# ---- design 1 ----
Fig. 1: design 1, logic cells by family
Bar = 50 um.
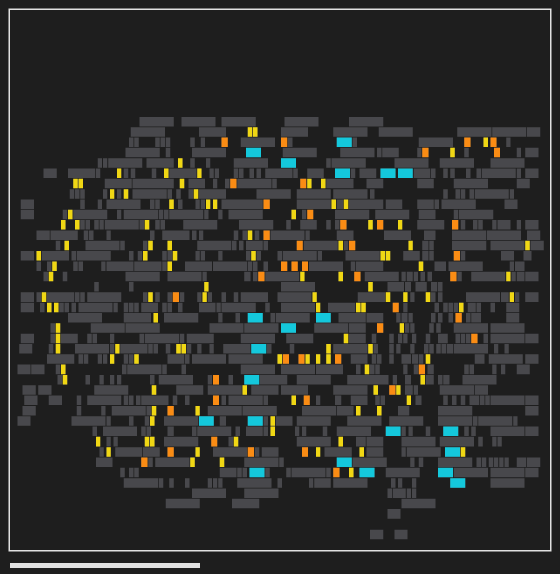

## src/rtl/wallace_mult_pipe_if.sv

```systemverilog
// Streaming handshake bundle for the pipelined Wallace multiplier: operand side and product side.
interface wallace_mult_pipe_if #(
  parameter int unsigned WIDTH = 8,
  parameter int unsigned TAG_W = 4
) ();
  logic                 in_valid;
  logic                 in_ready;
  logic [WIDTH-1:0]     in_a;
  logic [WIDTH-1:0]     in_b;
  logic [TAG_W-1:0]     in_tag;
  logic                 out_valid;
  logic                 out_ready;
  logic [2*WIDTH-1:0]   out_p;
  logic [TAG_W-1:0]     out_tag;

  modport slave (
    input  in_valid, in_a, in_b, in_tag, out_ready,
    output in_ready, out_valid, out_p, out_tag
  );

  modport master (
    output in_valid, in_a, in_b, in_tag, out_ready,
    input  in_ready, out_valid, out_p, out_tag
  );
endinterface

```

## src/rtl/wallace_mult_pipe.sv

```systemverilog
// Pipelined Wallace-tree multiplier WIDTH x WIDTH -> 2*WIDTH with valid/ready and tag passthrough.
// Define WALLACE_SIGNED_EN for two's complement (Baugh-Wooley) operation; unsigned otherwise.
module wallace_mult_pipe #(
  parameter int unsigned WIDTH  = 8,
  parameter int unsigned STAGES = 3,
  parameter int unsigned TAG_W  = 4
) (
  input  logic                 clk,
  input  logic                 rst_n,
  wallace_mult_pipe_if.slave   s_mul
);

  localparam int unsigned PW    = 2 * WIDTH;
  localparam int unsigned NROWS = WIDTH + 1;

  typedef logic [NROWS-1:0][PW-1:0] rows_t;

  // Rows remaining after lv carry-save levels (3 rows -> 2, leftovers pass through)
  function automatic int unsigned rows_after(int unsigned lv);
    int unsigned n;
    n = NROWS;
    for (int unsigned i = 0; i < lv; i++) n = 2 * (n / 3) + n % 3;
    return n;
  endfunction

  function automatic int unsigned count_levels();
    int unsigned c;
    c = 0;
    for (int unsigned i = 0; i < 64; i++) if (rows_after(i) > 2) c = i + 1;
    return c;
  endfunction

  localparam int unsigned NLEV = count_levels();

  function automatic rows_t csa_level(rows_t x, int unsigned n);
    rows_t       y;
    int unsigned g;
    y = '0;
    g = n / 3;
    for (int unsigned k = 0; k < NROWS / 3; k++) begin
      if (k < g) begin
        y[2*k]   = x[3*k] ^ x[3*k+1] ^ x[3*k+2];
        y[2*k+1] = PW'(((x[3*k] & x[3*k+1]) | (x[3*k] & x[3*k+2]) |
                        (x[3*k+1] & x[3*k+2])) << 1);
      end
    end
    for (int unsigned r = 0; r < 2; r++) begin
      if (r < n % 3) y[2*g+r] = x[3*g+r];
    end
    return y;
  endfunction

  function automatic rows_t cpa(rows_t x);
    rows_t y;
    y    = '0;
    y[0] = x[0] + x[1];
    return y;
  endfunction

  rows_t              w_pp;
  rows_t              w_sout [STAGES];
  rows_t              r_rows [STAGES];
  logic [TAG_W-1:0]   r_tg   [STAGES];
  logic [TAG_W-1:0]   w_tin  [STAGES];
  logic [STAGES-1:0]  r_v;
  logic [STAGES-1:0]  w_vin;
  logic [STAGES-1:0]  w_ld;

  // Partial-product array; the extra row carries the signed correction constant
  always_comb begin
    logic pb;
    w_pp = '0;
    pb   = 1'b0;
    for (int unsigned j = 0; j < WIDTH; j++) begin
      for (int unsigned i = 0; i < WIDTH; i++) begin
        pb = s_mul.in_a[i] & s_mul.in_b[j];
`ifdef WALLACE_SIGNED_EN
        if ((i == WIDTH - 1) != (j == WIDTH - 1)) pb = ~pb;
`endif
        w_pp[j][i+j] = pb;
      end
    end
`ifdef WALLACE_SIGNED_EN
    w_pp[WIDTH][WIDTH]  = 1'b1;
    w_pp[WIDTH][PW-1]   = 1'b1;
`endif
  end

  // Stage s owns CSA levels [LO,HI); the last stage also does the final carry-propagate add
  for (genvar s = 0; s < STAGES; s++) begin : g_stage
    localparam int unsigned LO = s * NLEV / STAGES;
    localparam int unsigned HI = (s + 1) * NLEV / STAGES;
    localparam int unsigned NL = HI - LO;

    rows_t lv [NL+1];

    if (s == 0) begin : g_first
      assign lv[0] = w_pp;
    end else begin : g_next
      assign lv[0] = r_rows[s-1];
    end

    for (genvar l = 0; l < NL; l++) begin : g_lv
      assign lv[l+1] = csa_level(lv[l], rows_after(LO + l));
    end

    if (s == STAGES - 1) begin : g_cpa
      assign w_sout[s] = cpa(lv[NL]);
    end else begin : g_mid
      assign w_sout[s] = lv[NL];
    end
  end

  // Load enables ripple back from the output; a stage loads when empty or draining
  always_comb begin
    logic acc;
    w_ld     = '0;
    w_vin    = '0;
    acc      = s_mul.out_ready;
    for (int s = STAGES - 1; s >= 0; s--) begin
      acc     = ~r_v[s] | acc;
      w_ld[s] = acc;
    end
    w_vin[0] = s_mul.in_valid;
    w_tin[0] = s_mul.in_tag;
    for (int unsigned s = 1; s < STAGES; s++) begin
      w_vin[s] = r_v[s-1];
      w_tin[s] = r_tg[s-1];
    end
  end

  always_ff @(posedge clk or negedge rst_n) begin
    if (!rst_n) begin
      r_v <= '0;
      for (int unsigned s = 0; s < STAGES; s++) begin
        r_rows[s] <= '0;
        r_tg[s]   <= '0;
      end
    end else begin
      for (int unsigned s = 0; s < STAGES; s++) begin
        if (w_ld[s]) begin
          r_v[s] <= w_vin[s];
          if (w_vin[s]) begin
            r_rows[s] <= w_sout[s];
            r_tg[s]   <= w_tin[s];
          end
        end
      end
    end
  end

  assign s_mul.in_ready  = w_ld[0];
  assign s_mul.out_valid = r_v[STAGES-1];
  assign s_mul.out_p     = r_rows[STAGES-1][0];
  assign s_mul.out_tag   = r_tg[STAGES-1];

endmodule

```

## src/flat_wrapper.sv

```systemverilog
// flat-port wrapper written by rule: the top's interface ports become plain ports
module wallace_mult_pipe_flat 
#(
  parameter int unsigned WIDTH  = 8,
  parameter int unsigned STAGES = 3,
  parameter int unsigned TAG_W  = 4
)
  (clk, rst_n, s_mul_in_valid, s_mul_in_a, s_mul_in_b, s_mul_in_tag, s_mul_out_ready, s_mul_in_ready, s_mul_out_valid, s_mul_out_p, s_mul_out_tag);
  wallace_mult_pipe_if #(.WIDTH(WIDTH), .TAG_W(TAG_W)) s_mul_i ();
  input  logic clk;
  input  logic rst_n;
  input wire logic [$bits(s_mul_i.in_valid)-1:0] s_mul_in_valid;
  input wire logic [$bits(s_mul_i.in_a)-1:0] s_mul_in_a;
  input wire logic [$bits(s_mul_i.in_b)-1:0] s_mul_in_b;
  input wire logic [$bits(s_mul_i.in_tag)-1:0] s_mul_in_tag;
  input wire logic [$bits(s_mul_i.out_ready)-1:0] s_mul_out_ready;
  output wire logic [$bits(s_mul_i.in_ready)-1:0] s_mul_in_ready;
  output wire logic [$bits(s_mul_i.out_valid)-1:0] s_mul_out_valid;
  output wire logic [$bits(s_mul_i.out_p)-1:0] s_mul_out_p;
  output wire logic [$bits(s_mul_i.out_tag)-1:0] s_mul_out_tag;
  assign s_mul_i.in_valid = s_mul_in_valid;
  assign s_mul_i.in_a = s_mul_in_a;
  assign s_mul_i.in_b = s_mul_in_b;
  assign s_mul_i.in_tag = s_mul_in_tag;
  assign s_mul_i.out_ready = s_mul_out_ready;
  assign s_mul_in_ready = s_mul_i.in_ready;
  assign s_mul_out_valid = s_mul_i.out_valid;
  assign s_mul_out_p = s_mul_i.out_p;
  assign s_mul_out_tag = s_mul_i.out_tag;
  wallace_mult_pipe #(.WIDTH(WIDTH), .STAGES(STAGES), .TAG_W(TAG_W)) u_core (.clk(clk), .rst_n(rst_n), .s_mul(s_mul_i));
endmodule
```

## config.mk

```make
export PLATFORM = sky130hd
export DESIGN_NAME = wallace_mult_pipe_flat
export DESIGN_NICKNAME = d
export VERILOG_FILES = /design/src/rtl/wallace_mult_pipe_if.sv /design/src/rtl/wallace_mult_pipe.sv /design/src/flat_wrapper.sv
export SDC_FILE = /design/constraint.sdc
export NUM_CORES = 1
export LEC_CHECK = 0
export ABC_AREA = 1
export CAP_MARGIN = 5
export CORE_MARGIN = 1.5
export CORE_UTILIZATION = 35
export CTS_BUF_LIST = sky130_fd_sc_hd__clkbuf_16
export DETAILED_ROUTE_END_ITERATION = 16
export SYNTH_ARGS = -nofsm -noshare
export SYNTH_HDL_FRONTEND = slang
export SYNTH_SLANG_ARGS = --single-unit
```

## constraint.sdc

```tcl
create_clock -name clk -period 5.63 [get_ports clk]
set_input_delay 1.4075 -clock clk [delete_from_list [all_inputs] [get_ports clk]]
set_output_delay 1.4075 -clock clk [all_outputs]
set_load 0.05 [all_outputs]
```

# ---- design 2 ----
===== config.mk =====
export PLATFORM = sky130hd
export DESIGN_NAME = lm_sm_sequencer
export DESIGN_NICKNAME = d
export VERILOG_FILES = /design/src/rtl/lm_sm_sequencer.sv
export SDC_FILE = /design/constraint.sdc
export NUM_CORES = 1
export LEC_CHECK = 0
export CORE_MARGIN = 2
export CORE_UTILIZATION = 48
export DETAILED_ROUTE_END_ITERATION = 8
export PLACE_DENSITY = 0.82
export SLEW_MARGIN = 15
export SYNTH_ARGS = -nofsm -noshare
export SYNTH_HDL_FRONTEND = slang
export SYNTH_SLANG_ARGS = --single-unit

===== constraint.sdc =====
create_clock -name clk -period 7 [get_ports clk]
set_clock_uncertainty 0.15 [all_clocks]
set_input_delay 1.05 -clock clk [delete_from_list [all_inputs] [get_ports clk]]
set_output_delay 1.05 -clock clk [all_outputs]
set_load 0.01 [all_outputs]

===== src/rtl/lm_sm_sequencer.sv =====
`default_nettype none
// +----------------------------------------------------------------------------+
// | lm_sm_sequencer                                                              |
// | Expands LM/SM in fetch into one LW/SW micro-op per set bitmap bit.           |
// | Rev 1.0 - initial release                                                   |
// +----------------------------------------------------------------------------+
module lm_sm_sequencer #(
   parameter logic [3:0] OPC_LM = 4'b0110,
   parameter logic [3:0] OPC_SM = 4'b0111,
   parameter logic [3:0] OPC_LW = 4'b0100,
   parameter logic [3:0] OPC_SW = 4'b0101
) (
   input  logic        clk,
   input  logic        reset,
   input  logic [15:0] imem_ir,
   input  logic        stall,
   input  logic        flush,
   output logic        IR_load_mux,
   output logic [15:0] new_IR_multi,
   output logic        pc_hold,
   output logic        busy
);

   typedef enum logic [0:0] {
      ST_IDLE = 1'b0,
      ST_SEQ  = 1'b1
   } state_t;

   state_t     state, state_nxt;
   logic [7:0] mask_q, mask_nxt;
   logic [7:0] bm_q, bm_nxt;
   logic [2:0] base_q, base_nxt;
   logic       is_lm_q, is_lm_nxt;
   logic       defer_q, defer_nxt;

   function automatic logic [2:0] lowest_bit(input logic [7:0] m);
      lowest_bit = 3'd0;
      for (int i = 7; i >= 0; i--) begin
         if (m[i]) lowest_bit = 3'(i);
      end
   endfunction

   function automatic logic [2:0] count_below(input logic [7:0] m, input logic [2:0] idx);
      count_below = 3'd0;
      for (int i = 0; i < 8; i++) begin
         if (m[i] && (i < int'(idx))) count_below = count_below + 3'd1;
      end
   endfunction

   // Decode of the instruction arriving from memory (only meaningful in IDLE).
   logic [3:0] ir_opc;
   logic [2:0] ir_rb;
   logic [7:0] ir_bm;
   logic       ir_lm, ir_multi, ir_defer;
   logic       unused_bit8;

   assign ir_opc      = imem_ir[15:12];
   assign ir_rb       = imem_ir[11:9];
   assign ir_bm       = imem_ir[7:0];
   assign unused_bit8 = imem_ir[8];
   assign ir_lm       = (ir_opc == OPC_LM);
   assign ir_multi    = (ir_lm || (ir_opc == OPC_SM)) && (ir_bm != 8'd0);
   assign ir_defer    = ir_lm && ir_bm[ir_rb];

   // Source of the current micro-op: live instruction in IDLE, latched context in SEQ.
   logic       in_seq, active, src_lm, src_defer, rem_defer, more;
   logic [7:0] src_mask, src_bm, rem_mask;
   logic [2:0] src_rb, emit_reg, emit_off;

   assign in_seq    = (state == ST_SEQ);
   assign active    = in_seq || ir_multi;
   assign src_bm    = in_seq ? bm_q    : ir_bm;
   assign src_rb    = in_seq ? base_q  : ir_rb;
   assign src_lm    = in_seq ? is_lm_q : ir_lm;
   assign src_defer = in_seq ? defer_q : ir_defer;
   assign src_mask  = in_seq ? mask_q  : (ir_bm & ~(ir_defer ? (8'd1 << ir_rb) : 8'd0));

   // An empty scan mask means only the deferred base load is left.
   assign emit_reg  = (src_mask != 8'd0) ? lowest_bit(src_mask) : src_rb;
   assign emit_off  = count_below(src_bm, emit_reg);
   assign rem_mask  = src_mask & ~(8'd1 << emit_reg);
   assign rem_defer = src_defer && (src_mask != 8'd0);
   assign more      = (rem_mask != 8'd0) || rem_defer;

   always_ff @(posedge clk) begin
      if (reset) begin
         state   <= ST_IDLE;
         mask_q  <= 8'd0;
         bm_q    <= 8'd0;
         base_q  <= 3'd0;
         is_lm_q <= 1'b0;
         defer_q <= 1'b0;
      end else begin
         state   <= state_nxt;
         mask_q  <= mask_nxt;
         bm_q    <= bm_nxt;
         base_q  <= base_nxt;
         is_lm_q <= is_lm_nxt;
         defer_q <= defer_nxt;
      end
   end

   always_comb begin
      state_nxt    = state;
      mask_nxt     = mask_q;
      bm_nxt       = bm_q;
      base_nxt     = base_q;
      is_lm_nxt    = is_lm_q;
      defer_nxt    = defer_q;
      IR_load_mux  = 1'b0;
      new_IR_multi = 16'h0000;
      pc_hold      = 1'b0;
      busy         = 1'b0;

      if (!reset) begin
         busy = in_seq;
         if (active) begin
            IR_load_mux  = 1'b1;
            new_IR_multi = {(src_lm ? OPC_LW : OPC_SW), emit_reg, src_rb, 3'b000, emit_off};
            pc_hold      = more;
         end
      end

      if (flush) begin
         state_nxt = ST_IDLE;
         mask_nxt  = 8'd0;
         defer_nxt = 1'b0;
      end else if (!stall && active) begin
         if (more) begin
            state_nxt = ST_SEQ;
            mask_nxt  = rem_mask;
            defer_nxt = rem_defer;
            bm_nxt    = src_bm;
            base_nxt  = src_rb;
            is_lm_nxt = src_lm;
         end else begin
            state_nxt = ST_IDLE;
            mask_nxt  = 8'd0;
            defer_nxt = 1'b0;
         end
      end
   end

endmodule
`default_nettype wire


Fig. 2: design 1, clock routing
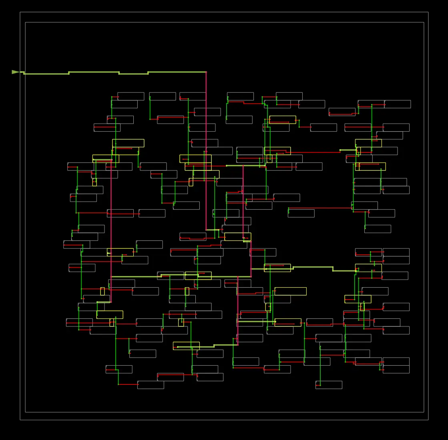
clk pwr: 1.05 mW
Max Clock Skew: 4.363 ps
clock buffers: 17

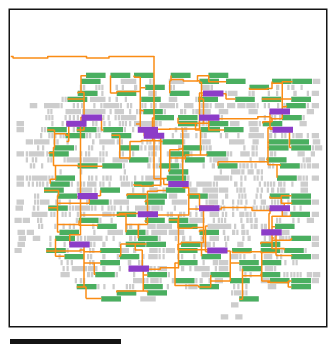
Fig. 3. Clock wires, drivers and flops (design 1).
Bar = 50 um.
[flip-flops] green | count: 123
[clock wires] orange | length: 1690 um
[clock drivers] purple | count: 17
routed clock nets: 18
Clock power frac: 0.233
Latency at later pin: 410 ps

## Picture notes: Fig. 1
[inverters] yellow | cells: 112
[multiplexers] cyan | cells: 21
[inverting AOI/OAI gates] orange | cells: 43
most numerous logic cell after layout: nand2_1
Comb area share: 0.3851
Layout Cells excl Fill: 1072

==> flow_summary_export.csv, design 1 <==
group,metric,value,unit
run_status,outcome,"complete, no violations",
critical_path,path_cells,"clkdlybuf4s50_1, inv_1, nand2_2, nor2_2, nand2_1, clkdlybuf4s50_1",
global_route,grt_remaining_overflow,0,
global_route,use_met3,0.04105,
cells_and_area,drive_above_1_share,0.06773,
final_timing,finalWorstPathRequiredPeriod,4342,ps
cells_and_area,design_area,0.007919,sq mm
final_timing,setup_slack,1288,ps
final_timing,drv_slew,0,
clocking,cts_sinks,123,
placed_design,place_congestion,0.7538,
critical_path,worstSetupStartpointType,"input pin",
final_timing,fmax,230.3,MHz
drt,num_vias,4784,
power,power_density,571.2,mW/mm^2
power,p_seq_frac,0.280,
critical_path,crit_top_cell,"clkdlybuf4s50_1",
drt,ant_nets,0,
power,p_leak,4.466,nW
logic_synthesis,simple_gate_share,0.2027,
clocking,cts_tree,"done",
critical_path,cpPeakStageDelay,810,ps
drt,drtIter0Drc,217,
logic_synthesis,yosysMostFrequentCell,"nand2_1",
power,top_power_group,"combinational cells",
min_path,hold_path_end,"u_core.s_mul.out_tag[1]",
cells_and_area,nFillCells,1930,
logic_synthesis,top_area_frac,0.4532,
floorplan,rows,50,
global_route,grt_use_met2,0.2154,
critical_path,cp_top_family,"buffers and inverters",
critical_path,r2r.worst_path.cells,11,
cells_and_area,combGateArea,0.003049,sq mm
logic_synthesis,postSynthCellCount,773,
drt,routed_wirelength,13980,um
logic_synthesis,common_cells,"nand2_1, dfrtp_1, inv_1, fa_1, ha_1",
==> design 1: sequential cells by signal, indices dropped and copies added, names as in the netlist <==
signal / count
u_core.s_mul.out_p: 16
u_core.s_mul.out_tag: 4
u_core.g_stage.lv: 92
u_core.r_v: 3
u_core.r_tg: 8
==> design 1: cell type report <==
type / count / share of cell area
clock buffer: 17 / 0.05372
tap: 260 / 0.04108
clock inverter: 14 / 0.01706
multi-input combinational: 496 / 0.3851
inverter: 112 / 0.05309
sequential: 123 / 0.3887
timing repair buffer: 50 / 0.06131
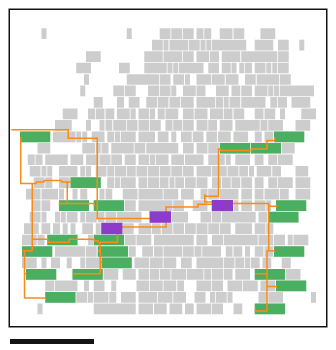
Fig. 4. Clock wires, drivers and flops (design 2).
Bar = 20 um.
[clock wires] orange | length: 292 um
[clock drivers] purple | count: 3
[flip-flops] green | count: 21
routed clock nets: 4
clk pwr: 0.0810 mW
Clock power frac: 0.218
Latency at later pin: 260 ps

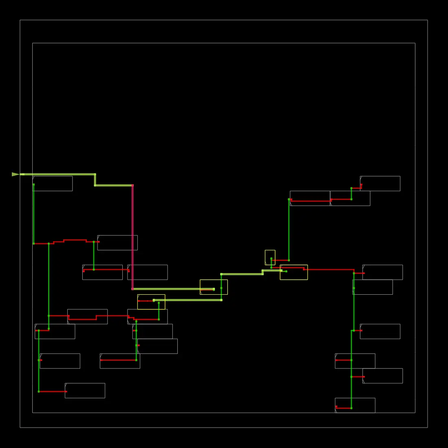
Fig. 5. Clock routing (design 2).
Num CTS Buffers: 3
clock buffers: 3
Seq cells: 21
Sink Count: 21

==> flow_summary_export.csv, design 2 <==
group,metric,value,unit
run_status,outcome,"complete, no violations",
final_timing,timing.setup.tns,0,ps
logic_synthesis,ys.flop_type,"dfxtp_1",
cells_and_area,area_growth,43.17,%
global_route,grt_remaining_overflow,0,
cells_and_area,nonClkBufAreaFrac,0.2755,
final_timing,maxSlewHeadroom,0.5389,
job,maxCapViolations,0,
critical_path,cp-end-kind,"output pin",
cells_and_area,largest_class,"multi-input combinational cells",
cells_and_area,largest_register_ff_count,8,
cells_and_area,final_nets,422,
global_route,antenna_found_initial,0,
power,top_power_group,"combinational cells",
final_timing,hold_ws,313.9,ps
placed_design,dpl_worst_slack,-986.5,ps
logic_synthesis,ys_area,0.002417,sq mm
logic_synthesis,edf_count,0,
clocking,postCtsHoldBufs,0,
critical_path,cp_max_fo,5,
logic_synthesis,mux_area_frac,0.1356,
logic_synthesis,xor_share,0.05331,
logic_synthesis,yosysTopAreaCell,"dfxtp_1",
placed_design,dp_hpwl,5668,um
drt,vias_per_cell,5.980,
final_timing,finalWorstPathRequiredPeriod,6901,ps
final_timing,finalHoldViolCount,0,
floorplan,io_pins,39,
floorplan,dieHeight,74.97,um
power,power_density,107.4,mW/mm^2
global_route,grt_use_total,0.2970,
cells_and_area,most-common-layout-cells,"buf_4, nand2_1, nor2_1",
critical_path,cpPeakStageDelay,430,ps
placed_design,dp_cells,444,
cells_and_area,seqCellArea,420.4,sq um
logic_synthesis,ys_cells,292,
logic_synthesis,synth.avg_cell_area,8.278,sq um
critical_path,cp_num_buf_inv,4,
cells_and_area,seq_share,0.1215,
cells_and_area,comb_share,0.5557,
power,vdd_drop_max,0.00009817,V
logic_synthesis,async_reset_ff_frac,0,
cells_and_area,antenna_cells,0,
cells_and_area,largest-register,"mask_q",
logic_synthesis,top_area_frac,0.1739,
power,power.total,0.3716,mW
drt,wl_per_cell,17.80,um
## design 2: path summary, 6_finish.rpt
path | start | end | slack (ps) | cells past startpoint
setup / recovery | imem_ir[10] | new_IR_multi[2] | 100 | 25
setup reg to reg | in_seq | is_lm_q | 3100 | 14
hold / removal | defer_q | defer_q | 310 | 2
hold reg to reg | defer_q | defer_q | 310 | 2
## design 2: routing by layer
layer | part of all wire | vias to the layer above | GRT usage
met2 | 0.48 | 156 | 0.5097
met3 | 0.080 | 30 | 0.05087
li1 | - | 1281 | -
met1 | 0.40 | 1290 | 0.3742
met4 | 0.034 | 0 | 0.1052
met5 | 0 | - | 0

## Gallery

Power grid.
Pins as bars on the die edge. Tap cells in gray.
Plate I
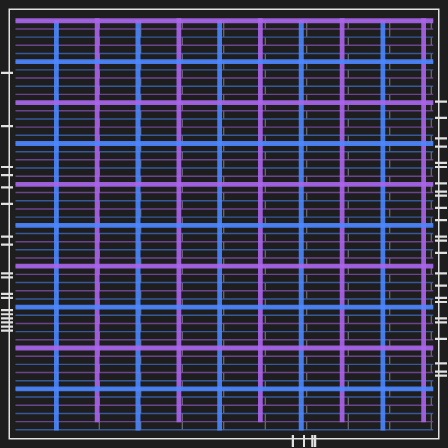
Plate II
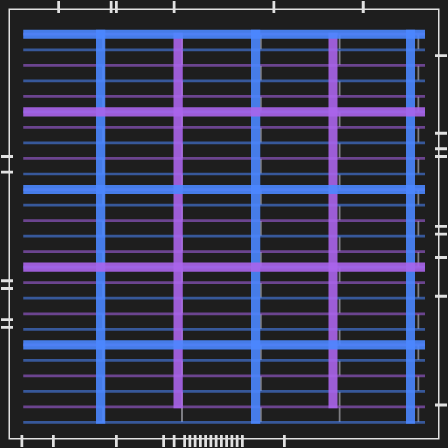
Plate II: design 2
Plate I: design 1


# ---- design 3 ----
`src/rtl/dram_feature_wr_addr_pkg.sv`:
```
// Shared definitions for the DRAM feature write-address generator:
// FSM encoding, burst-length width and the 4KB-in-beats helper.
package dram_feature_wr_addr_pkg;

    localparam int unsigned LenW       = 8;
    localparam int unsigned FourkBytes = 4096;

    typedef enum logic [2:0] {
        StIdle,
        StWait,
        StCalc,
        StLen,
        StIssue
    } state_e;

    function automatic int unsigned fourk_beats(input int unsigned axiwidth);
        return FourkBytes * 8 / axiwidth;
    endfunction

endpackage

```
`src/rtl/dram_feature_wr_addr_feature_row_fifo.sv`:
```
// Two-entry FIFO of completed output-row indices waiting for write-address bursts.
module feature_row_fifo #(
    parameter int unsigned WIDTH = 10
) (
    input  logic             clk,
    input  logic             rst,
    input  logic             push,
    input  logic [WIDTH-1:0] push_data,
    input  logic             pop,
    output logic [WIDTH-1:0] pop_data,
    output logic             full,
    output logic             empty
);

    logic [WIDTH-1:0] mem_q [2];
    logic             wr_ptr_q;
    logic             rd_ptr_q;
    logic [1:0]       cnt_q;
    logic             do_push;
    logic             do_pop;

    assign full     = (cnt_q == 2'd2);
    assign empty    = (cnt_q == 2'd0);
    assign do_push  = push & ~full;
    assign do_pop   = pop & ~empty;
    assign pop_data = mem_q[rd_ptr_q];

    always_ff @(posedge clk) begin
        if (rst) begin
            wr_ptr_q <= 1'b0;
            rd_ptr_q <= 1'b0;
            cnt_q    <= 2'd0;
        end else begin
            if (do_push) begin
                mem_q[wr_ptr_q] <= push_data;
                wr_ptr_q        <= ~wr_ptr_q;
            end
            if (do_pop) begin
                rd_ptr_q <= ~rd_ptr_q;
            end
            case ({do_push, do_pop})
                2'b10:   cnt_q <= cnt_q + 2'd1;
                2'b01:   cnt_q <= cnt_q - 2'd1;
                default: cnt_q <= cnt_q;
            endcase
        end
    end

endmodule

```
`src/rtl/dram_feature_wr_addr.sv`:
```
// Turns "output row ready" handshakes into write-address bursts for that row.
// Define DRAM_FEATURE_WR_4K_SPLIT_EN to keep every burst inside one 4KB page.
module dram_feature_wr_addr
    import dram_feature_wr_addr_pkg::*;
#(
    parameter int unsigned W_WIDTH    = 10,
    parameter int unsigned LITEWIDTH  = 32,
    parameter int unsigned DEPTHWIDTH = 9,
    parameter int unsigned AXIWIDTH   = 128,
    parameter int unsigned MAX_BURST  = 64
) (
    input  logic                  I_clk,
    input  logic                  I_rst,
    input  logic                  I_ap_start,
    input  logic [LITEWIDTH-1:0]  I_feature_out_base_addr,
    input  logic [DEPTHWIDTH-1:0] I_coMemGroup,
    input  logic [W_WIDTH-1:0]    I_owidth,
    input  logic [W_WIDTH-1:0]    I_oheight,
    input  logic                  I_row_valid,
    input  logic [W_WIDTH-1:0]    I_row_hindex,
    output logic                  O_row_rdy,
    output logic [LITEWIDTH-1:0]  O_dram_feature_wr_addr,
    output logic [LenW-1:0]       O_dram_feature_wr_len,
    output logic                  O_dram_feature_wr_valid,
    input  logic                  I_dram_feature_wr_rdy,
    output logic                  O_busy,
    output logic                  O_done
);

    localparam int unsigned LbW        = DEPTHWIDTH + W_WIDTH;
    localparam int unsigned FourkBeats = fourk_beats(AXIWIDTH);

    state_e               state_q;
    logic                 ap_q, ap_prev_q;
    logic [LITEWIDTH-1:0] base_q, addr_q;
    logic [W_WIDTH-1:0]   oheight_q, hindex_q, row_cnt_q;
    logic [LbW-1:0]       line_beats_q, remaining_q;
    logic [8:0]           len_q, len_next;
    logic [LenW-1:0]      wr_len_q;
    logic                 busy_q, done_q, valid_q;
    logic                 fifo_full, fifo_empty, fifo_pop;
    logic [W_WIDTH-1:0]   fifo_data;
    logic                 start, row_push, burst_hs, row_last, row_fin;
    logic [31:0]          cap;
`ifdef DRAM_FEATURE_WR_4K_SPLIT_EN
    logic [31:0]          room;
`endif

    assign start     = ap_q & ~ap_prev_q;
    assign O_row_rdy = busy_q & ~fifo_full;
    assign row_push  = I_row_valid & O_row_rdy;
    assign fifo_pop  = (state_q == StWait) & ~fifo_empty;
    assign burst_hs  = valid_q & I_dram_feature_wr_rdy;
    assign row_last  = ({1'b0, row_cnt_q} + {{W_WIDTH{1'b0}}, 1'b1}) == {1'b0, oheight_q};

    // A row finishes either on its last burst handshake or straight away when it has no beats.
    assign row_fin = ((state_q == StCalc) && (hindex_q < oheight_q) && (line_beats_q == '0)) ||
                     ((state_q == StIssue) && burst_hs && (remaining_q == LbW'(len_q)));

    always_comb begin
        cap = 32'(MAX_BURST);
`ifdef DRAM_FEATURE_WR_4K_SPLIT_EN
        room = FourkBeats - 32'(addr_q % LITEWIDTH'(FourkBeats));
        if (room < cap) cap = room;
`endif
        len_next = (32'(remaining_q) < cap) ? 9'(remaining_q) : 9'(cap);
    end

    feature_row_fifo #(
        .WIDTH (W_WIDTH)
    ) u_row_fifo (
        .clk       (I_clk),
        .rst       (I_rst),
        .push      (row_push),
        .push_data (I_row_hindex),
        .pop       (fifo_pop),
        .pop_data  (fifo_data),
        .full      (fifo_full),
        .empty     (fifo_empty)
    );

    always_ff @(posedge I_clk) begin
        if (I_rst) begin
            state_q      <= StIdle;
            ap_q         <= 1'b0;
            ap_prev_q    <= 1'b0;
            base_q       <= '0;
            addr_q       <= '0;
            oheight_q    <= '0;
            hindex_q     <= '0;
            row_cnt_q    <= '0;
            line_beats_q <= '0;
            remaining_q  <= '0;
            len_q        <= '0;
            wr_len_q     <= '0;
            busy_q       <= 1'b0;
            done_q       <= 1'b0;
            valid_q      <= 1'b0;
        end else begin
            ap_q      <= I_ap_start;
            ap_prev_q <= ap_q;
            done_q    <= 1'b0;
            unique case (state_q)
                StIdle: begin
                    if (start) begin
                        base_q       <= I_feature_out_base_addr;
                        line_beats_q <= LbW'(I_coMemGroup) * LbW'(I_owidth);
                        oheight_q    <= I_oheight;
                        row_cnt_q    <= '0;
                        if (I_oheight == '0) begin
                            done_q <= 1'b1;
                        end else begin
                            busy_q  <= 1'b1;
                            state_q <= StWait;
                        end
                    end
                end
                StWait: begin
                    if (!fifo_empty) begin
                        hindex_q <= fifo_data;
                        state_q  <= StCalc;
                    end
                end
                StCalc: begin
                    if (hindex_q >= oheight_q) begin
                        state_q <= StWait;
                    end else if (line_beats_q != '0) begin
                        addr_q      <= base_q + LITEWIDTH'(hindex_q) * LITEWIDTH'(line_beats_q);
                        remaining_q <= line_beats_q;
                        state_q     <= StLen;
                    end
                end
                StLen: begin
                    len_q    <= len_next;
                    wr_len_q <= LenW'(len_next - 9'd1);
                    valid_q  <= 1'b1;
                    state_q  <= StIssue;
                end
                StIssue: begin
                    if (burst_hs) begin
                        valid_q     <= 1'b0;
                        addr_q      <= addr_q + LITEWIDTH'(len_q);
                        remaining_q <= remaining_q - LbW'(len_q);
                        state_q     <= StLen;
                    end
                end
                default: state_q <= StIdle;
            endcase
            if (row_fin) begin
                row_cnt_q <= row_cnt_q + {{(W_WIDTH-1){1'b0}}, 1'b1};
                if (row_last) begin
                    done_q  <= 1'b1;
                    busy_q  <= 1'b0;
                    state_q <= StIdle;
                end else begin
                    state_q <= StWait;
                end
            end
        end
    end

    assign O_dram_feature_wr_addr  = addr_q;
    assign O_dram_feature_wr_len   = wr_len_q;
    assign O_dram_feature_wr_valid = valid_q;
    assign O_busy                  = busy_q;
    assign O_done                  = done_q;

endmodule

```
`config.mk`:
```
export PLATFORM = sky130hd
export DESIGN_NAME = dram_feature_wr_addr
export DESIGN_NICKNAME = d
export VERILOG_FILES = /design/src/rtl/dram_feature_wr_addr_pkg.sv /design/src/rtl/dram_feature_wr_addr_feature_row_fifo.sv /design/src/rtl/dram_feature_wr_addr.sv
export SDC_FILE = /design/constraint.sdc
export NUM_CORES = 1
export LEC_CHECK = 0
export ABC_AREA = 1
export CAP_MARGIN = 20
export CORE_MARGIN = 3
export CORE_UTILIZATION = 58
export DETAILED_ROUTE_END_ITERATION = 6
export GPL_TIMING_DRIVEN = 0
export PLACE_DENSITY_LB_ADDON = 0.3
export RECOVER_POWER = 100
export SYNTH_ARGS = -nofsm -noshare
export SYNTH_HDL_FRONTEND = slang
export SYNTH_SLANG_ARGS = --single-unit
```
`constraint.sdc`:
```
create_clock -name I_clk -period 7 [get_ports I_clk]
set_input_delay 0.7 -clock I_clk [delete_from_list [all_inputs] [get_ports I_clk]]
set_output_delay 0.7 -clock I_clk [all_outputs]
set_load 0.02 [all_outputs]
```
# ---- design 4 ----
## config.mk

```make
export PLATFORM = sky130hd
export DESIGN_NAME = compare_scan_alarm
export DESIGN_NICKNAME = d
export VERILOG_FILES = /design/src/rtl/compare_scan_alarm.sv
export SDC_FILE = /design/constraint.sdc
export NUM_CORES = 1
export LEC_CHECK = 0
export CORE_ASPECT_RATIO = 1.1
export CORE_MARGIN = 1.5
export CORE_UTILIZATION = 49
export CTS_CLUSTER_DIAMETER = 80
export DETAILED_ROUTE_END_ITERATION = 10
export GPL_TIMING_DRIVEN = 0
export PLACE_DENSITY = 0.77
export SLEW_MARGIN = 20
export SYNTH_ARGS = -nofsm -noshare
export SYNTH_HDL_FRONTEND = slang
export SYNTH_SLANG_ARGS = --single-unit
```

## constraint.sdc

```tcl
create_clock -name clk -period 7.6 [get_ports clk]
set_input_delay 2.28 -clock clk [delete_from_list [all_inputs] [get_ports clk]]
set_output_delay 2.28 -clock clk [all_outputs]
set_load 0.02 [all_outputs]
```

## src/rtl/compare_scan_alarm.sv

```systemverilog
// Sequential channel comparator. It scans N snapshotted operand pairs one channel
// per cycle, counts mismatches and raises a sticky alarm when the count reaches a threshold.
module compare_scan_alarm #(
  parameter int unsigned W  = 2,
  parameter int unsigned N  = 4,
  localparam int unsigned CW = $clog2(N + 1),
  localparam int unsigned IW = $clog2(N)
) (
  input  logic            clk,
  input  logic            reset,
  input  logic            go,
  input  logic            clear,
  input  logic [1:0]      mode,
  input  logic [CW-1:0]   thresh,
  input  logic [N*W-1:0]  a_vec,
  input  logic [N*W-1:0]  b_vec,
  output logic            busy,
  output logic            done,
  output logic            alarm,
  output logic [CW-1:0]   mismatch_cnt,
  output logic [IW-1:0]   first_idx
);

  typedef enum logic [1:0] {
    IDLE = 2'b00,
    SCAN = 2'b01,
    DONE = 2'b10
  } state_t;

  state_t          state;
  logic [N*W-1:0]  a_q;
  logic [N*W-1:0]  b_q;
  logic [1:0]      mode_q;
  logic [CW-1:0]   thresh_q;
  logic [IW-1:0]   idx;
  logic [CW-1:0]   cnt;
  logic            found;
  logic [IW-1:0]   first_q;

  logic [W-1:0]    a_ch;
  logic [W-1:0]    b_ch;
  logic            mism;
  logic [CW-1:0]   cnt_nx;
  logic            found_nx;
  logic [IW-1:0]   first_nx;
  logic            last;

  // Evaluate the channel currently addressed by idx
  always_comb begin
    a_ch = '0;
    b_ch = '0;
    for (int k = 0; k < int'(N); k++) begin
      if (idx == IW'(k)) begin
        a_ch = a_q[k*W +: W];
        b_ch = b_q[k*W +: W];
      end
    end
    mism = 1'b0;
    case (mode_q)
      2'b00:   mism = (a_ch != b_ch);
      2'b01:   mism = (a_ch >  b_ch);
      2'b10:   mism = (a_ch <  b_ch);
      default: mism = (a_ch == b_ch);
    endcase
    cnt_nx   = cnt + CW'(mism);
    found_nx = found | mism;
    first_nx = found ? first_q : idx;
    last     = (idx == IW'(N - 1));
  end

  // Control FSM; results are published on the edge entering DONE so they are valid alongside done
  always_ff @(posedge clk or posedge reset) begin
    if (reset) begin
      state        <= IDLE;
      a_q          <= '0;
      b_q          <= '0;
      mode_q       <= '0;
      thresh_q     <= '0;
      idx          <= '0;
      cnt          <= '0;
      found        <= 1'b0;
      first_q      <= '0;
      busy         <= 1'b0;
      done         <= 1'b0;
      alarm        <= 1'b0;
      mismatch_cnt <= '0;
      first_idx    <= '0;
    end else if (clear) begin
      state        <= IDLE;
      idx          <= '0;
      cnt          <= '0;
      found        <= 1'b0;
      first_q      <= '0;
      busy         <= 1'b0;
      done         <= 1'b0;
      alarm        <= 1'b0;
      mismatch_cnt <= '0;
      first_idx    <= '0;
    end else begin
      case (state)
        IDLE: begin
          done <= 1'b0;
          if (go) begin
            state    <= SCAN;
            a_q      <= a_vec;
            b_q      <= b_vec;
            mode_q   <= mode;
            thresh_q <= thresh;
            idx      <= '0;
            cnt      <= '0;
            found    <= 1'b0;
            first_q  <= '0;
            alarm    <= 1'b0;
            busy     <= 1'b1;
          end
        end
        SCAN: begin
          cnt   <= cnt_nx;
          found <= found_nx;
          if (mism && !found) begin
            first_q <= idx;
          end
          if (last) begin
            state        <= DONE;
            done         <= 1'b1;
            mismatch_cnt <= cnt_nx;
            first_idx    <= found_nx ? first_nx : '0;
            alarm        <= (thresh_q != '0) && (cnt_nx >= thresh_q);
          end else begin
            idx <= idx + IW'(1);
          end
        end
        DONE: begin
          state <= IDLE;
          done  <= 1'b0;
          busy  <= 1'b0;
        end
        default: begin
          state <= IDLE;
          done  <= 1'b0;
          busy  <= 1'b0;
        end
      endcase
    end
  end

endmodule

```

# ---- design 5 ----
`config.mk`:
```
export PLATFORM = sky130hd
export DESIGN_NAME = key_pulse_gen
export DESIGN_NICKNAME = d
export VERILOG_FILES = /design/src/rtl/key_pulse_pkg.sv /design/src/rtl/key_pulse_gen_sync_chain.sv /design/src/rtl/key_pulse_gen.sv
export SDC_FILE = /design/constraint.sdc
export NUM_CORES = 1
export LEC_CHECK = 0
export CORE_MARGIN = 5
export CORE_UTILIZATION = 60
export CTS_CLUSTER_SIZE = 14
export DETAILED_ROUTE_END_ITERATION = 16
export GPL_ROUTABILITY_DRIVEN = 0
export GPL_TIMING_DRIVEN = 0
export PLACE_DENSITY = 0.75
export SKIP_CTS_REPAIR_TIMING = 1
export SLEW_MARGIN = 0
export SYNTH_ARGS = -nofsm -noshare
export SYNTH_HDL_FRONTEND = slang
export SYNTH_SLANG_ARGS = --single-unit
```
`constraint.sdc`:
```
create_clock -name clock -period 3.9 [get_ports clock]
set_input_delay 1.17 -clock clock [delete_from_list [all_inputs] [get_ports clock]]
set_output_delay 1.17 -clock clock [all_outputs]
set_load 0.03 [all_outputs]
```
`src/rtl/key_pulse_pkg.sv`:
```
// key_pulse_pkg: shared FSM encodings and sizing helper for key_pulse_gen
package key_pulse_pkg;
  localparam logic [2:0] ST_IDLE       = 3'd0;
  localparam logic [2:0] ST_DB_PRESS   = 3'd1;
  localparam logic [2:0] ST_HELD       = 3'd2;
  localparam logic [2:0] ST_REPEAT     = 3'd3;
  localparam logic [2:0] ST_DB_RELEASE = 3'd4;
  function automatic int max3(input int a, input int b, input int c);
    int m;
    m = (a > b) ? a : b;
    return (m > c) ? m : c;
  endfunction
endpackage

```
`src/rtl/key_pulse_gen_sync_chain.sv`:
```
// sync_chain: resettable multi-flop synchronizer for an asynchronous level
module sync_chain #(
  parameter int SYNC_STAGES = 2
) (
  input  logic clock,
  input  logic reset,
  input  logic d_i,
  output logic q_o
);
  logic [SYNC_STAGES-1:0] s_q;
  // shift the raw level toward the last stage; reset flushes any stale press
  always_ff @(posedge clock)
    s_q <= reset ? '0 : {s_q[SYNC_STAGES-2:0], d_i};
  assign q_o = s_q[SYNC_STAGES-1];
endmodule

```
`src/rtl/key_pulse_gen.sv`:
```
// key_pulse_gen: debounced pushbutton to one-cycle pulse with optional auto-repeat
module key_pulse_gen
  import key_pulse_pkg::*;
#(
  parameter int SYNC_STAGES     = 2,
  parameter int DEBOUNCE_CYCLES = 1000,
  parameter int REPEAT_EN       = 1,
  parameter int REPEAT_DELAY    = 25000000,
  parameter int REPEAT_PERIOD   = 5000000,
  parameter int KEY_ACTIVE_LOW  = 1
) (
  input  logic clock,
  input  logic reset,
  input  logic key,
  output logic pulse,
  output logic keyDown,
  output logic repeating
);
  localparam int TW = $clog2(max3(DEBOUNCE_CYCLES, REPEAT_DELAY, REPEAT_PERIOD)) + 1;
  localparam logic [TW-1:0] DB_LAST  = TW'(DEBOUNCE_CYCLES - 1);
  localparam logic [TW-1:0] DLY_LAST = TW'(REPEAT_DELAY - 1);
  localparam logic [TW-1:0] PER_LAST = TW'(REPEAT_PERIOD - 1);
  logic key_lvl, key_sync, pulse_d, reload;
  logic [2:0] state_q, state_d;
  logic [TW-1:0] timer_q, timer_d;
  logic pulse_q, key_down_q, repeating_q;
  assign key_lvl = (KEY_ACTIVE_LOW != 0) ? ~key : key;
  sync_chain #(.SYNC_STAGES(SYNC_STAGES)) u_sync (
    .clock(clock),
    .reset(reset),
    .d_i  (key_lvl),
    .q_o  (key_sync)
  );
  // next state, pulse request and timer; a key change always beats a timer expiry
  always_comb begin
    state_d = state_q;
    pulse_d = 1'b0;
    reload  = 1'b0;
    case (state_q)
      ST_IDLE:       state_d = key_sync ? ST_DB_PRESS : ST_IDLE;
      ST_DB_PRESS:
        if (!key_sync) state_d = ST_IDLE;
        else if (timer_q == DB_LAST) begin
          state_d = ST_HELD;
          pulse_d = 1'b1;
        end
      ST_HELD:
        if (!key_sync) state_d = ST_DB_RELEASE;
        else if (REPEAT_EN != 0 && timer_q == DLY_LAST) begin
          state_d = ST_REPEAT;
          pulse_d = 1'b1;
        end
      ST_REPEAT:
        if (!key_sync) state_d = ST_DB_RELEASE;
        else if (timer_q == PER_LAST) begin
          reload  = 1'b1;
          pulse_d = 1'b1;
        end
      ST_DB_RELEASE:
        if (key_sync) state_d = ST_HELD;
        else if (timer_q == DB_LAST) state_d = ST_IDLE;
      default:       state_d = ST_IDLE;
    endcase
    timer_d = (reload || state_d != state_q) ? '0 : timer_q + TW'(~&timer_q);
  end
  // register state, timer and all outputs so nothing combinational reaches a port
  always_ff @(posedge clock) begin
    if (reset) begin
      state_q     <= ST_IDLE;
      timer_q     <= '0;
      pulse_q     <= 1'b0;
      key_down_q  <= 1'b0;
      repeating_q <= 1'b0;
    end else begin
      state_q     <= state_d;
      timer_q     <= timer_d;
      pulse_q     <= pulse_d;
      key_down_q  <= (state_d == ST_HELD) || (state_d == ST_REPEAT) || (state_d == ST_DB_RELEASE);
      repeating_q <= state_d == ST_REPEAT;
    end
  end
  assign pulse     = pulse_q;
  assign keyDown   = key_down_q;
  assign repeating = repeating_q;
endmodule

```
# ---- design 6 ----
File: src/rtl/alu_arbiter.sv
// alu_arbiter: shares one combinational ALU between two requesters.
// Round-robin grant, valid/ready on both sides, one registered result in flight.
// Optional per-requester grant counters are built when ALU_ARB_STATS_EN is defined.
module alu_arbiter #(
  parameter int unsigned NBIT = 8,
  parameter int unsigned OPW  = 4,
  parameter int unsigned CNTW = 16
) (
  input  logic            CLK,
  input  logic            RST_N,
  input  logic            req0_valid,
  output logic            req0_ready,
  input  logic [OPW-1:0]  req0_op,
  input  logic [NBIT-1:0] req0_a,
  input  logic [NBIT-1:0] req0_b,
  output logic            rsp0_valid,
  input  logic            rsp0_ready,
  output logic [NBIT-1:0] rsp0_data,
  input  logic            req1_valid,
  output logic            req1_ready,
  input  logic [OPW-1:0]  req1_op,
  input  logic [NBIT-1:0] req1_a,
  input  logic [NBIT-1:0] req1_b,
  output logic            rsp1_valid,
  input  logic            rsp1_ready,
  output logic [NBIT-1:0] rsp1_data,
  output logic [OPW-1:0]  alu_op,
  output logic [NBIT-1:0] alu_in_a,
  output logic [NBIT-1:0] alu_in_b,
  input  logic [NBIT-1:0] alu_out
`ifdef ALU_ARB_STATS_EN
  ,
  output logic [CNTW-1:0] gnt0_cnt,
  output logic [CNTW-1:0] gnt1_cnt
`endif
);

  typedef enum logic {StIdle, StResp} state_e;

  state_e          state_q, state_d;
  logic            owner_q, owner_d;
  logic            last_q, last_d;   // 1: requester 1 was granted last
  logic [NBIT-1:0] data_q, data_d;

  logic gnt0, gnt1;
  logic can_accept, accept;

  // Round-robin grant: a tie goes to the requester not granted last.
  always_comb begin
    gnt0 = 1'b0;
    gnt1 = 1'b0;
    if (req0_valid && req1_valid) begin
      gnt0 = last_q;
      gnt1 = ~last_q;
    end else begin
      gnt0 = req0_valid;
      gnt1 = req1_valid;
    end
  end

  // A new op fits when nothing is held or the held result leaves this cycle.
  always_comb begin
    can_accept = 1'b0;
    unique case (state_q)
      StIdle:  can_accept = 1'b1;
      StResp:  can_accept = owner_q ? rsp1_ready : rsp0_ready;
      default: can_accept = 1'b0;
    endcase
    accept = can_accept & (gnt0 | gnt1);
  end

  // Handshake and ALU drive; RST_N gating keeps them quiet while reset is asserted.
  always_comb begin
    req0_ready = RST_N & can_accept & gnt0;
    req1_ready = RST_N & can_accept & gnt1;
    alu_op     = '0;
    alu_in_a   = '0;
    alu_in_b   = '0;
    if (req0_ready) begin
      alu_op   = req0_op;
      alu_in_a = req0_a;
      alu_in_b = req0_b;
    end else if (req1_ready) begin
      alu_op   = req1_op;
      alu_in_a = req1_a;
      alu_in_b = req1_b;
    end
  end

  // Next state: load a new result on accept, otherwise drain the held one.
  always_comb begin
    state_d = state_q;
    owner_d = owner_q;
    last_d  = last_q;
    data_d  = data_q;
    if (accept) begin
      state_d = StResp;
      owner_d = gnt1;
      last_d  = gnt1;
      data_d  = alu_out;
    end else if (state_q == StResp && can_accept) begin
      state_d = StIdle;
    end
  end

  // State registers; reset discards any in-flight result.
  always_ff @(posedge CLK or negedge RST_N) begin
    if (!RST_N) begin
      state_q <= StIdle;
      owner_q <= 1'b0;
      last_q  <= 1'b1;
      data_q  <= '0;
    end else begin
      state_q <= state_d;
      owner_q <= owner_d;
      last_q  <= last_d;
      data_q  <= data_d;
    end
  end

  // Response side: only the owner sees valid; data is held until taken.
  always_comb begin
    rsp0_valid = (state_q == StResp) & ~owner_q;
    rsp1_valid = (state_q == StResp) & owner_q;
    rsp0_data  = data_q;
    rsp1_data  = data_q;
  end

`ifdef ALU_ARB_STATS_EN
  logic [CNTW-1:0] cnt0_q, cnt1_q;

  // Saturating accepted-op counters per requester.
  always_ff @(posedge CLK or negedge RST_N) begin
    if (!RST_N) begin
      cnt0_q <= '0;
      cnt1_q <= '0;
    end else begin
      if (accept && gnt0 && !(&cnt0_q)) cnt0_q <= cnt0_q + CNTW'(1);
      if (accept && gnt1 && !(&cnt1_q)) cnt1_q <= cnt1_q + CNTW'(1);
    end
  end

  assign gnt0_cnt = cnt0_q;
  assign gnt1_cnt = cnt1_q;
`else
  // Counter width only matters when the stats counters are built.
  if (CNTW == 0) begin : g_no_stats
  end
`endif

endmodule

File: config.mk
export PLATFORM = sky130hd
export DESIGN_NAME = alu_arbiter
export DESIGN_NICKNAME = d
export VERILOG_FILES = /design/src/rtl/alu_arbiter.sv
export SDC_FILE = /design/constraint.sdc
export NUM_CORES = 1
export LEC_CHECK = 0
export CAP_MARGIN = 0
export CORE_MARGIN = 8
export CORE_UTILIZATION = 33
export DETAILED_ROUTE_END_ITERATION = 16
export GPL_TIMING_DRIVEN = 0
export PLACE_DENSITY = 0.88
export SLEW_MARGIN = 20
export SYNTH_ARGS = -nofsm -noshare
export SYNTH_HDL_FRONTEND = slang
export SYNTH_SLANG_ARGS = --single-unit
File: constraint.sdc
create_clock -name CLK -period 4.2 [get_ports CLK]
set_clock_uncertainty 0.2 [all_clocks]
set_input_delay 0.84 -clock CLK [delete_from_list [all_inputs] [get_ports CLK]]
set_output_delay 0.84 -clock CLK [all_outputs]
set_load 0.1 [all_outputs]
Fig. 6: design 5, clock routing
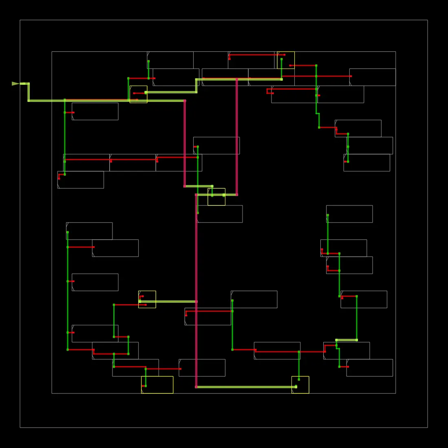
Latency at later pin: 340 ps
clk pwr: 0.195 mW
Num CTS Buffers: 5
Max Clock Skew: 7.657 ps

==> flow_summary_export.csv, design 5 <==
group,metric,value,unit
global_route,antenna_found_initial,0,
drt,wl_per_cell,15.31,um
cells_and_area,layout.cells.most_common,"dfxtp_1",
min_path,min-delay-start,"u_sync.s_q[0]",
logic_synthesis,area_leaders,"dfxtp_1, xnor2_1, nor3_1, nor2_1, nand2_1",
placed_design,dp_cells,260,
drt,met3WireLength,209,um
logic_synthesis,ys_sh_aoi,0.05609,
logic_synthesis,synth.avg_cell_area,8.102,sq um
critical_path,crit_arrival,3510,ps
drt,vias_per_cell,6.195,
placed_design,dpl_worst_slack,715.7,ps
logic_synthesis,fa_ha_area_frac,0.01385,
logic_synthesis,yosysMostFrequentCell,"dfxtp_1",
global_route,grt_remaining_overflow,0,
cells_and_area,nClkBuffers,6,
logic_synthesis,async_reset_ff_frac,0,
logic_synthesis,mux_area_frac,0,
cells_and_area,inverters,7,
logic_synthesis,top_area_frac,0.3767,
logic_synthesis,ys_cells,223,
logic_synthesis,top_logic_kind,"simple AND/OR/NAND/NOR gates",
cells_and_area,antenna_cells,0,
run_status,outcome,"complete, no violations",
design 5: power groups by stage:
stage               Combinational [mW]  Sequential, mW  Clock [mW]
global route                    0.0781           0.372       0.219
global placement                0.0657           0.377           0
finish                          0.0697           0.371       0.195
CTS                             0.0702           0.371       0.199
detailed placement              0.0691           0.379           0
floorplan                       0.0541           0.375           0
design 5: metrics by stage:
stage          cell area, sq um  hold WS, ps
6_report                   1939        457.8
5_1_grt                    1939        471.6
4_1_cts                    1939        455.0
3_5_place_dp               1888        432.2
3_3_place_gp               1888        416.9
2_1_floorplan              1807        413.8
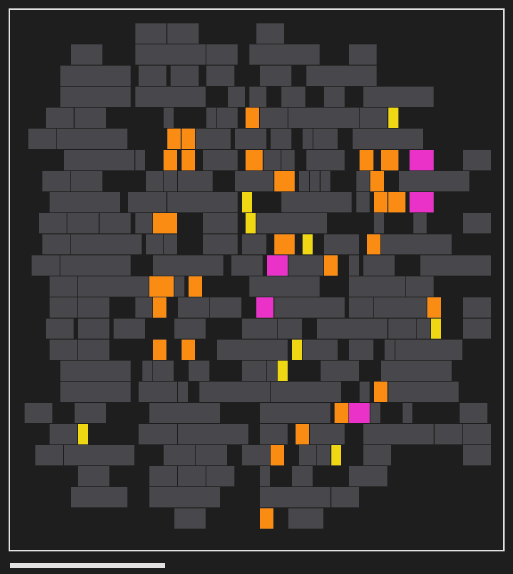
Fig. 7. Logic cells by family (design 4).
Bar = 20 um.
[inverters] yellow | cells: 9
[inverting AOI/OAI gates] orange | cells: 27
[AND and OR gates] magenta | cells: 5
Comb area share: 0.3780
Layout Cells excl Fill: 262
most numerous logic cell after layout: dfrtp_1

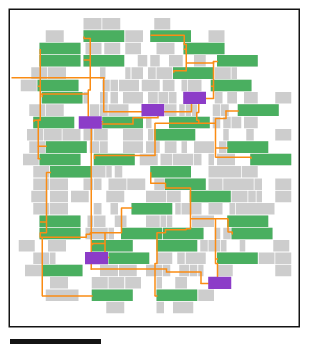
Fig. 8. Clock wires, drivers and flops (design 4).
Bar = 20 um.
[clock drivers] purple | count: 5
[flip-flops] green | count: 39
[clock wires] orange | length: 455 um
routed clock nets: 6
clk pwr: 0.152 mW
Latency at later pin: 300 ps
Max Clock Skew: 10.13 ps
Clock power frac: 0.268

==> flow_summary_export.csv, design 4 <==
group,metric,value,unit
logic_synthesis,simple_gate_share,0.1472,
critical_path,cp_num_buf_inv,3,
clocking,cts_tree,"done",
min_path,min-delay-start,"done",
drt,num_vias,1429,
clocking,clk_root_buffer_cell,"clkbuf_8",
logic_synthesis,async_reset_ff_frac,1.000,
critical_path,required,7770,ps
run_status,outcome,"complete, no violations",
floorplan,io_pins,33,
min_path,hold_path_class,"reg -> reg",
final_timing,hold_ws,497.6,ps
power,vdd_drop_max,0.0001338,V
power,p_leak,1.118,nW
logic_synthesis,common_cells,"dfrtp_1, mux2_2, a21oi_1, ha_1, nand2_1",
placed_design,dp_cells,254,
critical_path,worstSetupStartpointType,"register",
global_route,grt_pass1_wl,6851,um
drt,vias_per_cell,5.454,
critical_path,path_class,"reg -> reg",
logic_synthesis,yosysMostFrequentCell,"dfrtp_1",
logic_synthesis,edf_count,0,
power,p_comb,0.158,mW
logic_synthesis,synth_warnings,0,
floorplan,nWellTaps,52,
clocking,post_cts_buffers,0,
critical_path,cp-end-kind,"register",
final_timing,timing.setup.tns,0,ps
critical_path,cpPeakStageDelay,440,ps
power,top_power_group,"registers",
job,maxCapViolations,0,
drt,drc,0,
cells_and_area,clk_share,0.04026,
clocking,postCtsHoldBufs,0,
drt,wl_per_cell,14.88,um
cells_and_area,inverters,9,
final_timing,setup_viol,0,
cells_and_area,most-common-layout-cells,"dfrtp_1, clkdlybuf4s50_1, mux2_2",
logic_synthesis,syn-cell-area,0.001981,sq mm
design 4: path summary, 6_finish.rpt:
check	endpoint	slack (ps)	cells past startpoint
min reg2reg	done	500	1
max	alarm	3810	18
min in group asynchronous	thresh_q[1]	2220	2
max in group asynchronous	mode_q[0]	4960	3
min	done	500	1
max reg2reg	alarm	3810	18
design 4: routing by layer:
metal / routed length [um] / vias up / share of wire / global-route usage
li1: - / 688 / - / -
met1: 1575 / 703 / 0.40 / 0.2237
met2: 2115 / 33 / 0.54 / 0.3708
met3: 169 / 5 / 0.043 / 0.05519
met4: 39 / 0 / 0.010 / 0.05072
met5: 0 / - / 0 / 0
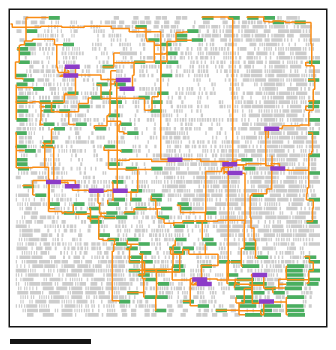
Fig. 9. Clock wires, drivers and flops (design 3).
Bar = 50 um.
[clock drivers] purple | count: 17
[flip-flops] green | count: 181
[clock wires] orange | length: 3010 um
flops lie: widely spread
Max Clock Skew: 19.05 ps
Clock power frac: 0.274
clk pwr: 1.02 mW
Latency at later pin: 460 ps

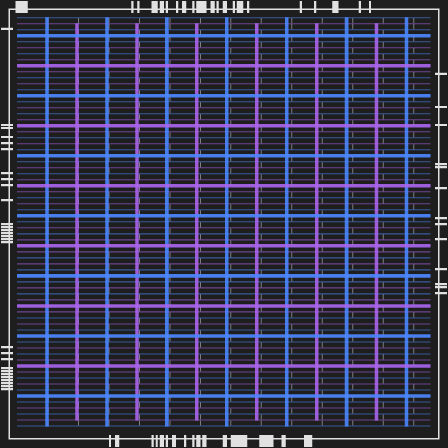
Fig. 10. Power grid (design 3).
Pins as bars on the die edge. Tap cells in gray.
[VSS] blue
[VDD] purple
met5 straps: 13
rows: 68
tap cells: 455
met4 straps: 13
Chip Height: 193.9 um
Core Footprint: 0.03463 sq mm
die width: 193.9 um
VDD IR max: 0.0001881 V

==> flow_summary_export.csv, design 3 <==
group,metric,value,unit
cells_and_area,inverters,651,
clocking,postCtsHoldBufs,0,
logic_synthesis,ys.flops,181,
final_timing,setup_slack,686.2,ps
global_route,grt_remaining_overflow,0,
cells_and_area,largest_class,"multi-input combinational cells",
final_timing,drv_slew,0,
cells_and_area,seq_share,0.1698,
logic_synthesis,common_cells,"nand2_1, inv_1, nor2_1, fa_1, a21oi_1",
final_timing,tightest_slew,1421,ps
drt,drc,0,
cells_and_area,layout.cells.most_common,"nand2_1",
logic_synthesis,yosysMostFrequentCell,"nand2_1",
floorplan,dieArea,0.03759,sq mm
logic_synthesis,xor_share,0.01027,
critical_path,path_depth,22,
logic_synthesis,synth_warnings,0,
job,maxCapViolations,0,
logic_synthesis,ys_area,0.02047,sq mm
run_status,outcome,"complete, no violations",
clocking,cts_max_level,4,
floorplan,io_pins,120,
global_route,grt_pass1_vias,20030,
cells_and_area,antenna_cells,0,
logic_synthesis,ys.flop_type,"dfxtp_1",
final_timing,finalClockPeriodUsage,0.9020,
cells_and_area,comb_share,0.6063,
power,p_leak,12.11,nW
logic_synthesis,synth_seq_share,0.1868,
cells_and_area,drive_above_1_share,0.01929,
min_path,hold_path_class,"reg -> reg",
critical_path,path_cells,"clkbuf_1, clkbuf_1, nand2_1, fa_1, inv_1, fa_1, fa_1, fa_1, inv_1, fa_1, inv_1, ha_1, nand2_1, inv_1, a21oi_1, o21ai_0, a21oi_1, nand3_1, nand3_1, nand3_1, nand2_1, inv_1",
placed_design,placed_area,0.02205,sq mm
cells_and_area,design_area,0.02252,sq mm
critical_path,required,7370,ps
clocking,cts_buffers,17,
logic_synthesis,area_leaders,"fa_1, dfxtp_1, nand2_1, inv_1, ha_1",
clocking,cts.reportedPaths.clkPinSlew,80,ps
logic_synthesis,ys_cells,2978,
clocking,post_cts_buffers,0,
critical_path,path_class,"reg -> reg",
placed_design,port_buffers,99,
placed_design,dp_hpwl,54330,um
global_route,antenna_found_initial,1,
cells_and_area,clk_share,0.02539,
floorplan,fp_util,0.5912,
cells_and_area,combGateArea,0.01366,sq mm
logic_synthesis,synth_nets,3415,
[design 3: report_power, final]
| group | internal (mW) | switching (mW) |
|---|---|---|
| logic | 0.524 | 0.986 |
| registers | 1.11 | 0.0731 |
| clock network | 0.504 | 0.511 |
[design 3: layer usage]
| metal | routed length (um) | global-route usage | vias up |
|---|---|---|---|
| met5 | 11 | 0 | - |
| met4 | 2874 | 0.1465 | 2 |
| met3 | 6103 | 0.05786 | 166 |
| met2 | 31080 | 0.5915 | 977 |
| met1 | 27250 | 0.4818 | 9558 |
| li1 | - | - | 9375 |
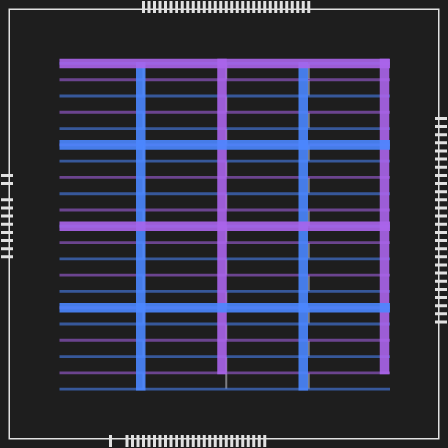
Fig. 11. Power grid (design 6).
Pins as bars on the die edge. Tap cells in gray.
[VDD] purple
[VSS] blue
tap cells: 33
met4 straps: 4
die width: 71.49 um
VDD IR max: 0.0005672 V
Core Footprint: 0.003003 sq mm
Chip Height: 71.49 um

==> flow_summary_export.csv, design 6 <==
group,metric,value,unit
power,pwr-share-clk,0.062,
drt,drtIter0Drc,79,
clocking,cts_buffers,3,
cells_and_area,seqCellArea,276.5,sq um
cells_and_area,clk_share,0.01357,
placed_design,place_congestion,0.7733,
global_route,met1_usage,0.1851,
critical_path,cp_max_fo,13,
final_timing,hold_ws,332.0,ps
critical_path,path_cells,"clkdlybuf4s50_1, o21ai_1, nor3_2, dlygate4sd2_1",
min_path,min-delay-start,"rsp0_data[4]",
critical_path,crit_end,"req1_ready",
critical_path,crit_arrival,2910,ps
drt,vias_per_cell,5.320,
power,top_power_group,"combinational cells",
logic_synthesis,yosysTopAreaCell,"o211ai_1",
floorplan,io_pins,94,
power,p_leak,0.7473,nW
clocking,insertion_delay,270,ps
final_timing,setup_viol,0,
job,maxCapViolations,0,
cells_and_area,comb_cells,86,
global_route,grt_pass1_vias,1298,
run_status,outcome,"complete, no violations",
cells_and_area,design_area,0.001936,sq mm
power,pwr-share-comb,0.795,
final_timing,finalWorstPathRequiredPeriod,3953,ps
drt,routed.top_layer,"met4",
floorplan,fp_util,0.3383,
==> design 6: flip-flops by register name, summed over array words and instances, names as in the netlist <==
signal	flops
last_q	1
owner_q	1
state_q	1
rsp0_data	8
==> design 6: worst register-to-register path: stages (launching register included) <==
cell and delay [ps]:
dfrtp_1 430, mux2i_1 220, a21oi_4 340, mux2_2 370
==> design 6: per-stage QoR <==
| step | TNS [ps] | utilization |
|---|---|---|
| floorplan | 0 | - |
| global placement | -5904 | 0.6604 |
| detailed placement | -6152 | 0.6604 |
| CTS | 0 | 0.6683 |
| global route | 0 | 0.6446 |
| finish | 0 | 0.6446 |

## Gallery

Placed cells, one color a class.
panel A
Bar = 20 um.
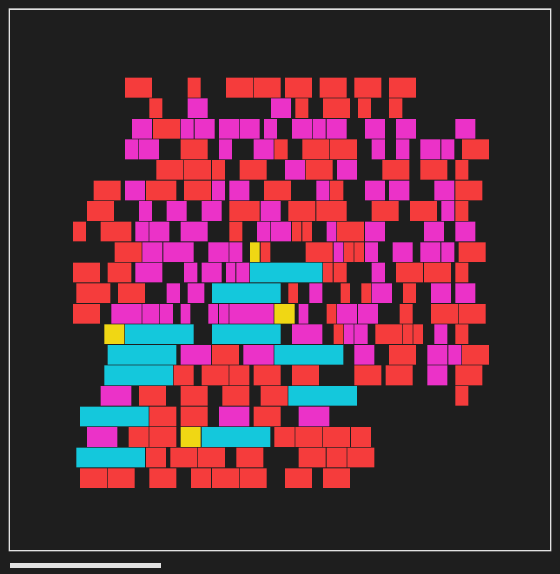
panel B
Bar = 50 um.
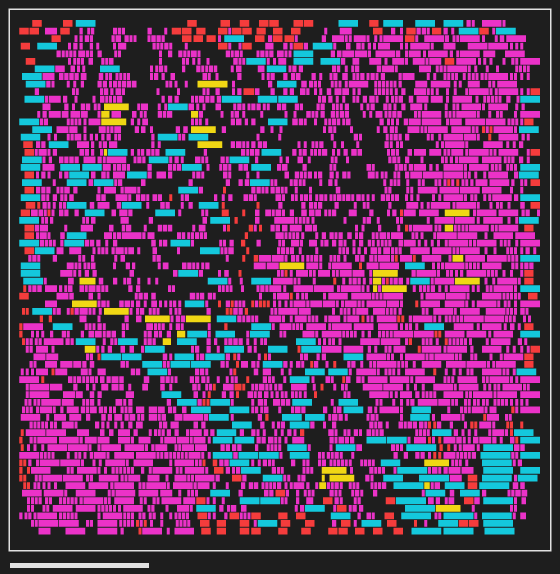
panel C
Bar = 20 um.
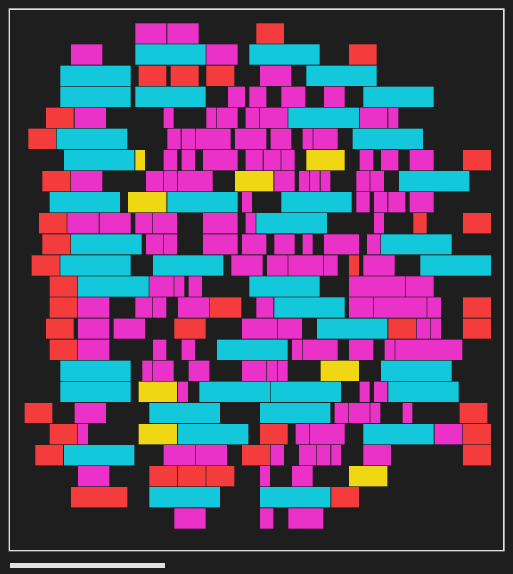
panel D
Bar = 20 um.
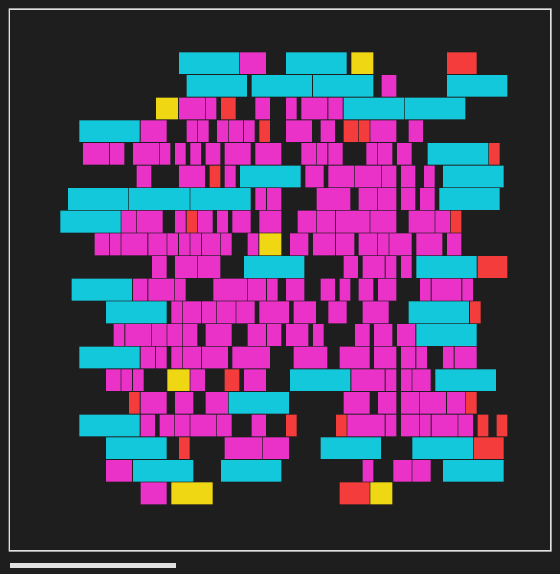
| from | picture |
|---|---|
| design 4 | panel C |
| design 6 | panel A |
| design 5 | panel D |
| design 3 | panel B |

Key to panel A:
[clock drivers and dummy loads] yellow | cells: 4 | share of their area: 1.4%
[other buffers and delay cells] red | cells: 115 | share of their area: 51%
[flops] cyan | cells: 11 | share of their area: 15%
[combinational and other logic] magenta | cells: 90 | share of their area: 33%



==> gallery <==
Logic cells by family.
image #1
Bar = 20 um.
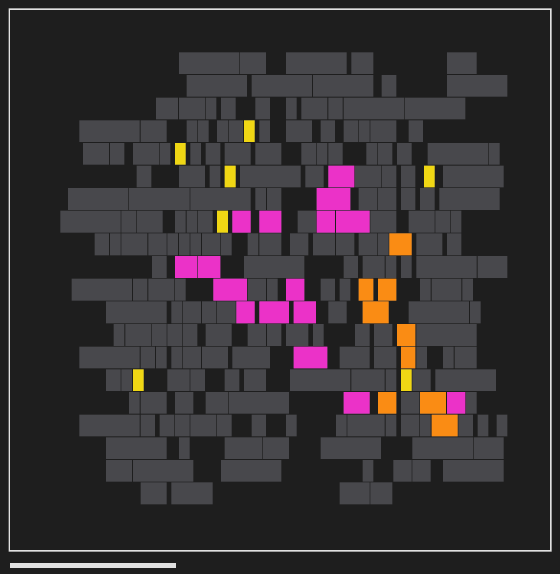
image #2
Bar = 20 um.
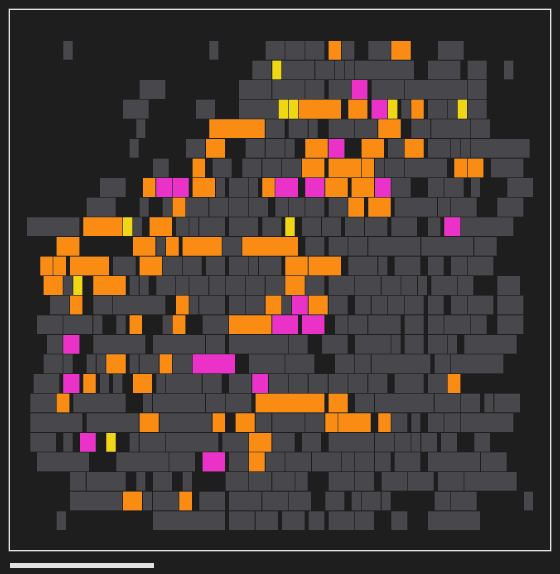
image #3
Bar = 50 um.
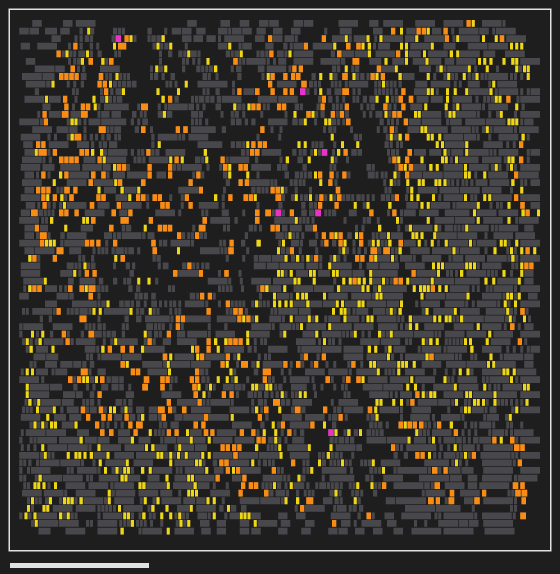
image #4
Bar = 20 um.
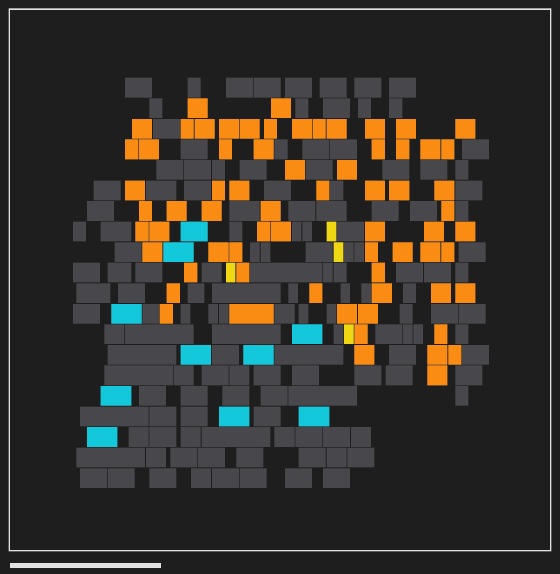
The one with the most cells is image #3.
The one with the smallest die is image #1.
- design 2 = image #2
- design 6 = image #4
- design 5 = image #1
- design 3 = image #3


==> gallery <==
Clock routing.
picture 1
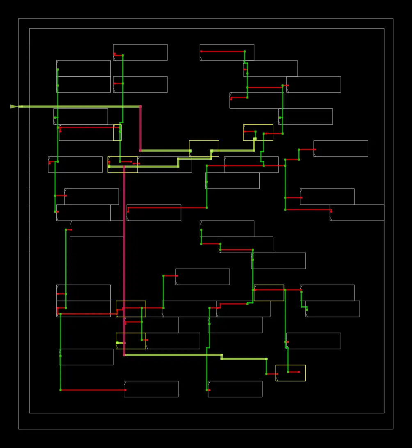
picture 2
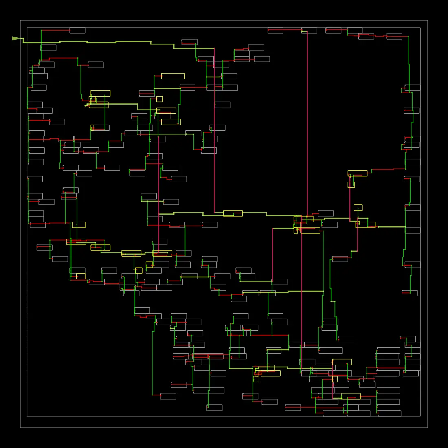
picture 3
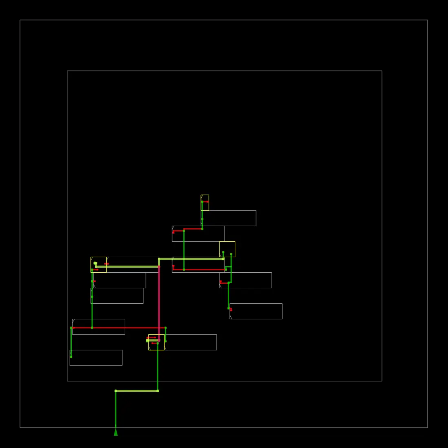
picture 1 -> design 4
picture 3 -> design 6
picture 2 -> design 3

Power and IR drop assume default switching activity.
